######## bster_cmd_ingress ########
bster_cmd_ingress, PDN straps and rails:
Bar = 100 um. Pins as bars on the die edge.
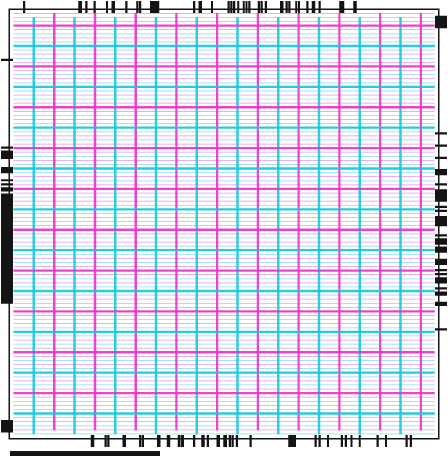

### config.mk
export PLATFORM = sky130hd
export DESIGN_NAME = bster_cmd_ingress
export DESIGN_NICKNAME = d
export VERILOG_FILES = /design/src/rtl/bster_pkg.sv /design/src/rtl/bster_sync_fifo.sv /design/src/rtl/bster_cmd_ingress.sv
export SDC_FILE = /design/constraint.sdc
export NUM_CORES = 1
export LEC_CHECK = 0
export CORE_MARGIN = 2
export CORE_UTILIZATION = 60
export DETAILED_ROUTE_END_ITERATION = 10
export GPL_ROUTABILITY_DRIVEN = 1
export PLACE_DENSITY = 0.89
export REMOVE_ABC_BUFFERS = 1
export SLEW_MARGIN = 0
export SYNTH_ARGS = -nofsm -noshare
export SYNTH_HDL_FRONTEND = slang
export SYNTH_SLANG_ARGS = --single-unit
export TNS_END_PERCENT = 50
### constraint.sdc
create_clock -name aclk -period 26 [get_ports aclk]
set_clock_uncertainty 0.05 [all_clocks]
set_input_delay 6.5 -clock aclk [delete_from_list [all_inputs] [get_ports aclk]]
set_output_delay 6.5 -clock aclk [all_outputs]
set_load 0.1 [all_outputs]
### src/rtl/bster_pkg.sv
// rtl/bster_pkg.sv - shared opcode, error-code and ingress state definitions for the bster core
package bster_pkg;

    localparam logic [7:0] OP_INSERT = 8'h01;
    localparam logic [7:0] OP_SEARCH = 8'h02;
    localparam logic [7:0] OP_DELETE = 8'h03;

    localparam logic [1:0] ERR_SHORT  = 2'b01;
    localparam logic [1:0] ERR_LONG   = 2'b10;
    localparam logic [1:0] ERR_OPCODE = 2'b11;

    typedef enum logic {
        COLLECT = 1'b0,
        DISCARD = 1'b1
    } ingress_state_e;

    function automatic logic op_legal(input logic [7:0] op);
        return (op == OP_INSERT) || (op == OP_SEARCH) || (op == OP_DELETE);
    endfunction

endpackage

### src/rtl/bster_sync_fifo.sv
// rtl/bster_sync_fifo.sv - synchronous FIFO with write-side full and read-side valid/ready
module bster_sync_fifo #(
    parameter int WIDTH = 128,
    parameter int DEPTH = 8
) (
    input  logic             i_clk,
    input  logic             i_resetn,
    input  logic             i_wvalid,
    input  logic [WIDTH-1:0] i_wdata,
    output logic             o_full,
    output logic             o_rvalid,
    input  logic             i_rready,
    output logic [WIDTH-1:0] o_rdata
);

    localparam int AW = $clog2(DEPTH);

    logic [WIDTH-1:0] r_mem [DEPTH];
    logic [AW-1:0]    r_wptr;
    logic [AW-1:0]    r_rptr;
    logic [AW:0]      r_count;
    logic             w_push;
    logic             w_pop;

    assign o_full   = (r_count == (AW+1)'(DEPTH));
    assign o_rvalid = (r_count != '0);
    // Data forced to zero while empty so the read port never shows stale entries
    assign o_rdata  = o_rvalid ? r_mem[r_rptr] : '0;
    assign w_push   = i_wvalid & ~o_full;
    assign w_pop    = i_rready & o_rvalid;

    always_ff @(posedge i_clk) begin
        if (w_push) begin
            r_mem[r_wptr] <= i_wdata;
        end
    end

    always_ff @(posedge i_clk) begin
        if (!i_resetn) begin
            r_wptr  <= '0;
            r_rptr  <= '0;
            r_count <= '0;
        end else begin
            if (w_push) begin
                r_wptr <= r_wptr + AW'(1);
            end
            if (w_pop) begin
                r_rptr <= r_rptr + AW'(1);
            end
            r_count <= r_count + (AW+1)'(w_push) - (AW+1)'(w_pop);
        end
    end

endmodule

### src/rtl/bster_cmd_ingress.sv
// rtl/bster_cmd_ingress.sv - host command assembly, framing/opcode check and command queue
module bster_cmd_ingress
    import bster_pkg::*;
#(
    parameter int IN_WIDTH   = 32,
    parameter int CMD_WIDTH  = 128,
    parameter int FIFO_DEPTH = 8,
    parameter int CNT_WIDTH  = 16
) (
    input  logic                 aclk,
    input  logic                 aresetn,
    input  logic                 s_tvalid,
    output logic                 s_tready,
    input  logic [IN_WIDTH-1:0]  s_tdata,
    input  logic                 s_tlast,
    output logic                 cmd_tvalid,
    input  logic                 cmd_tready,
    output logic [CMD_WIDTH-1:0] cmd_tdata,
    output logic                 err_tvalid,
    input  logic                 err_tready,
    output logic [7:0]           err_tdata,
    output logic [CNT_WIDTH-1:0] cmd_cnt,
    output logic [CNT_WIDTH-1:0] drop_cnt
);

    localparam int BEATS = CMD_WIDTH / IN_WIDTH;
    localparam int IDX_W = (BEATS > 1) ? $clog2(BEATS) : 1;
    localparam logic [IDX_W-1:0] LAST_IDX = IDX_W'(BEATS - 1);

    ingress_state_e       r_state;
    ingress_state_e       w_state_nxt;
    logic [IDX_W-1:0]     r_idx;
    logic [IDX_W-1:0]     w_idx_nxt;
    logic [CMD_WIDTH-1:0] r_cmd;
    logic [CMD_WIDTH-1:0] w_asm;
    logic                 r_run;
    logic                 w_xfer;
    logic                 w_push;
    logic                 w_err;
    logic [1:0]           w_err_code;
    logic                 w_fifo_full;
    logic                 w_err_pop;
    logic                 r_err_valid;
    logic [7:0]           r_err_data;
    logic [CNT_WIDTH-1:0] r_cmd_cnt;
    logic [CNT_WIDTH-1:0] r_drop_cnt;

    // r_run keeps s_tready low during and on the cycle right after reset
    assign s_tready   = r_run & ((r_state == DISCARD) | ~w_fifo_full);
    assign w_xfer     = s_tvalid & s_tready;
    assign w_err_pop  = r_err_valid & err_tready;
    assign err_tvalid = r_err_valid;
    assign err_tdata  = r_err_data;
    assign cmd_cnt    = r_cmd_cnt;
    assign drop_cnt   = r_drop_cnt;

    // Command as it looks once the current beat lands, so the last beat pushes directly
    always_comb begin
        w_asm = r_cmd;
        w_asm[r_idx*IN_WIDTH +: IN_WIDTH] = s_tdata;
    end

    always_comb begin
        w_state_nxt = r_state;
        w_idx_nxt   = r_idx;
        w_push      = 1'b0;
        w_err       = 1'b0;
        w_err_code  = 2'b00;
        if (w_xfer) begin
            if (r_state == COLLECT) begin
                if (r_idx == LAST_IDX) begin
                    w_idx_nxt = '0;
                    if (s_tlast) begin
                        if (op_legal(w_asm[7:0])) begin
                            w_push = 1'b1;
                        end else begin
                            w_err      = 1'b1;
                            w_err_code = ERR_OPCODE;
                        end
                    end else begin
                        w_err       = 1'b1;
                        w_err_code  = ERR_LONG;
                        w_state_nxt = DISCARD;
                    end
                end else if (s_tlast) begin
                    w_err      = 1'b1;
                    w_err_code = ERR_SHORT;
                    w_idx_nxt  = '0;
                end else begin
                    w_idx_nxt = r_idx + IDX_W'(1);
                end
            end else begin
                w_idx_nxt = '0;
                if (s_tlast) begin
                    w_state_nxt = COLLECT;
                end
            end
        end
    end

    always_ff @(posedge aclk) begin
        if (!aresetn) begin
            r_state <= COLLECT;
            r_idx   <= '0;
            r_cmd   <= '0;
            r_run   <= 1'b0;
        end else begin
            r_state <= w_state_nxt;
            r_idx   <= w_idx_nxt;
            r_run   <= 1'b1;
            if (w_xfer && r_state == COLLECT) begin
                r_cmd <= w_asm;
            end
        end
    end

    always_ff @(posedge aclk) begin
        if (!aresetn) begin
            r_err_valid <= 1'b0;
            r_err_data  <= '0;
            r_cmd_cnt   <= '0;
            r_drop_cnt  <= '0;
        end else begin
            if (w_err) begin
                if (!r_err_valid || w_err_pop) begin
                    r_err_valid <= 1'b1;
                    r_err_data  <= {6'b000000, w_err_code};
                end else begin
                    r_err_data[7] <= 1'b1;
                end
            end else if (w_err_pop) begin
                r_err_valid <= 1'b0;
                r_err_data  <= '0;
            end
            if (w_push) begin
                r_cmd_cnt <= r_cmd_cnt + CNT_WIDTH'(1);
            end
            if (w_err) begin
                r_drop_cnt <= r_drop_cnt + CNT_WIDTH'(1);
            end
        end
    end

    bster_sync_fifo #(
        .WIDTH (CMD_WIDTH),
        .DEPTH (FIFO_DEPTH)
    ) u_cmd_fifo (
        .i_clk    (aclk),
        .i_resetn (aresetn),
        .i_wvalid (w_push),
        .i_wdata  (w_asm),
        .o_full   (w_fifo_full),
        .o_rvalid (cmd_tvalid),
        .i_rready (cmd_tready),
        .o_rdata  (cmd_tdata)
    );

endmodule

######## matrix_capture ########
==> config.mk <==
export PLATFORM = sky130hd
export DESIGN_NAME = matrix_capture
export DESIGN_NICKNAME = d
export VERILOG_FILES = /design/src/rtl/matrix_capture_pkg.sv /design/src/rtl/sync_edge.sv /design/src/rtl/matrix_capture.sv
export SDC_FILE = /design/constraint.sdc
export NUM_CORES = 1
export LEC_CHECK = 0
export CAP_MARGIN = 20
export CORE_UTILIZATION = 50
export CTS_CLUSTER_DIAMETER = 80
export DETAILED_ROUTE_END_ITERATION = 10
export GPL_TIMING_DRIVEN = 0
export MAX_ROUTING_LAYER = met4
export PLACE_DENSITY = 0.76
export SYNTH_ARGS = -nofsm -noshare
export SYNTH_HDL_FRONTEND = slang
export SYNTH_SLANG_ARGS = --single-unit
==> constraint.sdc <==
create_clock -name clk -period 2.7 [get_ports clk]
set_input_delay 0.405 -clock clk [delete_from_list [all_inputs] [get_ports clk]]
set_output_delay 0.405 -clock clk [all_outputs]
set_load 0.01 [all_outputs]
==> src/rtl/matrix_capture_pkg.sv <==
// Shared definitions for the LED panel capture block. The default panel
// geometry matches the display driver that produces the panel signals.
package matrix_capture_pkg;

    localparam int MC_DISP_ADDR_WIDTH = 3;
    localparam int MC_DISPLAY_WIDTH   = 416;
    localparam int MC_FB_ADDR_WIDTH   = 13;
    localparam int MC_DATA_WIDTH      = 8;

    typedef enum logic [1:0] {
        RMW_IDLE = 2'd0,
        RMW_RD   = 2'd1,
        RMW_WR   = 2'd2
    } rmw_state_t;

endpackage

==> src/rtl/sync_edge.sv <==
// Two-flop synchroniser followed by a history flop. It gives the
// synchronised level of each bit and a one-cycle rising-edge pulse.
module sync_edge
    import matrix_capture_pkg::*;
#(
    parameter int WIDTH = 1
) (
    input  logic             clk,
    input  logic             reset,
    input  logic [WIDTH-1:0] i_async,
    output logic [WIDTH-1:0] o_sync,
    output logic [WIDTH-1:0] o_rise
);

    logic [WIDTH-1:0] r_meta;
    logic [WIDTH-1:0] r_sync;
    logic [WIDTH-1:0] r_hist;

    // Metastability chain plus one cycle of history for edge detection
    always_ff @(posedge clk or negedge reset) begin
        if (!reset) begin
            r_meta <= '0;
            r_sync <= '0;
            r_hist <= '0;
        end else begin
            r_meta <= i_async;
            r_sync <= r_meta;
            r_hist <= r_sync;
        end
    end

    assign o_sync = r_sync;
    assign o_rise = r_sync & ~r_hist;

endmodule

==> src/rtl/matrix_capture.sv <==
// Receiver for the shift/latch/row-address LED panel interface. Rebuilds the
// grayscale framebuffer one bit plane at a time via read-modify-write.
module matrix_capture
    import matrix_capture_pkg::*;
#(
    parameter int DISP_ADDR_WIDTH = MC_DISP_ADDR_WIDTH,
    parameter int DISPLAY_WIDTH   = MC_DISPLAY_WIDTH,
    parameter int FB_ADDR_WIDTH   = MC_FB_ADDR_WIDTH,
    parameter int DATA_WIDTH      = MC_DATA_WIDTH
) (
    input  logic                       clk,
    input  logic                       reset,
    input  logic                       panel_clk,
    input  logic                       panel_data,
    input  logic                       panel_latch,
    input  logic [DISP_ADDR_WIDTH-1:0] panel_addr,
    output logic [FB_ADDR_WIDTH-1:0]   fb_rd_addr,
    input  logic [DATA_WIDTH-1:0]      fb_rd_data,
    output logic                       fb_wr_en,
    output logic [FB_ADDR_WIDTH-1:0]   fb_wr_addr,
    output logic [DATA_WIDTH-1:0]      fb_wr_data,
    output logic                       frame_strobe,
    output logic                       sync_err,
    output logic                       line_err
);

    localparam int X_WIDTH     = $clog2(DISPLAY_WIDTH + 1);
    localparam int PLANE_WIDTH = (DATA_WIDTH > 1) ? $clog2(DATA_WIDTH) : 1;

    localparam logic [X_WIDTH-1:0]         X_FULL     = X_WIDTH'(DISPLAY_WIDTH);
    localparam logic [PLANE_WIDTH-1:0]     PLANE_LAST = PLANE_WIDTH'(DATA_WIDTH - 1);
    localparam logic [DISP_ADDR_WIDTH-1:0] ROW_LAST   = '1;

    logic                       w_clk_rise;
    logic                       w_latch_rise;
    logic                       w_clk_sync_unused;
    logic                       w_latch_sync;
    logic                       w_data_sync;
    logic [DISP_ADDR_WIDTH-1:0] w_addr_sync;
    logic [DISP_ADDR_WIDTH:0]   w_bus_rise_unused;
    logic                       w_data_edge;
    logic                       w_accept;
    logic [FB_ADDR_WIDTH-1:0]   w_pix_addr;
    logic [DATA_WIDTH-1:0]      w_merged;

    logic [X_WIDTH-1:0]         r_x;
    logic [PLANE_WIDTH-1:0]     r_plane;
    logic [DISP_ADDR_WIDTH-1:0] r_row;
    logic                       r_locked;
    logic                       r_sync_err;
    logic                       r_line_err;
    logic                       r_strobe;

    rmw_state_t                 r_state;
    logic [FB_ADDR_WIDTH-1:0]   r_rd_addr;
    logic                       r_wr_en;
    logic [FB_ADDR_WIDTH-1:0]   r_wr_addr;
    logic [DATA_WIDTH-1:0]      r_wr_data;
    logic                       r_rmw_bit;
    logic [PLANE_WIDTH-1:0]     r_rmw_plane;

    sync_edge #(.WIDTH(2)) u_ctl_sync (
        .clk     (clk),
        .reset   (reset),
        .i_async ({panel_latch, panel_clk}),
        .o_sync  ({w_latch_sync, w_clk_sync_unused}),
        .o_rise  ({w_latch_rise, w_clk_rise})
    );

    sync_edge #(.WIDTH(DISP_ADDR_WIDTH + 1)) u_bus_sync (
        .clk     (clk),
        .reset   (reset),
        .i_async ({panel_addr, panel_data}),
        .o_sync  ({w_addr_sync, w_data_sync}),
        .o_rise  (w_bus_rise_unused)
    );

    // A shift-clock edge while the latch is high is the latch-hold edge, not data
    assign w_data_edge = w_clk_rise & ~w_latch_sync;
    assign w_accept    = w_data_edge & (r_x != X_FULL);
    assign w_pix_addr  = FB_ADDR_WIDTH'(32'(r_row) * 32'(DISPLAY_WIDTH) + 32'(r_x));

    // Column/plane/row tracking, row prediction and the sticky error flags
    always_ff @(posedge clk or negedge reset) begin
        if (!reset) begin
            r_x        <= '0;
            r_plane    <= '0;
            r_row      <= '0;
            r_locked   <= 1'b0;
            r_sync_err <= 1'b0;
            r_line_err <= 1'b0;
            r_strobe   <= 1'b0;
        end else begin
            r_strobe <= 1'b0;
            if (w_data_edge) begin
                if (r_x == X_FULL) begin
                    r_line_err <= 1'b1;
                end else begin
                    r_x <= r_x + 1'b1;
                end
            end
            if (w_latch_rise) begin
                if (r_x != X_FULL) begin
                    r_line_err <= 1'b1;
                end
                if (w_addr_sync == r_row) begin
                    if (r_plane == PLANE_LAST) begin
                        r_plane <= '0;
                        r_row   <= r_row + 1'b1;
                        if (r_row == ROW_LAST) begin
                            r_strobe <= 1'b1;
                        end
                    end else begin
                        r_plane <= r_plane + 1'b1;
                    end
                end else begin
                    if (r_locked) begin
                        r_sync_err <= 1'b1;
                    end
                    r_locked <= 1'b1;
                    r_plane  <= '0;
                    r_row    <= (r_plane == PLANE_LAST) ? w_addr_sync + 1'b1 : w_addr_sync;
                end
                r_x <= '0;
            end
        end
    end

    // Plane 0 writes directly; later planes read, then merge one bit and write back
    always_ff @(posedge clk or negedge reset) begin
        if (!reset) begin
            r_state     <= RMW_IDLE;
            r_rd_addr   <= '0;
            r_wr_en     <= 1'b0;
            r_wr_addr   <= '0;
            r_wr_data   <= '0;
            r_rmw_bit   <= 1'b0;
            r_rmw_plane <= '0;
        end else begin
            r_wr_en <= 1'b0;
            case (r_state)
                RMW_RD: begin
                    r_state   <= RMW_WR;
                    r_wr_en   <= 1'b1;
                    r_wr_addr <= r_rd_addr;
                end
                default: r_state <= RMW_IDLE;
            endcase
            if (w_accept) begin
                if (r_plane == '0) begin
                    r_wr_en   <= 1'b1;
                    r_wr_addr <= w_pix_addr;
                    r_wr_data <= {{(DATA_WIDTH-1){1'b0}}, w_data_sync};
                end else begin
                    r_state     <= RMW_RD;
                    r_rd_addr   <= w_pix_addr;
                    r_rmw_bit   <= w_data_sync;
                    r_rmw_plane <= r_plane;
                end
            end
        end
    end

    // Read data only arrives in the write cycle, so the merge is combinational
    always_comb begin
        w_merged              = fb_rd_data;
        w_merged[r_rmw_plane] = r_rmw_bit;
    end

    assign fb_rd_addr   = r_rd_addr;
    assign fb_wr_en     = r_wr_en;
    assign fb_wr_addr   = r_wr_addr;
    assign fb_wr_data   = (r_state == RMW_WR) ? w_merged : r_wr_data;
    assign frame_strobe = r_strobe;
    assign sync_err     = r_sync_err;
    assign line_err     = r_line_err;

endmodule
######## branch_predict_unit ########
--- src/rtl/branch_predict_unit_pkg.sv ---
// Shared constants for the branch predict unit: decoded branch codes,
// BHT counter init value and index-width helper.
package branch_predict_unit_pkg;

    localparam logic [5:0] OP_BEQ  = 6'h04;
    localparam logic [5:0] OP_BNE  = 6'h05;
    localparam logic [5:0] OP_BLEZ = 6'h06;
    localparam logic [5:0] OP_BGTZ = 6'h07;
    localparam logic [5:0] OP_BLTZ = 6'h08;
    localparam logic [5:0] OP_BGEZ = 6'h09;

    // Weakly-not-taken: 01 for 2-bit counters, 0 for 1-bit.
    function automatic int unsigned ctr_init(int unsigned bits);
        return (1 << (bits - 1)) - 1;
    endfunction

    function automatic int unsigned bp_log2(int unsigned depth);
        return (depth < 2) ? 1 : $clog2(depth);
    endfunction

endpackage

--- src/rtl/branch_predict_unit_branch_cmp.sv ---
// Combinational branch condition evaluator; signed compares on rs/rt.
// Unknown codes report not-a-branch and not-taken.
module branch_predict_unit_branch_cmp
    import branch_predict_unit_pkg::*;
#(
    parameter int WIDTH = 32
) (
    input  logic [5:0]       code_i,
    input  logic [WIDTH-1:0] a_i,
    input  logic [WIDTH-1:0] b_i,
    output logic             taken_o,
    output logic             is_branch_o
);

    logic a_neg;
    logic a_zero;
    logic a_eq_b;

    assign a_neg  = a_i[WIDTH-1];
    assign a_zero = (a_i == '0);
    assign a_eq_b = (a_i == b_i);

    always_comb begin
        taken_o     = 1'b0;
        is_branch_o = 1'b1;
        unique case (code_i)
            OP_BEQ:  taken_o = a_eq_b;
            OP_BNE:  taken_o = !a_eq_b;
            OP_BLEZ: taken_o = a_neg || a_zero;
            OP_BGTZ: taken_o = !a_neg && !a_zero;
            OP_BLTZ: taken_o = a_neg;
            OP_BGEZ: taken_o = !a_neg;
            default: is_branch_o = 1'b0;
        endcase
    end

endmodule

--- src/rtl/branch_predict_unit.sv ---
// Branch resolution plus BHT-based dynamic prediction: IF-stage lookup,
// D-stage resolve/train, and saturating branch/mispredict statistics.
module branch_predict_unit
    import branch_predict_unit_pkg::*;
#(
    parameter int WIDTH     = 32,
    parameter int BHT_DEPTH = 64,
    parameter int CTR_BITS  = 2,
    parameter int PC_LSB    = 2,
    parameter int STAT_BITS = 32
) (
    input  logic                 clk,
    input  logic                 reset,
    input  logic [WIDTH-1:0]     if_pc_in,
    output logic                 pred_taken_out,
    input  logic                 res_valid_in,
    input  logic [WIDTH-1:0]     res_pc_in,
    input  logic [5:0]           instr_code_in,
    input  logic [WIDTH-1:0]     srcA,
    input  logic [WIDTH-1:0]     srcB,
    input  logic                 res_pred_taken_in,
    output logic                 branch_out,
    output logic                 mispredict_out,
    output logic [STAT_BITS-1:0] branch_cnt_out,
    output logic [STAT_BITS-1:0] mispredict_cnt_out
);

    localparam int IDX_W = bp_log2(BHT_DEPTH);
    localparam logic [CTR_BITS-1:0] CTR_INIT =
        CTR_BITS'(ctr_init(CTR_BITS));

    logic [CTR_BITS-1:0]  bht_q [BHT_DEPTH];
    logic [CTR_BITS-1:0]  ctr_q;
    logic [CTR_BITS-1:0]  ctr_d;
    logic [STAT_BITS-1:0] br_cnt_q;
    logic [STAT_BITS-1:0] br_cnt_d;
    logic [STAT_BITS-1:0] mp_cnt_q;
    logic [STAT_BITS-1:0] mp_cnt_d;
    logic [IDX_W-1:0]     if_idx;
    logic [IDX_W-1:0]     res_idx;
    logic                 taken;
    logic                 is_branch;
    logic                 upd;
    logic                 mispred;
    logic                 unused_pc;

    assign if_idx    = if_pc_in[PC_LSB +: IDX_W];
    assign res_idx   = res_pc_in[PC_LSB +: IDX_W];
    assign unused_pc = ^{if_pc_in, res_pc_in};

    branch_predict_unit_branch_cmp #(
        .WIDTH(WIDTH)
    ) u_cmp (
        .code_i      (instr_code_in),
        .a_i         (srcA),
        .b_i         (srcB),
        .taken_o     (taken),
        .is_branch_o (is_branch)
    );

    assign upd     = res_valid_in && is_branch;
    assign mispred = upd && (taken != res_pred_taken_in);

    // IF read sees the pre-update value on a same-index collision.
    assign pred_taken_out = bht_q[if_idx][CTR_BITS-1];
    assign ctr_q          = bht_q[res_idx];

    always_comb begin
        ctr_d = ctr_q;
        if (taken) begin
            if (ctr_q != '1) ctr_d = ctr_q + 1'b1;
        end else begin
            if (ctr_q != '0) ctr_d = ctr_q - 1'b1;
        end
    end

    always_comb begin
        br_cnt_d = br_cnt_q;
        mp_cnt_d = mp_cnt_q;
        if (upd && (br_cnt_q != '1)) br_cnt_d = br_cnt_q + 1'b1;
        if (mispred && (mp_cnt_q != '1)) mp_cnt_d = mp_cnt_q + 1'b1;
    end

    always_ff @(posedge clk) begin
        if (reset) begin
            for (int i = 0; i < BHT_DEPTH; i++) begin
                bht_q[i] <= CTR_INIT;
            end
            br_cnt_q <= '0;
            mp_cnt_q <= '0;
        end else begin
            if (upd) bht_q[res_idx] <= ctr_d;
            br_cnt_q <= br_cnt_d;
            mp_cnt_q <= mp_cnt_d;
        end
    end

    assign branch_out         = taken;
    assign mispredict_out     = mispred;
    assign branch_cnt_out     = br_cnt_q;
    assign mispredict_cnt_out = mp_cnt_q;

endmodule
--- config.mk ---
export PLATFORM = sky130hd
export DESIGN_NAME = branch_predict_unit
export DESIGN_NICKNAME = d
export VERILOG_FILES = /design/src/rtl/branch_predict_unit_pkg.sv /design/src/rtl/branch_predict_unit_branch_cmp.sv /design/src/rtl/branch_predict_unit.sv
export SDC_FILE = /design/constraint.sdc
export NUM_CORES = 1
export LEC_CHECK = 0
export ABC_CLOCK_PERIOD_IN_PS = 4850
export CORE_ASPECT_RATIO = 1.4
export CORE_MARGIN = 2
export CORE_UTILIZATION = 54
export CTS_CLUSTER_SIZE = 16
export DETAILED_ROUTE_END_ITERATION = 8
export GPL_TIMING_DRIVEN = 0
export PLACE_DENSITY_LB_ADDON = 0.12
export SKIP_CTS_REPAIR_TIMING = 1
export SLEW_MARGIN = 20
export SYNTH_ARGS = -nofsm -noshare
export SYNTH_HDL_FRONTEND = slang
export SYNTH_SLANG_ARGS = --single-unit
--- constraint.sdc ---
create_clock -name clk -period 4.85 [get_ports clk]
set_input_delay 0.97 -clock clk [delete_from_list [all_inputs] [get_ports clk]]
set_output_delay 0.97 -clock clk [all_outputs]
set_load 0.02 [all_outputs]
######## softreg_req_bridge ########
`config.mk`:
```
export PLATFORM = sky130hd
export DESIGN_NAME = softreg_req_bridge
export DESIGN_NICKNAME = d
export VERILOG_FILES = /design/src/rtl/softreg_req_bridge.sv
export SDC_FILE = /design/constraint.sdc
export NUM_CORES = 1
export LEC_CHECK = 0
export CELL_PAD_IN_SITES_DETAIL_PLACEMENT = 1
export CELL_PAD_IN_SITES_GLOBAL_PLACEMENT = 2
export CORE_MARGIN = 5
export CORE_UTILIZATION = 24
export CTS_CLUSTER_DIAMETER = 30
export DETAILED_ROUTE_END_ITERATION = 10
export GPL_TIMING_DRIVEN = 1
export PLACE_DENSITY_LB_ADDON = 0.1
export SYNTH_ARGS = -nofsm -noshare
export SYNTH_HDL_FRONTEND = slang
export SYNTH_SLANG_ARGS = --single-unit
```
`constraint.sdc`:
```
create_clock -name clk -period 3.74 [get_ports clk]
set_clock_uncertainty 0.1 [all_clocks]
set_input_delay 0.748 -clock clk [delete_from_list [all_inputs] [get_ports clk]]
set_output_delay 0.748 -clock clk [all_outputs]
set_load 0.03 [all_outputs]
```
`src/rtl/softreg_req_bridge.sv`:
```
// Pops softreg requests from a show-ahead FIFO and issues them one at a time on the midas request channel.
// Read data returns as a registered one-cycle strobe; REQ waits on req_ready; WAIT_RESP gives up after TIMEOUT_CYCLES.
module softreg_req_bridge #(
  parameter int unsigned TIMEOUT_CYCLES = 1024,
  parameter logic [63:0] TIMEOUT_DATA   = 64'hDEAD_BEEF_DEAD_BEEF,
  parameter int unsigned CNT_W          = 16
) (
  input  logic              clk,
  input  logic              rst_n,
  input  logic [96:0]       fifo_q,
  input  logic              fifo_empty,
  output logic              fifo_rdreq,
  input  logic              io_softreg_req_ready,
  output logic              io_softreg_req_valid,
  output logic [31:0]       io_softreg_req_bits_addr,
  output logic [63:0]       io_softreg_req_bits_wdata,
  output logic              io_softreg_req_bits_wr,
  output logic              io_softreg_resp_ready,
  input  logic              io_softreg_resp_valid,
  input  logic [63:0]       io_softreg_resp_bits_rdata,
  output logic [63:0]       softreg_rddata_out,
  output logic              softreg_rdvalid_out,
  output logic              busy,
  output logic [CNT_W-1:0]  timeout_count
);

  localparam int unsigned    TW      = (TIMEOUT_CYCLES > 2) ? $clog2(TIMEOUT_CYCLES) : 1;
  localparam logic [TW-1:0]  TO_LAST = TW'(TIMEOUT_CYCLES - 1);

  typedef enum logic [1:0] {S_IDLE, S_REQ, S_WAIT} state_t;

  state_t            r_state;
  state_t            w_next;
  logic [31:0]       r_addr;
  logic [63:0]       r_wdata;
  logic              r_wr;
  logic [TW-1:0]     r_tcnt;
  logic [63:0]       r_rddata;
  logic              r_rdvalid;
  logic [CNT_W-1:0]  r_timeout_count;

  logic w_pop;
  logic w_req_vld;
  logic w_resp_rdy;
  logic w_resp_take;
  logic w_timeout;

  always_comb begin
    w_next      = r_state;
    w_pop       = 1'b0;
    w_req_vld   = 1'b0;
    w_resp_rdy  = 1'b0;
    w_resp_take = 1'b0;
    w_timeout   = 1'b0;
    case (r_state)
      S_IDLE: begin
        if (!fifo_empty) begin
          w_pop  = 1'b1;
          w_next = S_REQ;
        end
      end
      S_REQ: begin
        w_req_vld = 1'b1;
        if (io_softreg_req_ready) begin
          w_next = r_wr ? S_IDLE : S_WAIT;
        end
      end
      S_WAIT: begin
        w_resp_rdy = 1'b1;
        // A response arriving on the last counted cycle takes priority over the timeout.
        if (io_softreg_resp_valid) begin
          w_resp_take = 1'b1;
          w_next      = S_IDLE;
        end else if (r_tcnt == TO_LAST) begin
          w_timeout = 1'b1;
          w_next    = S_IDLE;
        end
      end
      default: w_next = S_IDLE;
    endcase
  end

  always_ff @(posedge clk) begin
    if (!rst_n) begin
      r_state         <= S_IDLE;
      r_addr          <= '0;
      r_wdata         <= '0;
      r_wr            <= 1'b0;
      r_tcnt          <= '0;
      r_rddata        <= '0;
      r_rdvalid       <= 1'b0;
      r_timeout_count <= '0;
    end else begin
      r_state   <= w_next;
      r_rdvalid <= w_resp_take | w_timeout;
      if (w_pop) begin
        r_wr    <= fifo_q[96];
        r_addr  <= fifo_q[95:64];
        r_wdata <= fifo_q[63:0];
      end
      if (r_state == S_REQ) begin
        r_tcnt <= '0;
      end else if (r_state == S_WAIT) begin
        r_tcnt <= r_tcnt + TW'(1);
      end
      if (w_resp_take) begin
        r_rddata <= io_softreg_resp_bits_rdata;
      end else if (w_timeout) begin
        r_rddata <= TIMEOUT_DATA;
      end
      if (w_timeout && (r_timeout_count != '1)) begin
        r_timeout_count <= r_timeout_count + CNT_W'(1);
      end
    end
  end

  // Popping is held off while reset is asserted so no FIFO entry is lost to a reset cycle.
  assign fifo_rdreq                = w_pop & rst_n;
  assign io_softreg_req_valid      = w_req_vld;
  assign io_softreg_req_bits_addr  = r_addr;
  assign io_softreg_req_bits_wdata = r_wdata;
  assign io_softreg_req_bits_wr    = r_wr;
  assign io_softreg_resp_ready     = w_resp_rdy;
  assign softreg_rddata_out        = r_rddata;
  assign softreg_rdvalid_out       = r_rdvalid;
  assign busy                      = (r_state != S_IDLE);
  assign timeout_count             = r_timeout_count;

endmodule

```
branch_predict_unit, wiring by layer:
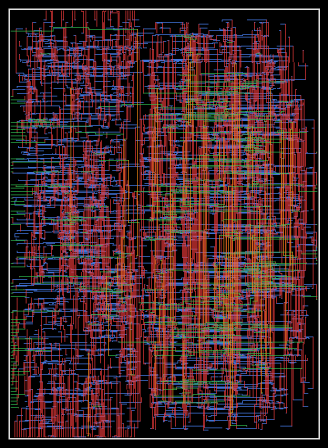
| colour | layer | wire length |
|---|---|---|
| orange | M4 | 2770 um |
| green | M3 | 3360 um |
| red | M2 | 19800 um |
| blue | M1 | 13400 um |

==> qor.yml, branch_predict_unit <==
yosys:
  ys_sh_mux_pct: 11.0
  ys_cells: 1141
  fp_nets: 1281
  simple_gate_share_pct: 24.6
  async_reset_ff_share_pct: 0
  syn_area_mm2: 0.0116
  syn_avg_cell_area_um2: 10.2
  synthAdderAreaFrac_pct: 0.409
  ff_type: "edfxtp_1"
  synth_cell_type_count: 85
layout:
  areaGrowthSynthToFinish_pct: 21.0
  buf_share_pct: 14.1
  num_antenna_cells: 0
  nFillCells: 1711
  design_area_mm2: 0.0141
  final_nets: 1446
  layout-drive-gt1-share_pct: 14.2
  comb_share_pct: 42.3
setup_path:
  slowest_stage: "clkdlybuf4s50_1"
  crit_end: "pred_taken_out"
power:
  power.internal_uw: 2750
  power.group.top: "sequential cells"
routing:
  via_count: 10400
  firstDrtPassIters: 5
  drtAntennaViolNets: 0
  drt_wl_total_um: 39300
die:
  floorplan.tapcells: 260
  core_mm2: 0.0212
sta:
  fin_crit_ns: 4.79
  slew_viol_final: 0
  post-route-period-util_pct: 98.8
  fmaxAchievable_mhz: 209
place:
  place.gp.congestion: 1.06
clocking:
  cts_tree: "built"
global_route:
  grtUsageMet1_pct: 39.4
worst_hold_path:
  min_to: "mispredict_cnt_out[31]"
outcome:
  status: "complete, no violations"
softreg_req_bridge, cells coloured by class:
Bar = 50 um.
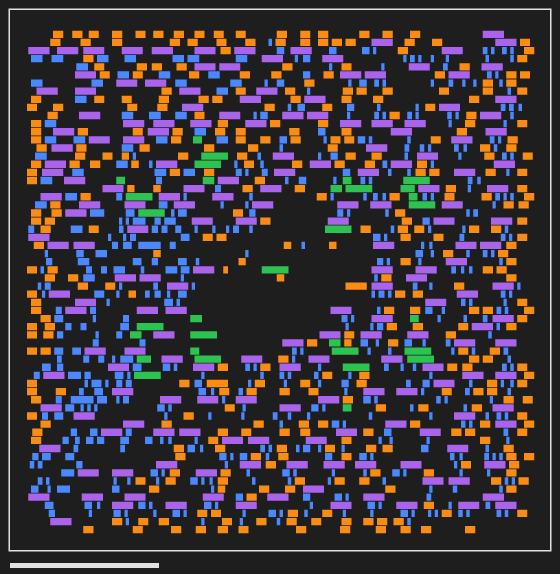
| colour | class | cells |
|---|---|---|
| green | clock drivers and dummy loads | 31 |
| orange | remaining buffers and delay cells | 361 |
| blue | remaining logic cells | 523 |
| purple | registers | 190 |

==> qor.yml, softreg_req_bridge <==
yosys:
  topCellsByArea: "dfxtp_1, nand2_1, o221a_2, a21boi_0, a21oi_1"
  top_cells_by_count: "nand2_1, dfxtp_1, a21oi_1"
  synth-edff-count: 0
  syn_avg_cell_area_um2: 9.08
  ys_cells: 772
worst_hold_path:
  min_to: "io_softreg_req_bits_wdata[0]"
setup_path:
  critPathMaxFanout: 3
  worstPathRequired_ns: 2.89
  critPathTopFamily: "buffers and inverters"
  worst_setup_path_start_kind: "input pin"
  rr_worst_depth: 6
  crit_cells: 4
clocking:
  cts-resized-gates: 0
  clkLatencyLatePin_ns: 0.43
die:
  dieArea_mm2: 0.0327
  fp_util_pct: 24.3
  pin_count: 348
  row_count: 62
layout:
  buffers: 361
  layout.clock.cell_area_share_pct: 5.00
power:
  pg_clk_uw: 1800
  powerDensity_mw_per_mm2: 422
  p_leak_uw: 0.00418
place:
  dpl_cell_area_mm2: 0.0108
  place.gp.congestion: 0.722
outcome:
  status: "complete, no violations"
sta:
  holdWs_ns: 0.352
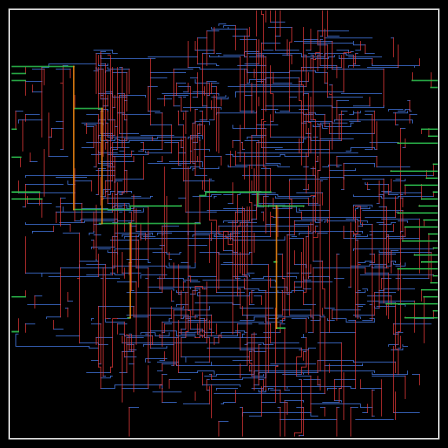
matrix_capture: wiring by layer
| colour | layer | wire length |
|---|---|---|
| green | M3 | 216 um |
| orange | M4 | 92.5 um |
| blue | M1 | 2950 um |
| red | M2 | 2900 um |

==> qor.yml, matrix_capture <==
outcome:
  status: "complete, no violations"
yosys:
  most_common_cell: "dfrtp_1"
  synthAdderAreaFrac_pct: 7.39
  simple_gate_share_pct: 14.3
  xor_share_pct: 4.49
setup_path:
  arrival_ns: 2.06
  critical_path_class: "register to output pin"
routing:
  vias_per_cell: 5.25
layout:
  comb_share_pct: 36.4
  nClkBuffers: 11
global_route:
  grt_max_degree: 68
power:
  powerDensity_mw_per_mm2: 799
  switchingPower_uw: 1020
clocking:
  cts_num_sinks: 67
sta:
  holdWs_ns: 0.158
  fmaxAchievable_mhz: 405
bster_cmd_ingress, routing congestion:
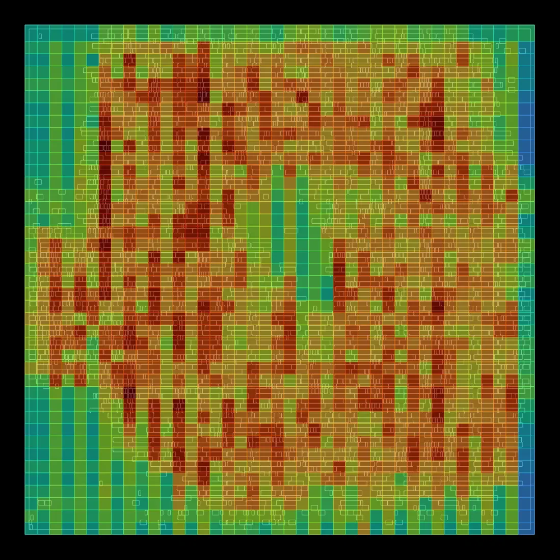
drt wl/cell: 27.2 um
routing usage on met2: 48.0%
met3 Usage GRT: 5.28%
GRT Overall Usage: 28.1%
met1 Use GR: 36.5%

About 'PDN straps and rails' of bster_cmd_ingress:
| colour | net |
|---|---|
| magenta | VDD |
| cyan | VSS |
signal pins: 209
met1 rails: 104
met5 straps: 20
met4 straps: 20
rows: 103

==> qor.yml, bster_cmd_ingress <==
layout:
  nFillCells: 4621
  largest_reg_flops: 1024
  design_area_mm2: 0.0542
  areaGrowthSynthToFinish_pct: 14.3
worst_hold_path:
  worstHoldPathType: "register to register"
setup_path:
  arrival_ns: 5.34
die:
  die_w_um: 285
routing:
  via_count: 27200
power:
  powerDensity_mw_per_mm2: 106
  power.total_uw: 5770
place:
  dp_cells: 4008
outcome:
  status: "complete, no violations"
yosys:
  synth_cell_type_count: 53
  yosys_area_mm2: 0.0474
  async_reset_ff_share_pct: 0
global_route:
  busiest_layer: "met2"
sta:
  fmaxAchievable_mhz: 84.1
  holdWs_ns: 0.403

==> layout pictures side by side <==
Routed clock nets over the placement.
Plate I
Bar = 50 um.
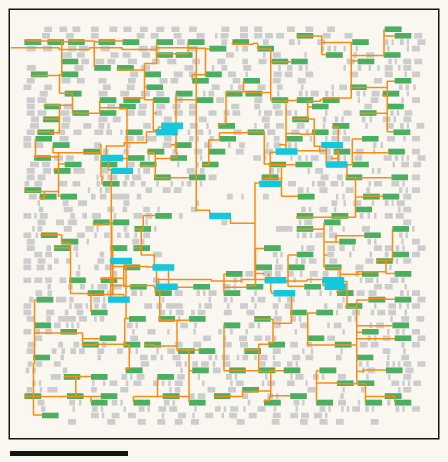
Plate II
Bar = 50 um.
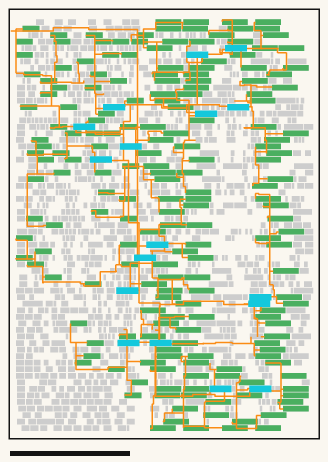
Plate III
Bar = 100 um.
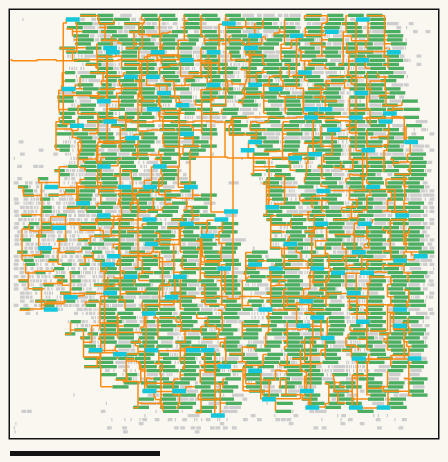
Plate IV
Bar = 20 um.
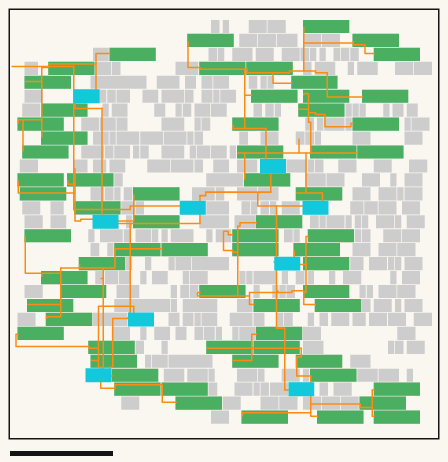
Of these, smallest die: Plate IV
Of these, largest die: Plate III
Plate IV: matrix_capture
Plate III: bster_cmd_ingress
Plate I: softreg_req_bridge
Plate II: branch_predict_unit


######## i3c_dat_mem_arbiter ########
--- config.mk ---
export PLATFORM = sky130hd
export DESIGN_NAME = i3c_dat_mem_arbiter
export DESIGN_NICKNAME = d
export VERILOG_FILES = /design/src/rtl/i3c_dat_mem_arbiter.sv
export SDC_FILE = /design/constraint.sdc
export NUM_CORES = 1
export LEC_CHECK = 0
export CORE_AREA = 2 2 233 235
export CTS_CLUSTER_SIZE = 30
export DETAILED_ROUTE_END_ITERATION = 10
export DIE_AREA = 0 0 235 237
export PLACE_DENSITY = 0.46
export SKIP_LAST_GASP = 1
export SLEW_MARGIN = 20
export SYNTH_ARGS = -nofsm -noshare
export SYNTH_HDL_FRONTEND = slang
export SYNTH_SLANG_ARGS = --single-unit
--- constraint.sdc ---
create_clock -name clk_i -period 3.75 [get_ports clk_i]
set_input_delay 0.75 -clock clk_i [delete_from_list [all_inputs] [get_ports clk_i]]
set_output_delay 0.75 -clock clk_i [all_outputs]
set_load 0.005 [all_outputs]
--- src/rtl/i3c_dat_mem_arbiter.sv ---
// rtl/i3c_dat_mem_arbiter.sv - shares the single-port DAT memory between CSR port A and lookup port B
// Optional build macro I3C_DAT_ARB_RR_EN selects round-robin instead of fixed B>A priority.
module i3c_dat_mem_arbiter #(
    parameter int unsigned AddrWidth = 5,
    parameter int unsigned DataWidth = 64,
    parameter int unsigned MaxWait   = 4
) (
    input  logic                 clk_i,
    input  logic                 rst_ni,

    input  logic                 a_req_i,
    output logic                 a_gnt_o,
    input  logic                 a_write_i,
    input  logic [AddrWidth-1:0] a_addr_i,
    input  logic [DataWidth-1:0] a_wdata_i,
    input  logic [DataWidth-1:0] a_wmask_i,
    output logic                 a_rvalid_o,
    output logic [DataWidth-1:0] a_rdata_o,

    input  logic                 b_req_i,
    output logic                 b_gnt_o,
    input  logic                 b_write_i,
    input  logic [AddrWidth-1:0] b_addr_i,
    input  logic [DataWidth-1:0] b_wdata_i,
    input  logic [DataWidth-1:0] b_wmask_i,
    output logic                 b_rvalid_o,
    output logic [DataWidth-1:0] b_rdata_o,

    output logic                 mem_req_o,
    output logic                 mem_write_o,
    output logic [AddrWidth-1:0] mem_addr_o,
    output logic [DataWidth-1:0] mem_wdata_o,
    output logic [DataWidth-1:0] mem_wmask_o,
    input  logic [DataWidth-1:0] mem_rdata_i,
    input  logic                 mem_rvalid_i
);

    // Requests are masked during reset so grants and the memory port stay quiet.
    logic a_live;
    logic b_live;
    logic a_win;
    logic b_win;

    assign a_live = a_req_i & rst_ni;
    assign b_live = b_req_i & rst_ni;

`ifdef I3C_DAT_ARB_RR_EN
    // rr_q = 0: A wins the next contention; flips to the loser after each contention.
    logic rr_q;

    assign a_win = a_live & (~b_live | ~rr_q);
    assign b_win = b_live & ~a_win;

    always_ff @(posedge clk_i or negedge rst_ni) begin
        if (!rst_ni) begin
            rr_q <= 1'b0;
        end else if (a_live && b_live) begin
            rr_q <= a_win;
        end
    end
`else
    localparam int unsigned WaitW = $clog2(MaxWait + 1);
    localparam logic [WaitW-1:0] WaitMax = WaitW'(MaxWait);

    logic [WaitW-1:0] wait_cnt_q;
    logic             a_starved;

    assign a_starved = (wait_cnt_q == WaitMax);
    assign a_win     = a_live & (~b_live | a_starved);
    assign b_win     = b_live & ~a_win;

    always_ff @(posedge clk_i or negedge rst_ni) begin
        if (!rst_ni) begin
            wait_cnt_q <= '0;
        end else if (!a_live || a_win) begin
            wait_cnt_q <= '0;
        end else if (!a_starved) begin
            wait_cnt_q <= wait_cnt_q + WaitW'(1);
        end
    end
`endif

    assign a_gnt_o   = a_win;
    assign b_gnt_o   = b_win;
    assign mem_req_o = a_win | b_win;

    always_comb begin
        mem_write_o = 1'b0;
        mem_addr_o  = '0;
        mem_wdata_o = '0;
        mem_wmask_o = '0;
        if (a_win) begin
            mem_write_o = a_write_i;
            mem_addr_o  = a_addr_i;
            mem_wdata_o = a_wdata_i;
            mem_wmask_o = a_wmask_i;
        end else if (b_win) begin
            mem_write_o = b_write_i;
            mem_addr_o  = b_addr_i;
            mem_wdata_o = b_wdata_i;
            mem_wmask_o = b_wmask_i;
        end
    end

    // One-deep read tag: the memory returns exactly one cycle after the request,
    // so a new tag can be written every cycle while the previous one is consumed.
    logic rd_tag_valid_q;
    logic rd_tag_owner_q;

    always_ff @(posedge clk_i or negedge rst_ni) begin
        if (!rst_ni) begin
            rd_tag_valid_q <= 1'b0;
            rd_tag_owner_q <= 1'b0;
        end else begin
            rd_tag_valid_q <= mem_req_o & ~mem_write_o;
            rd_tag_owner_q <= b_win;
        end
    end

    logic rd_return;
    assign rd_return  = mem_rvalid_i & rd_tag_valid_q;
    assign a_rvalid_o = rd_return & ~rd_tag_owner_q;
    assign b_rvalid_o = rd_return &  rd_tag_owner_q;

    logic [DataWidth-1:0] a_rdata_q;
    logic [DataWidth-1:0] b_rdata_q;

    always_ff @(posedge clk_i or negedge rst_ni) begin
        if (!rst_ni) begin
            a_rdata_q <= '0;
            b_rdata_q <= '0;
        end else begin
            if (a_rvalid_o) a_rdata_q <= mem_rdata_i;
            if (b_rvalid_o) b_rdata_q <= mem_rdata_i;
        end
    end

    // Return data passes straight through in the return cycle, then is held.
    assign a_rdata_o = a_rvalid_o ? mem_rdata_i : a_rdata_q;
    assign b_rdata_o = b_rvalid_o ? mem_rdata_i : b_rdata_q;

endmodule

######## aes_block_sequencer ########
File: src/rtl/aes_seq_pkg.sv
// Shared types and widths for the AES block sequencer.
// Contents: sequencer state enum, word/block widths, word-counter width.
package aes_seq_pkg;

  localparam int unsigned WORDS_PER_BLOCK = 4;
  localparam int unsigned WORD_W          = 32;
  localparam int unsigned BLOCK_W         = 128;
  localparam int unsigned WCNT_W          = $clog2(WORDS_PER_BLOCK);

  typedef enum logic [2:0] {
    COLLECT,
    CORE_RST,
    START,
    WAIT_DONE,
    DRAIN
  } state_t;

endpackage

File: src/rtl/aes_word_serializer.sv
// 128-to-32 bit output serializer with valid/ready handshake.
// Ports: clk, rst_n; load/load_data capture a block (MSW first out);
//        m_data/m_valid/m_ready stream interface; last_c pulses
//        combinationally on the final word handshake.
module aes_word_serializer
  import aes_seq_pkg::*;
(
  input  logic               clk,
  input  logic               rst_n,
  input  logic               load,
  input  logic [BLOCK_W-1:0] load_data,
  output logic [WORD_W-1:0]  m_data,
  output logic               m_valid,
  input  logic               m_ready,
  output logic               last_c
);

  logic [BLOCK_W-1:0] obuf_q, obuf_d;
  logic [WCNT_W-1:0]  cnt_q, cnt_d;
  logic               valid_q, valid_d;

  // Next-state: load a new block or shift out one word per handshake
  always_comb begin
    obuf_d  = obuf_q;
    cnt_d   = cnt_q;
    valid_d = valid_q;
    last_c  = valid_q && m_ready && (cnt_q == WCNT_W'(WORDS_PER_BLOCK - 1));
    if (load) begin
      obuf_d  = load_data;
      cnt_d   = '0;
      valid_d = 1'b1;
    end else if (valid_q && m_ready) begin
      obuf_d = {obuf_q[BLOCK_W-WORD_W-1:0], {WORD_W{1'b0}}};
      cnt_d  = cnt_q + WCNT_W'(1);
      if (last_c) valid_d = 1'b0;
    end
  end

  always_ff @(posedge clk or negedge rst_n) begin
    if (!rst_n) begin
      obuf_q  <= '0;
      cnt_q   <= '0;
      valid_q <= 1'b0;
    end else begin
      obuf_q  <= obuf_d;
      cnt_q   <= cnt_d;
      valid_q <= valid_d;
    end
  end

  assign m_data  = obuf_q[BLOCK_W-1 -: WORD_W];
  assign m_valid = valid_q;

endmodule

File: src/rtl/aes_block_sequencer.sv
// Feeds AES_Core one block at a time: packs four 32-bit input words into a
// plaintext block, resets and starts the core, waits for done (with a
// timeout) and streams the ciphertext back out as four 32-bit words.
// Ports: s_* input word stream; key_in/key_we key load (idle only);
//        core_* AES_Core interface; m_* output word stream;
//        busy, sticky timeout_err, wrapping blk_count status.
module aes_block_sequencer
  import aes_seq_pkg::*;
#(
  parameter int unsigned RST_CYCLES     = 2,
  parameter int unsigned TIMEOUT_CYCLES = 4096
) (
  input  logic               clk,
  input  logic               rst_n,
  input  logic [WORD_W-1:0]  s_data,
  input  logic               s_valid,
  output logic               s_ready,
  input  logic [BLOCK_W-1:0] key_in,
  input  logic               key_we,
  output logic               core_rst,
  output logic               core_start,
  output logic [BLOCK_W-1:0] core_plaintext,
  output logic [BLOCK_W-1:0] core_key,
  input  logic               core_done,
  input  logic [BLOCK_W-1:0] core_ciphertext,
  output logic [WORD_W-1:0]  m_data,
  output logic               m_valid,
  input  logic               m_ready,
  output logic               busy,
  output logic               timeout_err,
  output logic [15:0]        blk_count
);

  localparam int unsigned RCNT_W = 4;
  localparam int unsigned TO_W   = 16;
  localparam int unsigned BCNT_W = 16;

  state_t             state_q, state_d;
  logic [WCNT_W-1:0]  wcnt_q, wcnt_d;
  logic [BLOCK_W-1:0] pt_q, pt_d;
  logic [BLOCK_W-1:0] key_q, key_d;
  logic [RCNT_W-1:0]  rcnt_q, rcnt_d;
  logic [TO_W-1:0]    tocnt_q, tocnt_d;
  logic               core_rst_q, core_rst_d;
  logic               core_start_q, core_start_d;
  logic               s_ready_q, s_ready_d;
  logic               busy_q, busy_d;
  logic               timeout_err_q, timeout_err_d;
  logic [BCNT_W-1:0]  blk_count_q, blk_count_d;
  logic               ser_load;
  logic               ser_last_c;

  // Next-state and registered-output logic; outputs are decoded from the
  // next state so they are valid in the same cycle the state is entered.
  always_comb begin
    state_d       = state_q;
    wcnt_d        = wcnt_q;
    pt_d          = pt_q;
    key_d         = key_q;
    rcnt_d        = rcnt_q;
    tocnt_d       = tocnt_q;
    timeout_err_d = timeout_err_q;
    blk_count_d   = blk_count_q;
    core_rst_d    = 1'b0;
    core_start_d  = 1'b0;
    s_ready_d     = 1'b0;
    busy_d        = 1'b0;
    ser_load      = 1'b0;

    case (state_q)
      COLLECT: begin
        // Key may only change between blocks
        if (key_we && (wcnt_q == '0)) key_d = key_in;
        if (s_valid && s_ready_q) begin
          pt_d   = {pt_q[BLOCK_W-WORD_W-1:0], s_data};
          wcnt_d = wcnt_q + WCNT_W'(1);
          if (wcnt_q == WCNT_W'(WORDS_PER_BLOCK - 1)) begin
            rcnt_d  = '0;
            state_d = CORE_RST;
          end
        end
      end
      CORE_RST: begin
        if (rcnt_q == RCNT_W'(RST_CYCLES - 1)) state_d = START;
        else                                   rcnt_d  = rcnt_q + RCNT_W'(1);
      end
      START: begin
        tocnt_d = '0;
        state_d = WAIT_DONE;
      end
      WAIT_DONE: begin
        if (core_done) begin
          ser_load = 1'b1;
          state_d  = DRAIN;
        end else if (tocnt_q == TO_W'(TIMEOUT_CYCLES - 1)) begin
          // Abandon the block; one reset cycle unlocks the core
          timeout_err_d = 1'b1;
          core_rst_d    = 1'b1;
          state_d       = COLLECT;
        end else begin
          tocnt_d = tocnt_q + TO_W'(1);
        end
      end
      DRAIN: begin
        if (ser_last_c) begin
          blk_count_d = blk_count_q + BCNT_W'(1);
          state_d     = COLLECT;
        end
      end
      default: state_d = COLLECT;
    endcase

    if (state_d == CORE_RST) core_rst_d = 1'b1;
    core_start_d = (state_d == START);
    s_ready_d    = (state_d == COLLECT);
    busy_d       = (state_d != COLLECT);
  end

  always_ff @(posedge clk or negedge rst_n) begin
    if (!rst_n) begin
      state_q       <= COLLECT;
      wcnt_q        <= '0;
      pt_q          <= '0;
      key_q         <= '0;
      rcnt_q        <= '0;
      tocnt_q       <= '0;
      core_rst_q    <= 1'b1;
      core_start_q  <= 1'b0;
      s_ready_q     <= 1'b0;
      busy_q        <= 1'b0;
      timeout_err_q <= 1'b0;
      blk_count_q   <= '0;
    end else begin
      state_q       <= state_d;
      wcnt_q        <= wcnt_d;
      pt_q          <= pt_d;
      key_q         <= key_d;
      rcnt_q        <= rcnt_d;
      tocnt_q       <= tocnt_d;
      core_rst_q    <= core_rst_d;
      core_start_q  <= core_start_d;
      s_ready_q     <= s_ready_d;
      busy_q        <= busy_d;
      timeout_err_q <= timeout_err_d;
      blk_count_q   <= blk_count_d;
    end
  end

  aes_word_serializer u_ser (
    .clk       (clk),
    .rst_n     (rst_n),
    .load      (ser_load),
    .load_data (core_ciphertext),
    .m_data    (m_data),
    .m_valid   (m_valid),
    .m_ready   (m_ready),
    .last_c    (ser_last_c)
  );

  assign s_ready        = s_ready_q;
  assign core_rst       = core_rst_q;
  assign core_start     = core_start_q;
  assign core_plaintext = pt_q;
  assign core_key       = key_q;
  assign busy           = busy_q;
  assign timeout_err    = timeout_err_q;
  assign blk_count      = blk_count_q;

endmodule

File: config.mk
export PLATFORM = sky130hd
export DESIGN_NAME = aes_block_sequencer
export DESIGN_NICKNAME = d
export VERILOG_FILES = /design/src/rtl/aes_seq_pkg.sv /design/src/rtl/aes_word_serializer.sv /design/src/rtl/aes_block_sequencer.sv
export SDC_FILE = /design/constraint.sdc
export NUM_CORES = 1
export LEC_CHECK = 0
export CORE_AREA = 2 2 234 236
export CTS_BUF_LIST = sky130_fd_sc_hd__clkbuf_16
export DETAILED_ROUTE_END_ITERATION = 10
export DIE_AREA = 0 0 236 238
export HOLD_SLACK_MARGIN = 0.03
export PLACE_DENSITY_LB_ADDON = 0.12
export SLEW_MARGIN = 20
export SYNTH_ARGS = -nofsm -noshare
export SYNTH_HDL_FRONTEND = slang
export SYNTH_HIERARCHICAL = 1
export SYNTH_SLANG_ARGS = --single-unit
File: constraint.sdc
create_clock -name clk -period 3.2 [get_ports clk]
set_input_delay 0.32 -clock clk [delete_from_list [all_inputs] [get_ports clk]]
set_output_delay 0.32 -clock clk [all_outputs]
set_load 0.03 [all_outputs]
######## dac_cmd_scheduler ########
### config.mk
export PLATFORM = sky130hd
export DESIGN_NAME = dac_cmd_scheduler
export DESIGN_NICKNAME = d
export VERILOG_FILES = /design/src/rtl/dac_cmd_scheduler.sv
export SDC_FILE = /design/constraint.sdc
export NUM_CORES = 1
export LEC_CHECK = 0
export ABC_AREA = 1
export CAP_MARGIN = 0
export CORE_MARGIN = 2
export CORE_UTILIZATION = 58
export CTS_CLUSTER_SIZE = 20
export DETAILED_ROUTE_END_ITERATION = 16
export PLACE_DENSITY = 0.78
export SLEW_MARGIN = 10
export SYNTH_ARGS = -nofsm -noshare
export SYNTH_HDL_FRONTEND = slang
export SYNTH_SLANG_ARGS = --single-unit
### constraint.sdc
create_clock -name clk -period 2.9 [get_ports clk]
set_clock_uncertainty 0.1 [all_clocks]
set_input_delay 0.58 -clock clk [delete_from_list [all_inputs] [get_ports clk]]
set_output_delay 0.58 -clock clk [all_outputs]
set_load 0.005 [all_outputs]
### src/rtl/dac_cmd_scheduler.sv
// Round-robin scheduler sharing one DAC serializer among NUM_CH channels.
// Channel updates are latched into shadow registers, granted in turn, and
// sent as fixed-length frames followed by a fixed inter-frame gap.
module dac_cmd_scheduler #(
  parameter int unsigned NUM_CH       = 4,
  parameter logic [3:0]  CMD_WRITE    = 4'h3,
  parameter logic [3:0]  ADDR_BASE    = 4'h0,
  parameter int unsigned FRAME_CYCLES = 2080,
  parameter int unsigned GAP_CYCLES   = 16
) (
  input  logic                      clk,
  input  logic                      rst_n,
  input  logic                      enable,
  input  logic                      wr_valid,
  input  logic [$clog2(NUM_CH)-1:0] wr_chan,
  input  logic [15:0]               wr_data,
  output logic [NUM_CH-1:0]         pending,
  output logic                      busy,
  output logic                      done,
  output logic [$clog2(NUM_CH)-1:0] done_chan,
  output logic [3:0]                dac_comm,
  output logic [3:0]                dac_addr,
  output logic [15:0]               dac_data,
  output logic                      dac_ext_ctrl
);

  localparam int unsigned CHW     = $clog2(NUM_CH);
  localparam int unsigned MAX_CYC = (FRAME_CYCLES > GAP_CYCLES) ? FRAME_CYCLES : GAP_CYCLES;
  localparam int unsigned CW      = $clog2(MAX_CYC + 1);

  typedef enum logic [1:0] {S_IDLE, S_LOAD, S_ACTIVE, S_GAP} state_t;

  state_t          state, state_nxt;
  logic [CW-1:0]   cnt, cnt_nxt;
  logic [CHW-1:0]  grant, grant_nxt;
  logic [CHW-1:0]  ptr, ptr_nxt;
  logic [CHW-1:0]  sel;
  logic            sel_found;
  int unsigned     rr_idx;
  logic [15:0]     shadow [NUM_CH];
  logic            wr_hit;

  logic [NUM_CH-1:0] pending_nxt;
  logic              busy_nxt, done_nxt, ext_nxt;
  logic [CHW-1:0]    done_chan_nxt;
  logic [3:0]        comm_nxt, addr_nxt;
  logic [15:0]       data_nxt;

  // Only in-range channel numbers update the shadow registers.
  assign wr_hit = wr_valid && ({1'b0, wr_chan} < (CHW+1)'(NUM_CH));

  // Shadow registers: last write per channel wins.
  always_ff @(posedge clk) begin
    if (!rst_n) begin
      for (int i = 0; i < int'(NUM_CH); i++) shadow[i] <= '0;
    end else if (wr_hit) begin
      shadow[wr_chan] <= wr_data;
    end
  end

  // Round-robin search: first pending channel at or above ptr, wrapping.
  always_comb begin
    sel       = ptr;
    sel_found = 1'b0;
    rr_idx    = 0;
    for (int i = 0; i < int'(NUM_CH); i++) begin
      rr_idx = (32'(ptr) + 32'(i)) % NUM_CH;
      if (!sel_found && pending[CHW'(rr_idx)]) begin
        sel_found = 1'b1;
        sel       = CHW'(rr_idx);
      end
    end
  end

  // Next-state and registered-output logic.
  always_comb begin
    state_nxt     = state;
    cnt_nxt       = cnt;
    grant_nxt     = grant;
    ptr_nxt       = ptr;
    pending_nxt   = pending;
    comm_nxt      = dac_comm;
    addr_nxt      = dac_addr;
    data_nxt      = dac_data;
    done_chan_nxt = done_chan;

    case (state)
      S_IDLE: begin
        if (enable && sel_found) begin
          state_nxt = S_LOAD;
          grant_nxt = sel;
          comm_nxt  = CMD_WRITE;
          addr_nxt  = ADDR_BASE + 4'(sel);
          // A write landing on the grant edge is the freshest value.
          data_nxt  = (wr_hit && wr_chan == sel) ? wr_data : shadow[sel];
        end
      end
      S_LOAD: begin
        pending_nxt[grant] = 1'b0;
        ptr_nxt   = (grant == CHW'(NUM_CH - 1)) ? '0 : grant + CHW'(1);
        state_nxt = S_ACTIVE;
        cnt_nxt   = CW'(FRAME_CYCLES - 1);
      end
      S_ACTIVE: begin
        if (cnt == '0) begin
          state_nxt = S_GAP;
          cnt_nxt   = CW'(GAP_CYCLES - 1);
        end else begin
          cnt_nxt = cnt - CW'(1);
        end
      end
      S_GAP: begin
        if (cnt == '0) begin
          state_nxt = S_IDLE;
          cnt_nxt   = '0;
        end else begin
          cnt_nxt = cnt - CW'(1);
        end
      end
      default: state_nxt = S_IDLE;
    endcase

    // A write in the same cycle re-arms the channel after the LOAD clear.
    if (wr_hit) pending_nxt[wr_chan] = 1'b1;

    ext_nxt  = (state_nxt == S_ACTIVE);
    busy_nxt = (state_nxt != S_IDLE);
    done_nxt = (state_nxt == S_GAP) && (cnt_nxt == '0);
    if (done_nxt) done_chan_nxt = grant_nxt;
  end

  // State and output registers.
  always_ff @(posedge clk) begin
    if (!rst_n) begin
      state        <= S_IDLE;
      cnt          <= '0;
      grant        <= '0;
      ptr          <= '0;
      pending      <= '0;
      busy         <= 1'b0;
      done         <= 1'b0;
      done_chan    <= '0;
      dac_comm     <= '0;
      dac_addr     <= '0;
      dac_data     <= '0;
      dac_ext_ctrl <= 1'b0;
    end else begin
      state        <= state_nxt;
      cnt          <= cnt_nxt;
      grant        <= grant_nxt;
      ptr          <= ptr_nxt;
      pending      <= pending_nxt;
      busy         <= busy_nxt;
      done         <= done_nxt;
      done_chan    <= done_chan_nxt;
      dac_comm     <= comm_nxt;
      dac_addr     <= addr_nxt;
      dac_data     <= data_nxt;
      dac_ext_ctrl <= ext_nxt;
    end
  end

endmodule

######## rf_wb_arbiter ########
[src/rtl/rf_wb_pkg.sv]
// Shared types for the register-file writeback arbiter.
// Holds request and FIFO-entry structs, grant FSM states and field widths.
package rf_wb_pkg;

    localparam int REG_AW = 5;
    localparam int REG_DW = 32;

    typedef struct packed {
        logic [REG_AW-1:0] addr;
        logic [REG_DW-1:0] data;
    } wb_req_t;

    typedef struct packed {
        logic    live;
        wb_req_t req;
    } wb_ent_t;

    typedef enum logic {
        GNT_PIPE = 1'b0,
        GNT_LLU  = 1'b1
    } gnt_state_e;

endpackage

[src/rtl/rf_wb_fifo.sv]
// Circular queue of LLU writeback entries with a kill-by-address port.
// Ports: clk, rst_n (async, active-low); push/push_ent enqueue; pop dequeues
// head; empty/full status; kill_en/kill_addr clear live on matching entries.
// Optional (RF_WB_PENDMASK_EN): pend_mask, one bit per register with a
// live queued write (bit 0 always 0).
module rf_wb_fifo
    import rf_wb_pkg::*;
#(
    parameter int DEPTH = 2
) (
    input  logic              clk,
    input  logic              rst_n,
    input  logic              push,
    input  wb_ent_t           push_ent,
    input  logic              pop,
    output wb_ent_t           head,
    output logic              empty,
    output logic              full,
    input  logic              kill_en,
    input  logic [REG_AW-1:0] kill_addr
`ifdef RF_WB_PENDMASK_EN
    ,
    output logic [31:0]       pend_mask
`endif
);

    localparam int PW = $clog2(DEPTH);
    localparam int CW = PW + 1;

    wb_ent_t        mem [DEPTH];
    logic [PW-1:0]  rptr;
    logic [PW-1:0]  wptr;
    logic [CW-1:0]  count;
    logic           push_ok;
    logic           pop_ok;

    assign empty   = (count == '0);
    assign full    = (count == CW'(DEPTH));
    assign head    = mem[rptr];
    assign push_ok = push && !full;
    assign pop_ok  = pop && !empty;

    // Popped slots get live cleared so a stale slot never looks pending.
    always_ff @(posedge clk or negedge rst_n) begin
        if (!rst_n) begin
            for (int i = 0; i < DEPTH; i++) begin
                mem[i] <= '0;
            end
            rptr  <= '0;
            wptr  <= '0;
            count <= '0;
        end else begin
            for (int i = 0; i < DEPTH; i++) begin
                if (kill_en && mem[i].req.addr == kill_addr) begin
                    mem[i].live <= 1'b0;
                end
            end
            if (pop_ok) begin
                mem[rptr].live <= 1'b0;
                rptr           <= rptr + PW'(1);
            end
            if (push_ok) begin
                mem[wptr] <= push_ent;
                wptr      <= wptr + PW'(1);
            end
            case ({push_ok, pop_ok})
                2'b10:   count <= count + CW'(1);
                2'b01:   count <= count - CW'(1);
                default: count <= count;
            endcase
        end
    end

`ifdef RF_WB_PENDMASK_EN
    always_comb begin
        pend_mask = '0;
        for (int i = 0; i < DEPTH; i++) begin
            if (mem[i].live) begin
                pend_mask[mem[i].req.addr] = 1'b1;
            end
        end
        pend_mask[0] = 1'b0;
    end
`endif

endmodule

[src/rtl/rf_wb_arbiter.sv]
// Shares the register-file write port between PIPE writeback and LLU results.
// Ports: clk, rst_n; p_valid/p_ready/p_addr/p_data (PIPE, priority);
// l_valid/l_ready/l_addr/l_data (LLU, queued); RegWEn/AddrD/DataD (registered
// write port). Optional (RF_WB_PENDMASK_EN): PendMask of live queued targets.
module rf_wb_arbiter
    import rf_wb_pkg::*;
#(
    parameter int FIFO_DEPTH = 2,
    parameter int STARVE_MAX = 4
) (
    input  logic              clk,
    input  logic              rst_n,
    input  logic              p_valid,
    output logic              p_ready,
    input  logic [REG_AW-1:0] p_addr,
    input  logic [REG_DW-1:0] p_data,
    input  logic              l_valid,
    output logic              l_ready,
    input  logic [REG_AW-1:0] l_addr,
    input  logic [REG_DW-1:0] l_data,
    output logic              RegWEn,
    output logic [REG_AW-1:0] AddrD,
    output logic [REG_DW-1:0] DataD
`ifdef RF_WB_PENDMASK_EN
    ,
    output logic [31:0]       PendMask
`endif
);

    localparam int SW = $clog2(STARVE_MAX + 1);
    localparam logic [SW-1:0] SMAX = SW'(STARVE_MAX);

    gnt_state_e    state;
    logic [SW-1:0] starve_cnt;

    logic          empty;
    logic          full;
    wb_ent_t       head;
    wb_ent_t       push_ent;
    wb_ent_t       gnt;
    logic          p_fire;
    logic          l_fire;
    logic          pop;
    logic          kill_en;
    logic          gnt_valid;
    logic          we_nxt;
    logic          lose;

    assign p_ready = rst_n && (state == GNT_PIPE);
    assign l_ready = rst_n && !full;
    assign p_fire  = p_valid && p_ready;
    assign l_fire  = l_valid && l_ready;

    // PIPE wins in GNT_PIPE; GNT_LLU drains the head regardless.
    assign pop  = !empty && ((state == GNT_LLU) || !p_valid);
    assign lose = !empty && !pop;

    // A PIPE write is younger than anything queued for the same register.
    assign kill_en = p_fire && (p_addr != '0);

    always_comb begin
        push_ent          = '0;
        push_ent.live     = !(kill_en && (l_addr == p_addr));
        push_ent.req.addr = l_addr;
        push_ent.req.data = l_data;
    end

    always_comb begin
        gnt = head;
        if (p_fire) begin
            gnt.live     = 1'b1;
            gnt.req.addr = p_addr;
            gnt.req.data = p_data;
        end
    end

    assign gnt_valid = p_fire || pop;
    assign we_nxt    = gnt_valid && gnt.live && (gnt.req.addr != '0);

    rf_wb_fifo #(
        .DEPTH     (FIFO_DEPTH)
    ) u_fifo (
        .clk       (clk),
        .rst_n     (rst_n),
        .push      (l_fire),
        .push_ent  (push_ent),
        .pop       (pop),
        .head      (head),
        .empty     (empty),
        .full      (full),
        .kill_en   (kill_en),
        .kill_addr (p_addr)
`ifdef RF_WB_PENDMASK_EN
        ,
        .pend_mask (PendMask)
`endif
    );

    always_ff @(posedge clk or negedge rst_n) begin
        if (!rst_n) begin
            state      <= GNT_PIPE;
            starve_cnt <= '0;
            RegWEn     <= 1'b0;
            AddrD      <= '0;
            DataD      <= '0;
        end else begin
            if (lose) begin
                starve_cnt <= (starve_cnt == SMAX) ? SMAX
                                                   : starve_cnt + SW'(1);
            end else begin
                starve_cnt <= '0;
            end
            unique case (state)
                GNT_PIPE: begin
                    // This loss brings the count up to STARVE_MAX.
                    if (lose && starve_cnt >= SMAX - SW'(1)) begin
                        state <= GNT_LLU;
                    end
                end
                GNT_LLU: state <= GNT_PIPE;
                default: state <= GNT_PIPE;
            endcase
            RegWEn <= we_nxt;
            if (we_nxt) begin
                AddrD <= gnt.req.addr;
                DataD <= gnt.req.data;
            end
        end
    end

endmodule
[config.mk]
export PLATFORM = sky130hd
export DESIGN_NAME = rf_wb_arbiter
export DESIGN_NICKNAME = d
export VERILOG_FILES = /design/src/rtl/rf_wb_pkg.sv /design/src/rtl/rf_wb_fifo.sv /design/src/rtl/rf_wb_arbiter.sv
export SDC_FILE = /design/constraint.sdc
export NUM_CORES = 1
export LEC_CHECK = 0
export CAP_MARGIN = 20
export CORE_MARGIN = 1
export CORE_UTILIZATION = 45
export DETAILED_ROUTE_END_ITERATION = 10
export PLACE_DENSITY = 0.71
export SYNTH_ARGS = -nofsm -noshare
export SYNTH_HDL_FRONTEND = slang
export SYNTH_HIERARCHICAL = 1
export SYNTH_SLANG_ARGS = --single-unit
[constraint.sdc]
create_clock -name clk -period 3.25 [get_ports clk]
set_clock_uncertainty 0.2 [all_clocks]
set_input_delay 0.4875 -clock clk [delete_from_list [all_inputs] [get_ports clk]]
set_output_delay 0.4875 -clock clk [all_outputs]
set_load 0.005 [all_outputs]
aes_block_sequencer, PDN straps and rails:
Bar = 50 um. Pins as bars on the die edge.
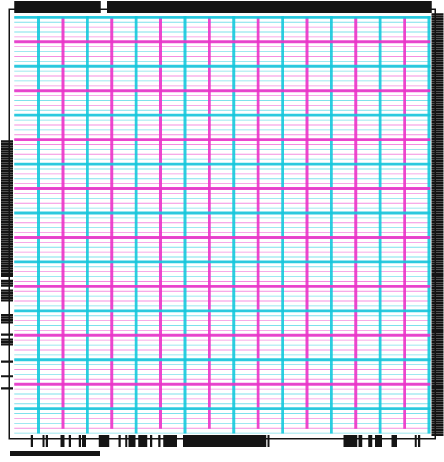
| colour | net |
|---|---|
| cyan | VSS |
| magenta | VDD |
met4 straps: 17
met5 straps: 17
signal pins: 604
met1 rails: 86

==> qor.yml, aes_block_sequencer <==
layout:
  areaGrowthSynthToFinish_pct: 42.7
  comb_cells: 876
  inverters: 38
die:
  fp_util_pct: 34.9
setup_path:
  worstPathRequired_ns: 2.88
  crit_end: "m_valid"
  critical_path_class: "register to output pin"
  path_buffers: 2
  crit_start: "u_ser/m_valid"
  worst_setup_path_start_kind: "register"
sta:
  fin_ws_ns: 0.748
outcome:
  status: "complete, no violations"
job:
  warning_count: 28
  maxCapViolCount: 0
routing:
  post_drt_wl_per_cell_um: 21.3
  drt_iter0_drc: 758
  via_count: 13600
  wl_met2_um: 30800
place:
  place_ws_ns: 0.828
  portBuffers: 603
clocking:
  clkLatencyLatePin_ns: 0.58
  cts_hold_buf: 1
  cts_inserted_buffers: 49
  clkTransAtPathRegs_ns: 0.06
  h-tree-depth: 2
power:
  power_frac_clock_pct: 18.6
  powerDensity_mw_per_mm2: 1030
yosys:
  aoi_share_pct: 6.27
  ys_sh_mux_pct: 15.7
  synthAdderAreaFrac_pct: 0.469
  yosysTopAreaCellShare_pct: 57.9
  fp_nets: 1792
  synth-edff-count: 0
  ys_cells: 1491
worst_hold_path:
  hold-path-cell-count: 3
global_route:
  grt_overflow: 0
rf_wb_arbiter, routed clock nets over the placement:
Bar = 20 um.
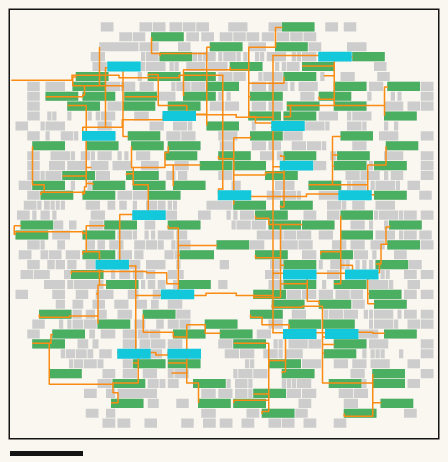
[cyan] clock-net drivers | count: 17
[orange] clock wires | length: 1580 um
[green] flip-flops | count: 122
routed clock nets: 18
flops lie: all over the die

==> qor.yml, rf_wb_arbiter <==
power:
  power.group.top: "combinational logic"
layout:
  layout.cells.most_common: "dfrtp_1"
  layout_top_cells: "dfrtp_1, clkdlybuf4s50_1, mux2_2, nand2_1, mux2_4"
  comb_share_pct: 34.8
  nClkBuffers: 26
  areaGrowthSynthToFinish_pct: 33.5
  buf_share_pct: 16.5
  final_util_pct: 62.5
  flops: 122
  largest-register: "u_fifo/mem"
  final_nets: 692
  buffers: 134
worst_hold_path:
  hold-path-cell-count: 1
  min_to: "u_fifo/mem[59]"
global_route:
  grt_pass1_vias: 4386
  grt_max_degree: 71
routing:
  drc_errors: 0
  drt_iter0_drc: 139
outcome:
  status: "complete, no violations"
sta:
  grt_setup_unrepaired: "false"
  setup_viol: 0
  finalSetupTns_ns: 0
yosys:
  yosys_warnings: 6
  top_cells_by_count: "dfrtp_1, mux2_2, nand2_1"
  async_reset_ff_share_pct: 100
  syn_inst: 481
  ff_type: "dfrtp_1"
  aoi_share_pct: 2.23
die:
  dieArea_mm2: 0.0138
  pin_count: 118
  die_w_um: 118
setup_path:
  critPathMaxFanout: 21
  crit_cells: 5
  slowest_stage: "dlygate4sd3_1"
place:
  portBuffers: 117
clocking:
  clockRootBuffer: "clkbuf_16"
  post_cts_buffers: 0
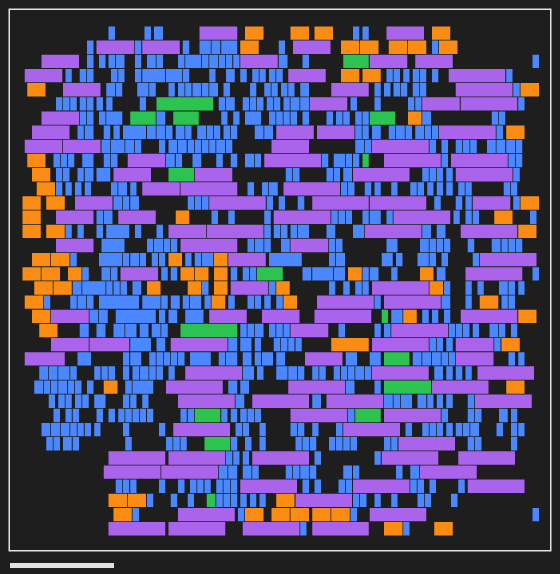
dac_cmd_scheduler: cells coloured by class
Bar = 20 um.
| colour | class | cells |
|---|---|---|
| orange | remaining buffers and delay cells | 70 |
| green | clock drivers and dummy loads | 16 |
| purple | registers | 110 |
| blue | remaining logic cells | 631 |

==> qor.yml, dac_cmd_scheduler <==
outcome:
  status: "complete, no violations"
setup_path:
  worstPathRequired_ns: 3.08
  worstSetupEndpointType: "register"
  reg2reg_to: "dac_data[9]"
worst_hold_path:
  hold_start: "dac_addr[1]"
layout:
  buf_share_pct: 9.95
  seq_area_mm2: 0.00285
  nClkBuffers: 13
yosys:
  topCombFamilyByArea: "simple AND/OR/NAND/NOR gates"
  yosys_warnings: 0
  syn_area_mm2: 0.00577
  synth_flops: 110
routing:
  drt_iter0_drc: 418
  wl_met2_um: 6550
die:
  core_mm2: 0.00973
  dieArea_mm2: 0.0108
global_route:
  busiest_layer: "met2"
  globalRouteMet3Util_pct: 5.10
clocking:
  cts-resized-gates: 0
i3c_dat_mem_arbiter, PDN straps and rails:
Bar = 50 um. Pins as bars on the die edge.
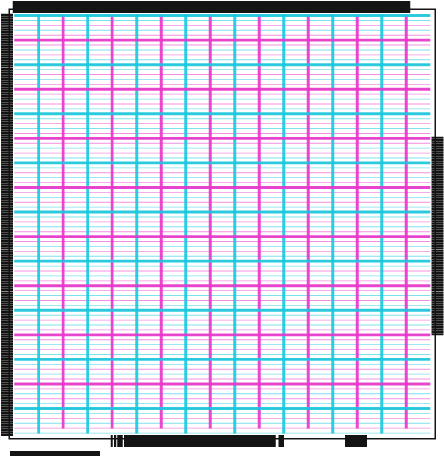
| colour | net |
|---|---|
| magenta | VDD |
| cyan | VSS |
rows: 85
met5 straps: 17
met4 straps: 16
met1 rails: 86
signal pins: 604

i3c_dat_mem_arbiter, cells coloured by class:
Bar = 50 um.
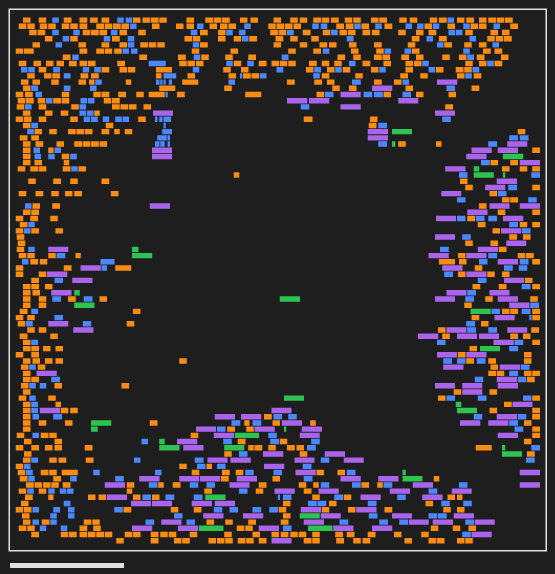
| colour | class | cells |
|---|---|---|
| purple | registers | 133 |
| orange | remaining buffers and delay cells | 633 |
| blue | remaining logic cells | 285 |
| green | clock drivers and dummy loads | 31 |

==> qor.yml, i3c_dat_mem_arbiter <==
outcome:
  status: "complete, no violations"
routing:
  drt-met1-wl_um: 14300
  drtAntennaViolNets: 0
  drc_errors: 0
  vias_per_cell: 3.66
  drt_wl_total_um: 36000
yosys:
  yosys_warnings: 0
  syn_inst: 460
  synthAdderAreaFrac_pct: 0.397
  synth_cell_type_count: 19
setup_path:
  rr_worst_depth: 7
  worst_setup_path_start_kind: "input pin"
  arrival_ns: 2.81
job:
  warning_count: 30
global_route:
  grt_overflow: 0
  antenna_found_initial: 3
  busiest_layer: "met2"
sta:
  fin_ws_ns: 0.185
  slew_viol_final: 0
power:
  switchingPower_uw: 1470
  switching_share_pct: 25.9
place:
  place_ws_ns: 0.103
worst_hold_path:
  worstHoldPathType: "input pin to asynchronous set/reset pin"
layout:
  comb_area_mm2: 0.00277
  layout-drive-gt1-share_pct: 17.7
  seq_share_pct: 23.9

==> gallery <==
Routing congestion.
image #1
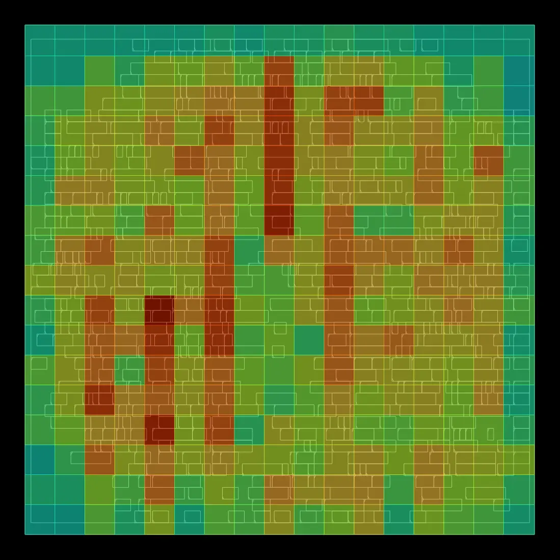
image #2
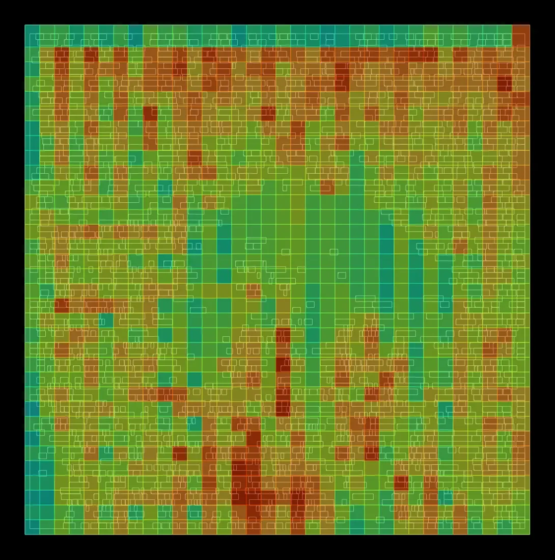
image #3
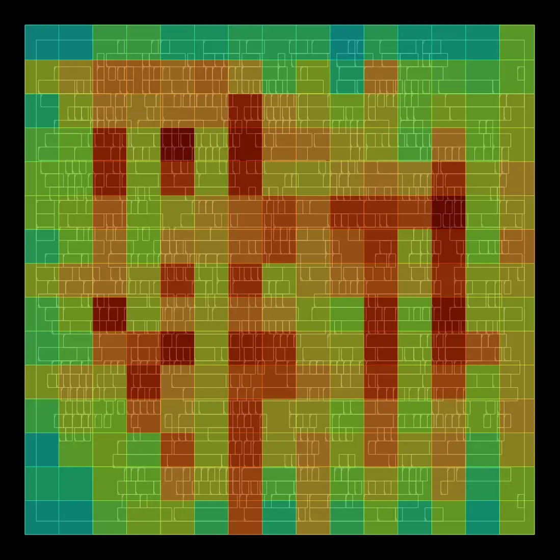
image #4
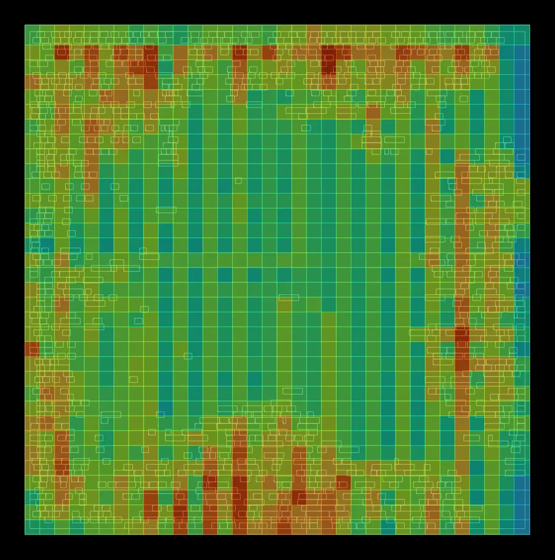
- highest track usage: image #3
- lowest track usage: image #4
| picture | from |
|---|---|
| image #2 | aes_block_sequencer |
| image #4 | i3c_dat_mem_arbiter |
| image #3 | dac_cmd_scheduler |
| image #1 | rf_wb_arbiter |


######## dmem_port_arbiter ########
dmem_port_arbiter, cells coloured by class:
Bar = 20 um.
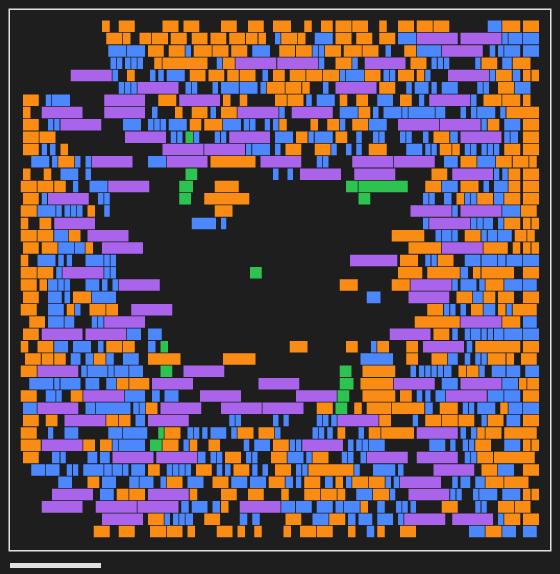

[config.mk]
export PLATFORM = sky130hd
export DESIGN_NAME = dmem_port_arbiter
export DESIGN_NICKNAME = d
export VERILOG_FILES = /design/src/rtl/dmem_port_arbiter.sv
export SDC_FILE = /design/constraint.sdc
export NUM_CORES = 1
export LEC_CHECK = 0
export CAP_MARGIN = 20
export CORE_MARGIN = 2
export CORE_UTILIZATION = 38
export CTS_BUF_LIST = sky130_fd_sc_hd__clkbuf_4
export CTS_CLUSTER_DIAMETER = 200
export CTS_CLUSTER_SIZE = 25
export DETAILED_ROUTE_END_ITERATION = 10
export PLACE_DENSITY = 0.9
export SYNTH_ARGS = -nofsm -noshare
export SYNTH_HDL_FRONTEND = slang
export SYNTH_SLANG_ARGS = --single-unit
[constraint.sdc]
create_clock -name clk -period 1.8 [get_ports clk]
set_input_delay 0.27 -clock clk [delete_from_list [all_inputs] [get_ports clk]]
set_output_delay 0.27 -clock clk [all_outputs]
set_load 0.005 [all_outputs]
[src/rtl/dmem_port_arbiter.sv]
// Shares the single-port data memory between the two MEM-stage lanes.
// Same-cycle accesses are serialised lane 0 first, lane 1 one cycle later.
//
// Ports:
//   clk, rst           clock; asynchronous active-low reset
//   req0_*, req1_*     per-lane access: valid, we, addr, wdata
//   mem_q              read data from dataMemory (valid in the same cycle)
//   mem_addr/wdata     address and write data to dataMemory
//   mem_wren/rden      memory write / read enables
//   rdata0, rdata1     load results for the lane 0 / lane 1 MEM/WB registers
//   stall              freezes the upstream pipeline for one cycle per conflict
//   conflict_cnt       saturating count of serialised pairs
module dmem_port_arbiter #(
  parameter int ADDR_W = 8,
  parameter int DATA_W = 32,
  parameter int CNT_W  = 16
) (
  input  logic              clk,
  input  logic              rst,
  input  logic              req0_valid,
  input  logic              req0_we,
  input  logic [ADDR_W-1:0] req0_addr,
  input  logic [DATA_W-1:0] req0_wdata,
  input  logic              req1_valid,
  input  logic              req1_we,
  input  logic [ADDR_W-1:0] req1_addr,
  input  logic [DATA_W-1:0] req1_wdata,
  input  logic [DATA_W-1:0] mem_q,
  output logic [ADDR_W-1:0] mem_addr,
  output logic [DATA_W-1:0] mem_wdata,
  output logic              mem_wren,
  output logic              mem_rden,
  output logic [DATA_W-1:0] rdata0,
  output logic [DATA_W-1:0] rdata1,
  output logic              stall,
  output logic [CNT_W-1:0]  conflict_cnt
);

  typedef enum logic {
    IDLE   = 1'b0,
    SECOND = 1'b1
  } state_e;

  state_e              state_q, state_d;
  logic                hold_we_q;
  logic [ADDR_W-1:0]   hold_addr_q;
  logic [DATA_W-1:0]   hold_wdata_q;
  logic [DATA_W-1:0]   rdata0_hold_q;
  logic [CNT_W-1:0]    cnt_q, cnt_d;
  logic                conflict;

  assign conflict = (state_q == IDLE) & req0_valid & req1_valid;

  always_ff @(posedge clk or negedge rst) begin
    if (!rst) begin
      state_q       <= IDLE;
      hold_we_q     <= 1'b0;
      hold_addr_q   <= '0;
      hold_wdata_q  <= '0;
      rdata0_hold_q <= '0;
      cnt_q         <= '0;
    end else begin
      state_q <= state_d;
      cnt_q   <= cnt_d;
      if (conflict) begin
        hold_we_q     <= req1_we;
        hold_addr_q   <= req1_addr;
        hold_wdata_q  <= req1_wdata;
        rdata0_hold_q <= mem_q;
      end
    end
  end

  always_comb begin
    state_d   = state_q;
    cnt_d     = cnt_q;
    mem_addr  = req0_addr;
    mem_wdata = req0_wdata;
    mem_wren  = 1'b0;
    mem_rden  = 1'b0;
    stall     = 1'b0;
    rdata0    = mem_q;
    rdata1    = mem_q;
    unique case (state_q)
      IDLE: begin
        if (req0_valid) begin
          mem_wren = req0_we;
          mem_rden = ~req0_we;
          if (req1_valid) begin
            stall   = 1'b1;
            state_d = SECOND;
            if (cnt_q != '1) cnt_d = cnt_q + CNT_W'(1);
          end
        end else if (req1_valid) begin
          mem_addr  = req1_addr;
          mem_wdata = req1_wdata;
          mem_wren  = req1_we;
          mem_rden  = ~req1_we;
        end
      end
      SECOND: begin
        // Live requests are ignored here; the pipeline resends nothing new.
        mem_addr  = hold_addr_q;
        mem_wdata = hold_wdata_q;
        mem_wren  = hold_we_q;
        mem_rden  = ~hold_we_q;
        rdata0    = rdata0_hold_q;
        state_d   = IDLE;
      end
      default: state_d = IDLE;
    endcase
    // Reset kills the memory strobes at once, dropping any held lane 1 access.
    if (!rst) begin
      mem_wren = 1'b0;
      mem_rden = 1'b0;
      stall    = 1'b0;
    end
  end

  assign conflict_cnt = cnt_q;

endmodule
######## fpu_issue_queue ########
[src/rtl/fpu_issue_queue.sv]
// fpu_issue_queue: in-order FPU issue queue with operand wakeup from the result broadcast bus
//
// Ports:
//   clk, rst                  clock; asynchronous active-high reset
//   flush                     synchronous squash of all entries
//   in_valid/in_ready         dispatch handshake (in_ready = count != DEPTH)
//   in_ctrl/in_dd/in_imm      op select, destination tag, immediate
//   in_ds_*/in_dt_*           source operands: value, producer tag, present flag
//   cdb_valid/cdb_tag/cdb_val result broadcast bus
//   unit_busy                 any set bit blocks issue
//   iss_valid                 one-cycle pulse per issued op
//   ds_val/dt_val/dd/imm/ctrl registered issue payload
//   count                     occupied entries
//   stall_cnt                 cycles a ready head was blocked by unit_busy
//
// Optional feature: define FPU_IQ_STATS_EN to build the stall_cnt counter; otherwise it reads 0.
module fpu_issue_queue #(
    parameter int DEPTH  = 4,
    parameter int TAG_W  = 6,
    parameter int DATA_W = 32
) (
    input  logic                       clk,
    input  logic                       rst,
    input  logic                       flush,
    input  logic                       in_valid,
    output logic                       in_ready,
    input  logic [3:0]                 in_ctrl,
    input  logic [TAG_W-1:0]           in_dd,
    input  logic [15:0]                in_imm,
    input  logic [DATA_W-1:0]          in_ds_val,
    input  logic [TAG_W-1:0]           in_ds_tag,
    input  logic                       in_ds_rdy,
    input  logic [DATA_W-1:0]          in_dt_val,
    input  logic [TAG_W-1:0]           in_dt_tag,
    input  logic                       in_dt_rdy,
    input  logic                       cdb_valid,
    input  logic [TAG_W-1:0]           cdb_tag,
    input  logic [DATA_W-1:0]          cdb_val,
    input  logic [6:0]                 unit_busy,
    output logic                       iss_valid,
    output logic [DATA_W-1:0]          ds_val,
    output logic [DATA_W-1:0]          dt_val,
    output logic [TAG_W-1:0]           dd,
    output logic [15:0]                imm,
    output logic [3:0]                 ctrl,
    output logic [$clog2(DEPTH):0]     count,
    output logic [15:0]                stall_cnt
);
    localparam int AW = $clog2(DEPTH);
    localparam int CW = AW + 1;

    logic [DEPTH-1:0]  v;
    logic [3:0]        q_ctrl  [DEPTH];
    logic [TAG_W-1:0]  q_dd    [DEPTH];
    logic [15:0]       q_imm   [DEPTH];
    logic [DATA_W-1:0] q_s_val [DEPTH];
    logic [TAG_W-1:0]  q_s_tag [DEPTH];
    logic [DEPTH-1:0]  q_s_rdy;
    logic [DATA_W-1:0] q_t_val [DEPTH];
    logic [TAG_W-1:0]  q_t_tag [DEPTH];
    logic [DEPTH-1:0]  q_t_rdy;
    logic [AW-1:0]     head, tail;
    logic              enq, head_rdy, iss, s_byp, t_byp;

    assign in_ready = count != CW'(DEPTH);
    assign enq      = in_valid && in_ready && !flush;
    // Readiness comes from registered state, so a wakeup takes effect one cycle later.
    assign head_rdy = v[head] && q_s_rdy[head] && q_t_rdy[head];
    assign iss      = head_rdy && unit_busy == '0;
    assign s_byp    = !in_ds_rdy && cdb_valid && cdb_tag == in_ds_tag;
    assign t_byp    = !in_dt_rdy && cdb_valid && cdb_tag == in_dt_tag;

    // Payload storage is qualified by v, so it needs no reset.
    always_ff @(posedge clk) begin
        for (int i = 0; i < DEPTH; i++) begin
            if (v[i] && !q_s_rdy[i] && cdb_valid && cdb_tag == q_s_tag[i]) begin
                q_s_val[i] <= cdb_val;
                q_s_rdy[i] <= 1'b1;
            end
            if (v[i] && !q_t_rdy[i] && cdb_valid && cdb_tag == q_t_tag[i]) begin
                q_t_val[i] <= cdb_val;
                q_t_rdy[i] <= 1'b1;
            end
        end
        if (enq) begin
            q_ctrl[tail]  <= in_ctrl;
            q_dd[tail]    <= in_dd;
            q_imm[tail]   <= in_imm;
            q_s_tag[tail] <= in_ds_tag;
            q_t_tag[tail] <= in_dt_tag;
            q_s_val[tail] <= in_ds_rdy ? in_ds_val : cdb_val;
            q_t_val[tail] <= in_dt_rdy ? in_dt_val : cdb_val;
            q_s_rdy[tail] <= in_ds_rdy || s_byp;
            q_t_rdy[tail] <= in_dt_rdy || t_byp;
        end
    end

    always_ff @(posedge clk or posedge rst) begin
        if (rst) begin
            v         <= '0;
            head      <= '0;
            tail      <= '0;
            count     <= '0;
            iss_valid <= 1'b0;
            ds_val    <= '0;
            dt_val    <= '0;
            dd        <= '0;
            imm       <= '0;
            ctrl      <= '0;
        end else if (flush) begin
            v         <= '0;
            head      <= '0;
            tail      <= '0;
            count     <= '0;
            iss_valid <= 1'b0;
        end else begin
            iss_valid <= iss;
            count     <= count + CW'(enq) - CW'(iss);
            // tail never equals a valid head here: enqueue requires a non-full queue.
            if (enq) begin
                v[tail] <= 1'b1;
                tail    <= tail + AW'(1);
            end
            if (iss) begin
                v[head] <= 1'b0;
                head    <= head + AW'(1);
                ds_val  <= q_s_val[head];
                dt_val  <= q_t_val[head];
                dd      <= q_dd[head];
                imm     <= q_imm[head];
                ctrl    <= q_ctrl[head];
            end
        end
    end

`ifdef FPU_IQ_STATS_EN
    always_ff @(posedge clk or posedge rst) begin
        if (rst)
            stall_cnt <= '0;
        else if (head_rdy && unit_busy != '0 && stall_cnt != 16'hFFFF)
            stall_cnt <= stall_cnt + 16'd1;
    end
`else
    assign stall_cnt = '0;
`endif
endmodule
[config.mk]
export PLATFORM = sky130hd
export DESIGN_NAME = fpu_issue_queue
export DESIGN_NICKNAME = d
export VERILOG_FILES = /design/src/rtl/fpu_issue_queue.sv
export SDC_FILE = /design/constraint.sdc
export NUM_CORES = 1
export LEC_CHECK = 0
export CAP_MARGIN = 25
export CORE_MARGIN = 1
export CORE_UTILIZATION = 30
export CTS_BUF_LIST = sky130_fd_sc_hd__clkbuf_4
export CTS_CLUSTER_SIZE = 16
export DETAILED_ROUTE_END_ITERATION = 12
export PLACE_DENSITY = 0.59
export SLEW_MARGIN = 20
export SYNTH_ARGS = -nofsm -noshare
export SYNTH_HDL_FRONTEND = slang
export SYNTH_SLANG_ARGS = --single-unit
export TNS_END_PERCENT = 30
[constraint.sdc]
create_clock -name clk -period 4.5 [get_ports clk]
set_clock_uncertainty 0.05 [all_clocks]
set_input_delay 0.45 -clock clk [delete_from_list [all_inputs] [get_ports clk]]
set_output_delay 0.45 -clock clk [all_outputs]
set_load 0.05 [all_outputs]
######## fc_score_collector_flat ########
## src/rtl/fc_score_collector_if.sv

```systemverilog
// Stream interface between the FC layer, the score collector and the argmax stage.
// The master side drives scores and accepts packed frames; the slave side is the collector.
interface fc_score_collector_if #(
  parameter int NUM_CLASS = 10,
  parameter int SCORE_W   = 16,
  parameter int ACC_W     = 32
);
  logic                         in_valid;
  logic                         in_ready;
  logic [ACC_W-1:0]             in_data;
  logic                         in_last;
  logic                         out_valid;
  logic                         out_ready;
  logic [NUM_CLASS*SCORE_W-1:0] out_data;
  logic                         out_err;

  modport master (
    output in_valid, in_data, in_last, out_ready,
    input  in_ready, out_valid, out_data, out_err
  );

  modport slave (
    input  in_valid, in_data, in_last, out_ready,
    output in_ready, out_valid, out_data, out_err
  );
endinterface

```

## src/rtl/fc_score_collector.sv

```systemverilog
// Ping-pong collector packing ten FC scores per frame into one 160-bit word.
// Optional macro SCORE_SAT_EN: saturate scores to the signed 16-bit range instead of truncating.
//
// state   | meaning
// --------+-----------------------------------------------------------
// COLLECT | writing beats into buffer wr_sel; in_ready = !full[wr_sel]
// DROP    | long frame already closed; discard beats up to in_last
module fc_score_collector #(
  parameter int NUM_CLASS = 10,
  parameter int SCORE_W   = 16,
  parameter int ACC_W     = 32
) (
  input logic                clk,
  input logic                rst_n,
  fc_score_collector_if.slave bus
);
  localparam int CNT_W = $clog2(NUM_CLASS);
  localparam logic [CNT_W-1:0]   LAST_BEAT   = CNT_W'(NUM_CLASS - 1);
  localparam logic [SCORE_W-1:0] SCORE_MIN   = {1'b1, {(SCORE_W-1){1'b0}}};
  localparam logic [SCORE_W-1:0] SCORE_MAX   = {1'b0, {(SCORE_W-1){1'b1}}};
  localparam logic [NUM_CLASS-1:0][SCORE_W-1:0] EMPTY_FRAME = {NUM_CLASS{SCORE_MIN}};

  typedef enum logic {COLLECT, DROP} state_t;

  state_t                             state_q, state_d;
  logic                               wr_sel_q, wr_sel_d;
  logic                               rd_sel_q, rd_sel_d;
  logic [CNT_W-1:0]                   beat_cnt_q, beat_cnt_d;
  logic [1:0]                         full_q, full_d;
  logic [1:0]                         err_q, err_d;
  logic [NUM_CLASS-1:0][SCORE_W-1:0]  frame_q [2];
  logic [NUM_CLASS-1:0][SCORE_W-1:0]  frame_d [2];
  logic                               in_ready_q, in_ready_d;
  logic                               out_valid_q, out_valid_d;
  logic                               out_err_q, out_err_d;
  logic [NUM_CLASS-1:0][SCORE_W-1:0]  out_data_q, out_data_d;

  logic               in_hs;
  logic               out_hs;
  logic               last_beat;
  logic [SCORE_W-1:0] score_narrow;

`ifdef SCORE_SAT_EN
  always_comb begin
    score_narrow = bus.in_data[SCORE_W-1:0];
    // Out of range whenever the bits above the 16-bit sign are not a pure sign extension.
    if (bus.in_data[ACC_W-1:SCORE_W-1] != {(ACC_W-SCORE_W+1){bus.in_data[ACC_W-1]}})
      score_narrow = bus.in_data[ACC_W-1] ? SCORE_MIN : SCORE_MAX;
  end
`else
  logic unused_in_msbs;
  assign unused_in_msbs = ^bus.in_data[ACC_W-1:SCORE_W];
  assign score_narrow   = bus.in_data[SCORE_W-1:0];
`endif

  assign in_hs     = bus.in_valid & in_ready_q;
  assign out_hs    = full_q[rd_sel_q] & bus.out_ready;
  assign last_beat = (beat_cnt_q == LAST_BEAT);

  always_comb begin
    state_d    = state_q;
    wr_sel_d   = wr_sel_q;
    rd_sel_d   = rd_sel_q;
    beat_cnt_d = beat_cnt_q;
    full_d     = full_q;
    err_d      = err_q;
    frame_d    = frame_q;

    if (out_hs) begin
      full_d[rd_sel_q]  = 1'b0;
      err_d[rd_sel_q]   = 1'b0;
      frame_d[rd_sel_q] = EMPTY_FRAME;
      rd_sel_d          = ~rd_sel_q;
    end

    // A close only happens into an empty buffer, so it never collides with the release above.
    if (in_hs) begin
      if (state_q == DROP) begin
        if (bus.in_last) state_d = COLLECT;
      end else begin
        frame_d[wr_sel_q][LAST_BEAT - beat_cnt_q] = score_narrow;
        if (bus.in_last || last_beat) begin
          full_d[wr_sel_q] = 1'b1;
          err_d[wr_sel_q]  = !(bus.in_last && last_beat);
          wr_sel_d         = ~wr_sel_q;
          beat_cnt_d       = '0;
          if (!bus.in_last) state_d = DROP;
        end else begin
          beat_cnt_d = beat_cnt_q + CNT_W'(1);
        end
      end
    end

    in_ready_d  = (state_d == DROP) || !full_d[wr_sel_d];
    out_valid_d = full_d[rd_sel_d];
    out_err_d   = err_d[rd_sel_d];
    out_data_d  = frame_d[rd_sel_d];
  end

  always_ff @(posedge clk or negedge rst_n) begin
    if (!rst_n) begin
      state_q     <= COLLECT;
      wr_sel_q    <= 1'b0;
      rd_sel_q    <= 1'b0;
      beat_cnt_q  <= '0;
      full_q      <= '0;
      err_q       <= '0;
      frame_q[0]  <= EMPTY_FRAME;
      frame_q[1]  <= EMPTY_FRAME;
      in_ready_q  <= 1'b1;
      out_valid_q <= 1'b0;
      out_err_q   <= 1'b0;
      out_data_q  <= EMPTY_FRAME;
    end else begin
      state_q     <= state_d;
      wr_sel_q    <= wr_sel_d;
      rd_sel_q    <= rd_sel_d;
      beat_cnt_q  <= beat_cnt_d;
      full_q      <= full_d;
      err_q       <= err_d;
      frame_q[0]  <= frame_d[0];
      frame_q[1]  <= frame_d[1];
      in_ready_q  <= in_ready_d;
      out_valid_q <= out_valid_d;
      out_err_q   <= out_err_d;
      out_data_q  <= out_data_d;
    end
  end

  assign bus.in_ready  = in_ready_q;
  assign bus.out_valid = out_valid_q;
  assign bus.out_err   = out_err_q;
  assign bus.out_data  = out_data_q;
endmodule

```

## src/flat_wrapper.sv

```systemverilog
// flat-port wrapper written by rule: the top's interface ports become plain ports
module fc_score_collector_flat 
#(
  parameter int NUM_CLASS = 10,
  parameter int SCORE_W   = 16,
  parameter int ACC_W     = 32
)
  (clk, rst_n, bus_in_valid, bus_in_data, bus_in_last, bus_out_ready, bus_in_ready, bus_out_valid, bus_out_data, bus_out_err);
  fc_score_collector_if #(.NUM_CLASS(NUM_CLASS), .SCORE_W(SCORE_W), .ACC_W(ACC_W)) bus_i ();
  input logic clk;
  input logic rst_n;
  input wire logic [$bits(bus_i.in_valid)-1:0] bus_in_valid;
  input wire logic [$bits(bus_i.in_data)-1:0] bus_in_data;
  input wire logic [$bits(bus_i.in_last)-1:0] bus_in_last;
  input wire logic [$bits(bus_i.out_ready)-1:0] bus_out_ready;
  output wire logic [$bits(bus_i.in_ready)-1:0] bus_in_ready;
  output wire logic [$bits(bus_i.out_valid)-1:0] bus_out_valid;
  output wire logic [$bits(bus_i.out_data)-1:0] bus_out_data;
  output wire logic [$bits(bus_i.out_err)-1:0] bus_out_err;
  assign bus_i.in_valid = bus_in_valid;
  assign bus_i.in_data = bus_in_data;
  assign bus_i.in_last = bus_in_last;
  assign bus_i.out_ready = bus_out_ready;
  assign bus_in_ready = bus_i.in_ready;
  assign bus_out_valid = bus_i.out_valid;
  assign bus_out_data = bus_i.out_data;
  assign bus_out_err = bus_i.out_err;
  fc_score_collector #(.NUM_CLASS(NUM_CLASS), .SCORE_W(SCORE_W), .ACC_W(ACC_W)) u_core (.clk(clk), .rst_n(rst_n), .bus(bus_i));
endmodule
```

## config.mk

```make
export PLATFORM = sky130hd
export DESIGN_NAME = fc_score_collector_flat
export DESIGN_NICKNAME = d
export VERILOG_FILES = /design/src/rtl/fc_score_collector_if.sv /design/src/rtl/fc_score_collector.sv /design/src/flat_wrapper.sv
export SDC_FILE = /design/constraint.sdc
export NUM_CORES = 1
export LEC_CHECK = 0
export CAP_MARGIN = 20
export CORE_ASPECT_RATIO = 2
export CORE_MARGIN = 3
export CORE_UTILIZATION = 29
export DETAILED_ROUTE_END_ITERATION = 16
export PLACE_DENSITY = 0.48
export SETUP_SLACK_MARGIN = 0.05
export SYNTH_ARGS = -nofsm -noshare
export SYNTH_HDL_FRONTEND = slang
export SYNTH_SLANG_ARGS = --single-unit
```

## constraint.sdc

```tcl
create_clock -name clk -period 4.8 [get_ports clk]
set_input_delay 0.48 -clock clk [delete_from_list [all_inputs] [get_ports clk]]
set_output_delay 0.48 -clock clk [all_outputs]
set_load 0.005 [all_outputs]
```

######## tlul_socket_1n_lite ########
`config.mk`:
```
export PLATFORM = sky130hd
export DESIGN_NAME = tlul_socket_1n_lite
export DESIGN_NICKNAME = d
export VERILOG_FILES = /design/src/rtl/tlul_socket_1n_lite.sv
export SDC_FILE = /design/constraint.sdc
export NUM_CORES = 1
export LEC_CHECK = 0
export CAP_MARGIN = 20
export CORE_AREA = 5 5 317 319
export CTS_CLUSTER_DIAMETER = 120
export DETAILED_ROUTE_END_ITERATION = 7
export DIE_AREA = 0 0 322 324
export PLACE_DENSITY = 0.32
export SLEW_MARGIN = 20
export SYNTH_ARGS = -nofsm -noshare
export SYNTH_HDL_FRONTEND = slang
export SYNTH_SLANG_ARGS = --single-unit
```
`constraint.sdc`:
```
create_clock -name clk_i -period 4.4 [get_ports clk_i]
set_input_delay 0.44 -clock clk_i [delete_from_list [all_inputs] [get_ports clk_i]]
set_output_delay 0.44 -clock clk_i [all_outputs]
set_load 0.02 [all_outputs]
```
`src/rtl/tlul_socket_1n_lite.sv`:
```
// -----------------------------------------------------------------------------
// tlul_pkg / tlul_socket_1n_lite
//
// tlul_pkg holds the TL-UL channel structs and opcodes that the socket uses.
//
// tlul_socket_1n_lite steers one TL-UL host to N devices plus an error port.
// A requests pass straight through (zero latency) to the target picked by
// dev_select_i. Any select value >= N routes to the error port, which feeds
// the downstream error responder. D responses come back from the target that
// owns the in-flight requests. Only one target can have requests in flight at
// a time, so a request to a different target stalls until the count drains.
// That is what keeps responses in order without a reorder buffer.
//
// Ports:
//   clk_i        clock
//   rst_i        synchronous active-high reset
//   tl_h_i       host request (A channel + d_ready)
//   tl_h_o       host response (D channel + a_ready)
//   dev_select_i decoded target for the current A beat (>= N -> error port)
//   tl_d_o[N]    device requests
//   tl_d_i[N]    device responses
//   tl_err_o     request to the error responder
//   tl_err_i     response from the error responder
//   stall_cnt_o  (only with TLUL_SOCKET_1N_PERF_EN) saturating count of cycles
//                in which a valid request was held off
//
// Optional feature macro: TLUL_SOCKET_1N_PERF_EN
// -----------------------------------------------------------------------------
package tlul_pkg;

    typedef enum logic [2:0] {
        PutFullData    = 3'h0,
        PutPartialData = 3'h1,
        Get            = 3'h4
    } tl_a_op_e;

    typedef enum logic [2:0] {
        AccessAck     = 3'h0,
        AccessAckData = 3'h1
    } tl_d_op_e;

    typedef struct packed {
        logic        a_valid;
        tl_a_op_e    a_opcode;
        logic [2:0]  a_param;
        logic [1:0]  a_size;
        logic [7:0]  a_source;
        logic [31:0] a_address;
        logic [3:0]  a_mask;
        logic [31:0] a_data;
        logic        d_ready;
    } tl_h2d_t;

    typedef struct packed {
        logic        d_valid;
        tl_d_op_e    d_opcode;
        logic [2:0]  d_param;
        logic [1:0]  d_size;
        logic [7:0]  d_source;
        logic        d_sink;
        logic [31:0] d_data;
        logic        d_error;
        logic        a_ready;
    } tl_d2h_t;

endpackage

module tlul_socket_1n_lite
    import tlul_pkg::*;
#(
    parameter int unsigned N              = 4,
    parameter int unsigned MaxOutstanding = 8,
    localparam int unsigned NWD           = $clog2(N + 1)
) (
    input  logic           clk_i,
    input  logic           rst_i,
    input  tl_h2d_t        tl_h_i,
    output tl_d2h_t        tl_h_o,
    input  logic [NWD-1:0] dev_select_i,
    output tl_h2d_t        tl_d_o [N],
    input  tl_d2h_t        tl_d_i [N],
    output tl_h2d_t        tl_err_o,
    input  tl_d2h_t        tl_err_i
`ifdef TLUL_SOCKET_1N_PERF_EN
    ,
    output logic [15:0]    stall_cnt_o
`endif
);

    localparam int unsigned    CntW   = $clog2(MaxOutstanding + 1);
    localparam logic [CntW-1:0] CntMax = CntW'(MaxOutstanding);
    // The error port is target index N everywhere inside the socket.
    localparam logic [NWD-1:0] ErrIdx = NWD'(N);

    logic [CntW-1:0] cnt_q;
    logic [NWD-1:0]  dev_sel_q;
    logic [NWD-1:0]  sel_n;
    logic            hold;
    logic            a_ready;
    logic            d_valid;
    logic            accept;
    logic            response;
    tl_d2h_t         rsp [N+1];

    // Fold every unmapped select onto the single error index, so "same
    // target" comparisons treat all unmapped values as one destination.
    assign sel_n = (dev_select_i >= ErrIdx) ? ErrIdx : dev_select_i;

    // Hold uses the registered count: in the cycle the last response retires,
    // a switch to another target is still held and goes through next cycle.
    assign hold = ((cnt_q != '0) && (sel_n != dev_sel_q)) || (cnt_q == CntMax);

    always_comb begin
        for (int i = 0; i < N; i++) begin
            rsp[i] = tl_d_i[i];
        end
        rsp[N] = tl_err_i;
    end

    // a_ready depends on a_valid only through the select, never directly.
    assign a_ready  = ~rst_i & ~hold & rsp[sel_n].a_ready;
    assign d_valid  = ~rst_i & rsp[dev_sel_q].d_valid & (cnt_q != '0);
    assign accept   = tl_h_i.a_valid & a_ready;
    assign response = d_valid & tl_h_i.d_ready;

    always_comb begin
        // NOTE: every output gets a full default first, so no path through
        // this block can leave a bit unassigned and infer a latch.
        tl_h_o         = rsp[dev_sel_q];
        tl_h_o.a_ready = a_ready;
        tl_h_o.d_valid = d_valid;
    end

    always_comb begin
        for (int i = 0; i < N; i++) begin
            tl_d_o[i]         = tl_h_i;
            tl_d_o[i].a_valid = tl_h_i.a_valid & ~rst_i & ~hold & (sel_n == NWD'(i));
            tl_d_o[i].d_ready = tl_h_i.d_ready & (dev_sel_q == NWD'(i));
        end
        tl_err_o         = tl_h_i;
        tl_err_o.a_valid = tl_h_i.a_valid & ~rst_i & ~hold & (sel_n == ErrIdx);
        tl_err_o.d_ready = tl_h_i.d_ready & (dev_sel_q == ErrIdx);
    end

    // NOTE: state registers use non-blocking assignments so every flop
    // samples the pre-edge values regardless of statement order.
    always_ff @(posedge clk_i) begin
        if (rst_i) begin
            cnt_q     <= '0;
            dev_sel_q <= '0;
        end else begin
            if (accept) begin
                dev_sel_q <= sel_n;
            end
            // Accept and response in the same cycle cancel out. hold keeps
            // the count from passing CntMax, and d_valid is gated at zero.
            case ({accept, response})
                2'b10:   cnt_q <= cnt_q + 1'b1;
                2'b01:   cnt_q <= cnt_q - 1'b1;
                default: cnt_q <= cnt_q;
            endcase
        end
    end

`ifdef TLUL_SOCKET_1N_PERF_EN
    always_ff @(posedge clk_i) begin
        if (rst_i) begin
            stall_cnt_o <= '0;
        end else if (tl_h_i.a_valid && hold && (stall_cnt_o != 16'hFFFF)) begin
            stall_cnt_o <= stall_cnt_o + 16'd1;
        end
    end
`else
    // No stall counter in this build. Routing and tracking are unchanged.
`endif

endmodule
```
fc_score_collector_flat, cells coloured by class:
Bar = 50 um.
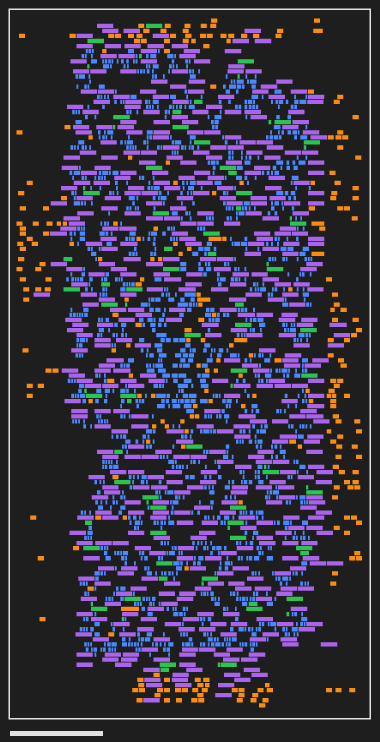
| colour | class | cells |
|---|---|---|
| orange | remaining buffers and delay cells | 264 |
| blue | remaining logic cells | 1334 |
| green | clock drivers and dummy loads | 84 |
| purple | registers | 494 |

fc_score_collector_flat, PDN straps and rails:
Bar = 50 um. Pins as bars on the die edge.
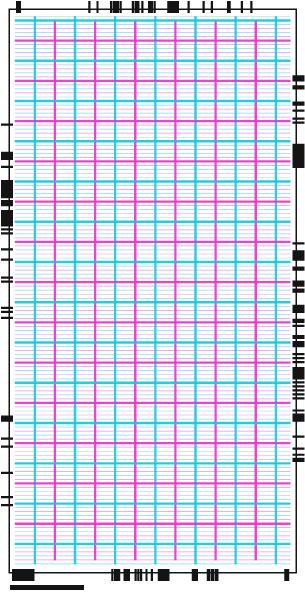
| colour | net |
|---|---|
| magenta | VDD |
| cyan | VSS |
signal pins: 200
rows: 136
met5 straps: 27
met4 straps: 13

==> qor.yml, fc_score_collector_flat <==
setup_path:
  critPathTopFamily: "AND-OR/OR-AND gates"
  worstSetupEndpointType: "register"
  rrSetupSlack_ns: 1.44
  rr_worst_depth: 7
layout:
  layout.clock.cell_area_share_pct: 5.95
  layout-drive-gt1-share_pct: 10.4
  buf_share_pct: 10.3
sta:
  slew_viol_final: 0
routing:
  via_count: 16300
  wl_met2_um: 36000
yosys:
  ff_type: "dfrtp_1"
clocking:
  cts_inserted_buffers: 45
global_route:
  grtUsageMet1_pct: 26.2
  grt_use_met2_pct: 32.7
outcome:
  status: "complete, no violations"
die:
  die_w_um: 193
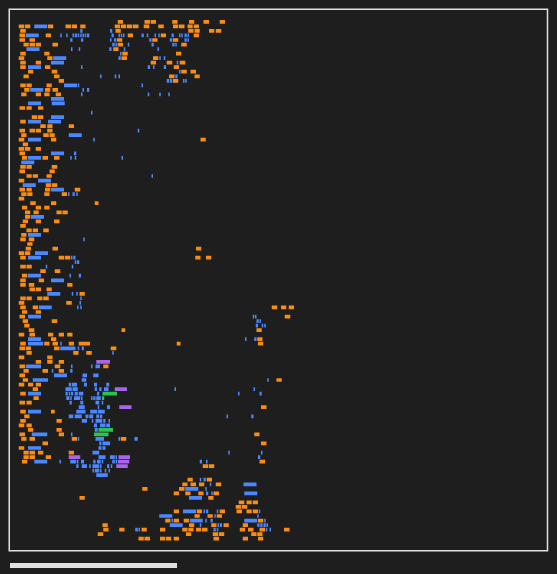
tlul_socket_1n_lite: cells coloured by class
Bar = 100 um.
| colour | class | cells |
|---|---|---|
| green | clock drivers and dummy loads | 4 |
| purple | registers | 7 |
| blue | remaining logic cells | 291 |
| orange | remaining buffers and delay cells | 333 |

==> qor.yml, tlul_socket_1n_lite <==
outcome:
  status: "complete, no violations"
global_route:
  grt_use_total_pct: 6.46
  grt_max_degree: 43
yosys:
  ys_cells: 748
  fp_nets: 1103
  simple_gate_share_pct: 7.86
  aoi_share_pct: 7.16
  synthAdderAreaFrac_pct: 0.972
  yosys_warnings: 0
  synth_cell_type_count: 45
sta:
  fmaxAchievable_mhz: 284
  skew_ns: 0.000834
  max_slew_margin_pct: 55.8
  fin_crit_ns: 3.52
  finalSetupTns_ns: 0
  holdWs_ns: 0.602
job:
  warning_count: 26
layout:
  seq_share_pct: 1.93
  comb_area_mm2: 0.00221
  nFillCells: 11500
  layout.clock.cell_area_share_pct: 1.04
  biggestRegsByFlops: "cnt_q (4), dev_sel_q (3)"
place:
  dp_hpwl_um: 34000
  dpl_cell_area_mm2: 0.00751
  portBuffers: 328
power:
  peakVddDrop_v: 0.0000716
  pg_seq_uw: 83.0
  power.total_uw: 1030
  p_leak_uw: 0.00230
  pwr-share-comb_pct: 76.5
worst_hold_path:
  min_to: "cnt_q[2]"
  hold_start: "cnt_q[2]"
die:
  row_count: 115
  pin_count: 833
  core_mm2: 0.0976
  floorplan.tapcells: 1287
clocking:
  cts-resized-gates: 0
  cts.path.max_buffers: 2
routing:
  drt_wl_total_um: 36800
  drt_iter0_drc: 165
  wl_met2_um: 19300
  drtAntennaViolNets: 0
  vias_per_cell: 2.25
setup_path:
  max_stage_delay_ns: 0.75
fpu_issue_queue, routed clock nets over the placement:
Bar = 100 um.
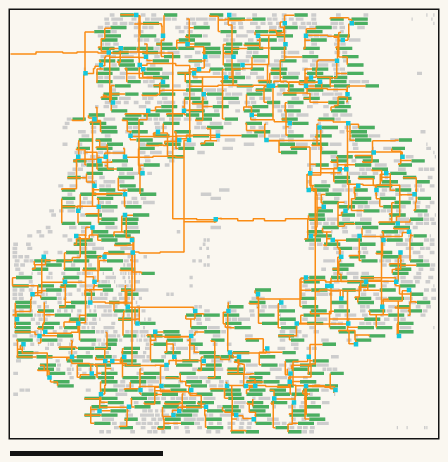
[orange] clock wires | length: 8050 um
[green] flip-flops | count: 518
[cyan] clock-net drivers | count: 145
flops lie: all over the die

fpu_issue_queue, wiring by layer:
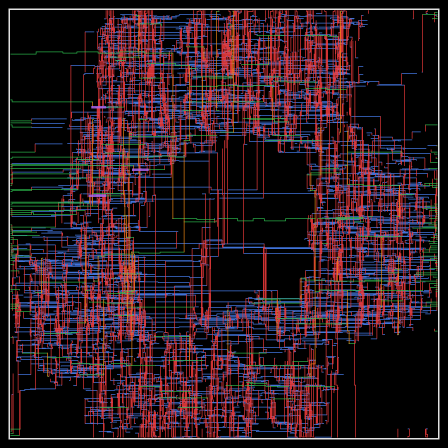
| colour | layer | wire length |
|---|---|---|
| green | M3 | 3420 um |
| blue | M1 | 26.4 mm |
| orange | M4 | 1630 um |
| red | M2 | 30.7 mm |
| purple | M5 | 27.6 um |

==> qor.yml, fpu_issue_queue <==
job:
  warning_count: 33
  maxCapViolCount: 0
die:
  pin_count: 265
  fp_util_pct: 30.3
  core_mm2: 0.0761
setup_path:
  crit_start: "count[1]"
  worst_setup_path_start_kind: "register"
  reg2reg_to: "q_s_val[0][18]"
  crit_end: "q_s_val[0][18]"
global_route:
  grt_pass1_wl_um: 91300
  grt_use_met2_pct: 26.6
yosys:
  synth-edff-count: 408
  topCombFamilyByArea: "multiplexers"
  yosys_warnings: 0
  synth_flops: 518
  top_cells_by_count: "edfxtp_1, mux2_2, dfrtp_1"
  yosys_area_mm2: 0.0231
routing:
  post_drt_wl_per_cell_um: 22.5
  drc_errors: 0
  wl_met2_um: 30700
power:
  peakVddDrop_v: 0.000170
  power.total_uw: 11000
worst_hold_path:
  worstHoldPathType: "input pin to register"
  min_to: "q_t_tag[3][3]"
outcome:
  status: "complete, no violations"
place:
  place_ws_ns: 0.871
layout:
  comb_area_mm2: 0.00774
  biggestRegsByFlops: "q_s_val (128), q_t_val (128), q_imm (64)"
  layout-drive-gt1-share_pct: 42.8
  buffers: 319
  flops: 518
sta:
  post-route-period-util_pct: 78.3
clocking:
  post_cts_buffers: 0
dmem_port_arbiter, wiring by layer:
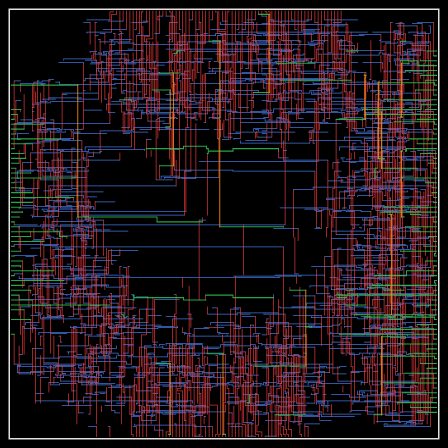
| colour | layer | wire length |
|---|---|---|
| blue | M1 | 6980 um |
| red | M2 | 9360 um |
| orange | M4 | 341 um |
| green | M3 | 1100 um |

dmem_port_arbiter, PDN straps and rails:
Bar = 20 um. Pins as bars on the die edge.
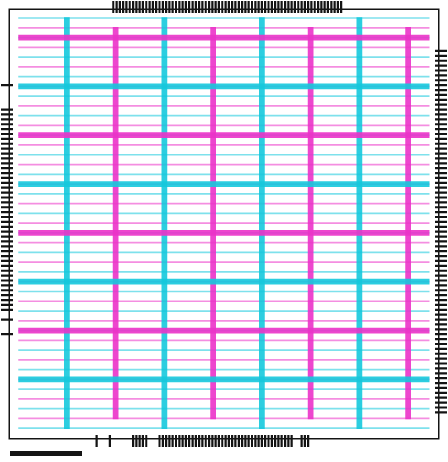
| colour | net |
|---|---|
| magenta | VDD |
| cyan | VSS |
met1 rails: 43
rows: 42

About 'cells coloured by class' of dmem_port_arbiter:
| colour | class | cells |
|---|---|---|
| green | clock drivers and dummy loads | 16 |
| orange | remaining buffers and delay cells | 328 |
| purple | registers | 90 |
| blue | remaining logic cells | 433 |

==> qor.yml, dmem_port_arbiter <==
sta:
  setup_viol: 70
  fin_crit_ns: 2.04
  fin_ws_ns: -0.240
  finalSetupTns_ns: -4.93
  post-route-period-util_pct: 113
  grt_setup_unrepaired: "true"
  fmaxAchievable_mhz: 490
yosys:
  simple_gate_share_pct: 24.5
  yosys_area_mm2: 0.00504
  synthAdderAreaFrac_pct: 0.248
  top_cells_by_count: "nand2_1, dfrtp_1, o21ai_0"
  fp_nets: 709
  ys_cells: 590
  ys_seq_share_pct: 44.7
  xor_share_pct: 2.61
  syn_inst: 590
place:
  dpl_cell_area_mm2: 0.00785
  dp_cells: 997
  dp_hpwl_um: 11200
die:
  row_count: 42
  die_w_um: 119
layout:
  seq_share_pct: 27.0
  instances_no_fill: 1043
  inverters: 1
  flops: 90
  num_antenna_cells: 0
  nFillCells: 1032
setup_path:
  max_stage_delay_ns: 0.56
  critical_path_class: "register to output pin"
  crit_cells: 5
  slowest_stage: "dfrtp_4"
  reg2reg_to: "conflict_cnt[3]"
  worstSetupEndpointType: "output pin"
  crit_end: "mem_addr[4]"
global_route:
  globalRouteMet3Util_pct: 5.65
power:
  switching_share_pct: 31.4
  power.group.top: "sequential cells"
outcome:
  violations: "negative setup slack"
  status: "finished with violations"
routing:
  via_count: 5175
  firstDrtPassIters: 6
  vias_per_cell: 4.96
  top_layer_used: "met4"

==> gallery <==
Routing congestion.
shot_01.png
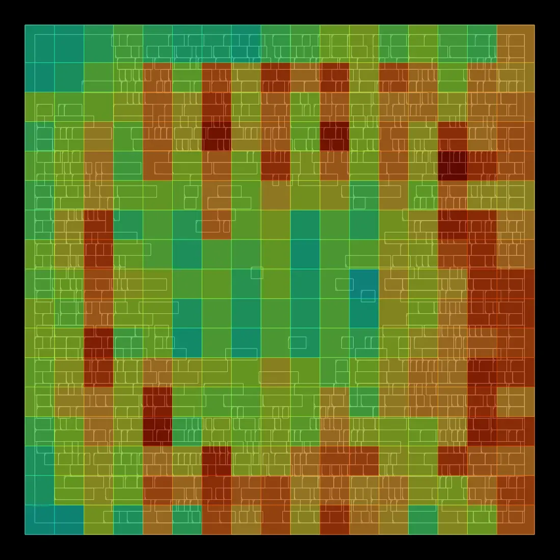
shot_02.png
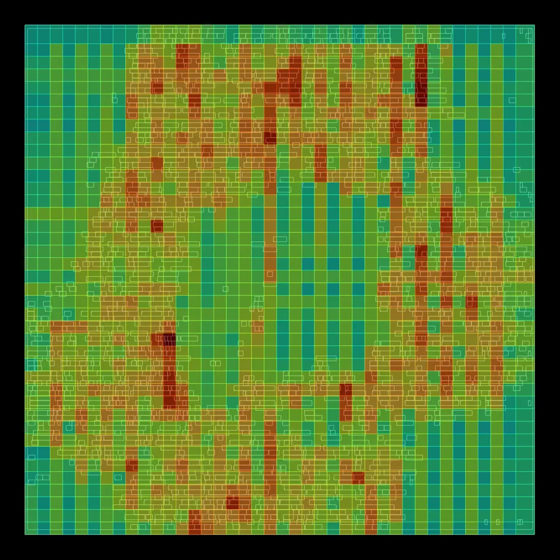
shot_03.png
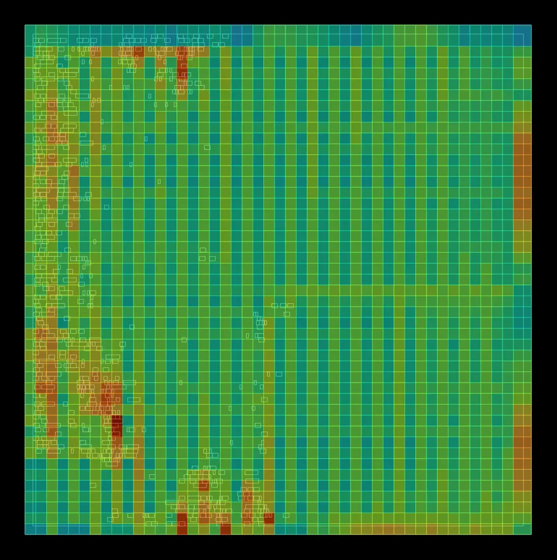
shot_04.png
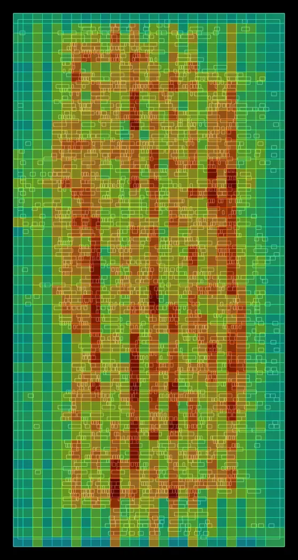
- lowest track usage: shot_03.png
- highest track usage: shot_01.png
| from | picture |
|---|---|
| dmem_port_arbiter | shot_01.png |
| fpu_issue_queue | shot_02.png |
| tlul_socket_1n_lite | shot_03.png |
| fc_score_collector_flat | shot_04.png |



==> notes/layouts.md <==
Pictures saved along the way, in no particular order.

Routed clock nets over the placement.
picture 1
Bar = 20 um.
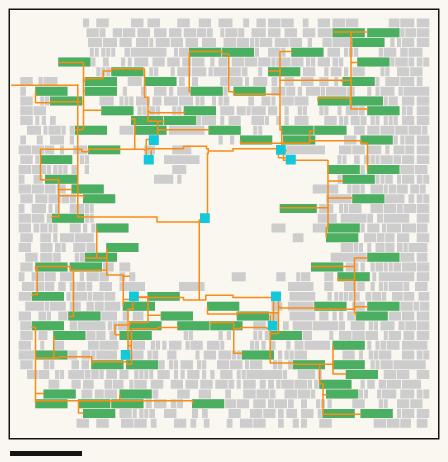
picture 2
Bar = 50 um.
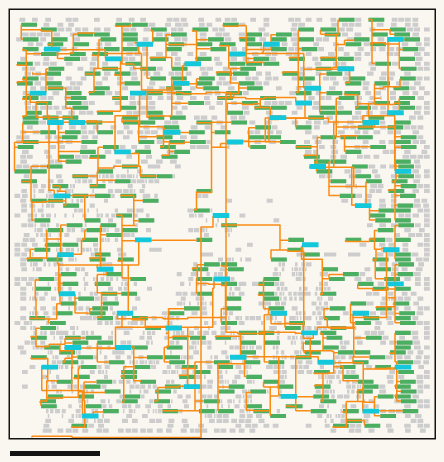
picture 3
Bar = 20 um.
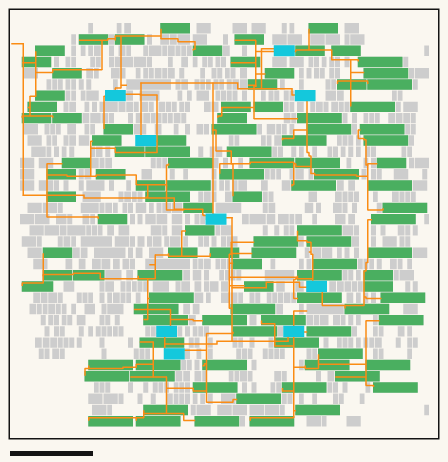
picture 4
Bar = 100 um.
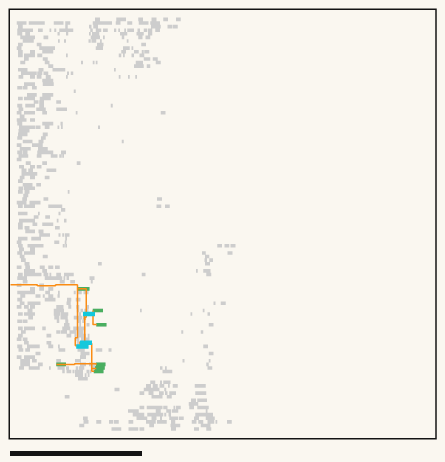
picture 5
Bar = 50 um.
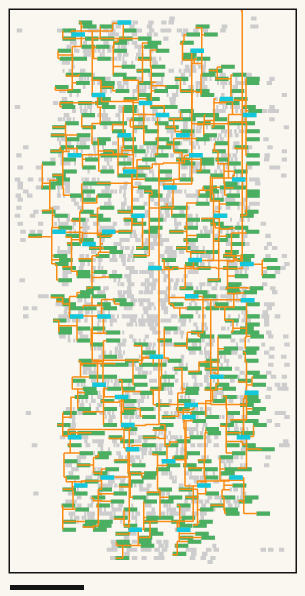
picture 6
Bar = 50 um.
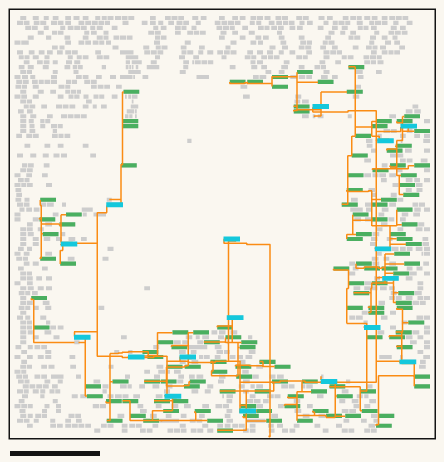
Of these, fewest sequential cells: picture 4
| picture | from |
|---|---|
| picture 1 | dmem_port_arbiter |
| picture 4 | tlul_socket_1n_lite |
| picture 5 | fc_score_collector_flat |
| picture 3 | dac_cmd_scheduler |
| picture 6 | i3c_dat_mem_arbiter |
| picture 2 | aes_block_sequencer |

Key to picture 1:
[green] flip-flops | count: 90
[orange] clock wires | length: 1170 um
[cyan] clock-net drivers | count: 9
routed clock nets: 10
flops lie: all over the die


## Gallery

Cells coloured by class.
panel A
Bar = 20 um.
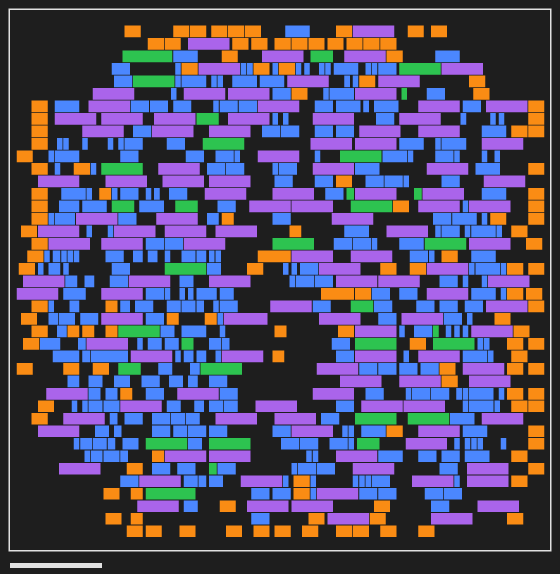
panel B
Bar = 50 um.
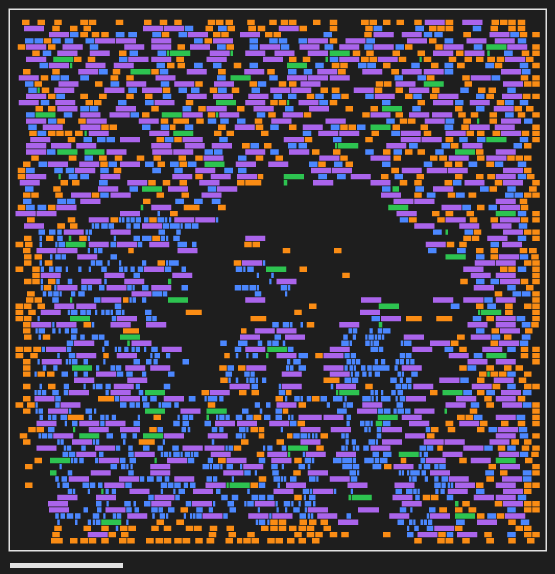
panel C
Bar = 100 um.
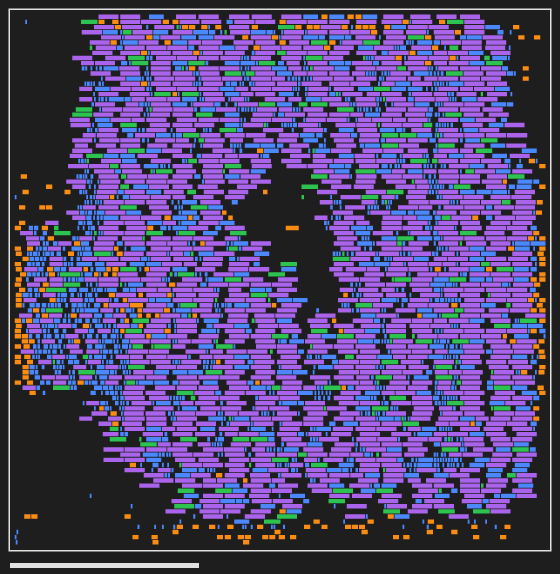
panel D
Bar = 100 um.
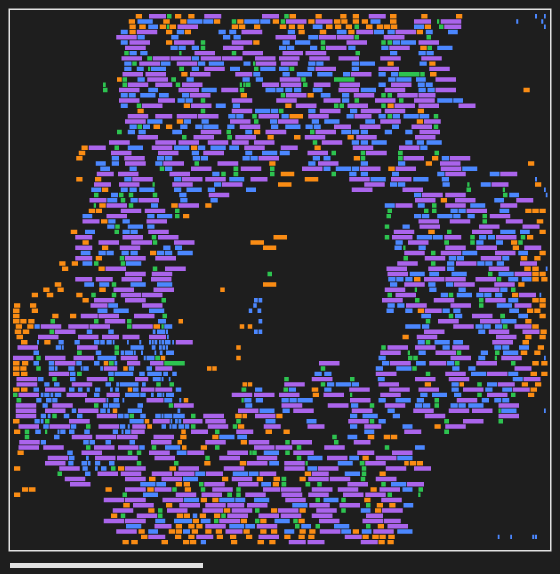
panel E
Bar = 20 um.
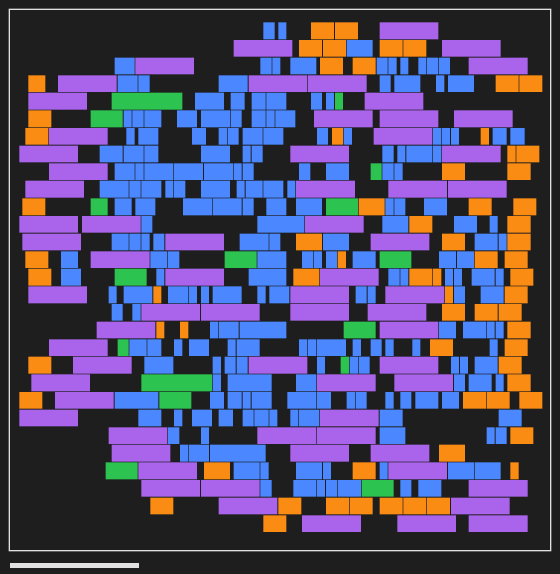
panel F
Bar = 50 um.
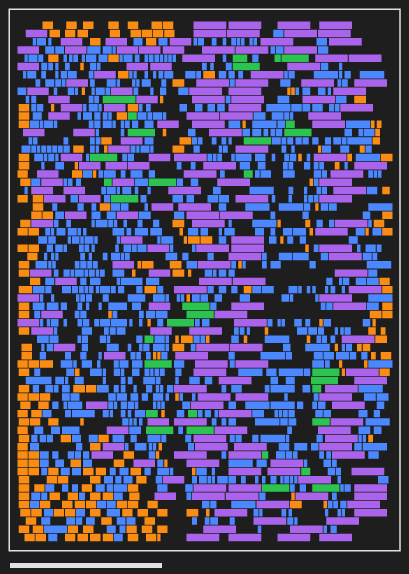
panel E: matrix_capture
panel B: aes_block_sequencer
panel F: branch_predict_unit
panel D: fpu_issue_queue
panel A: rf_wb_arbiter
panel C: bster_cmd_ingress
The one with the lowest utilization is panel D.

Power is estimated from default activity; no workload was simulated.
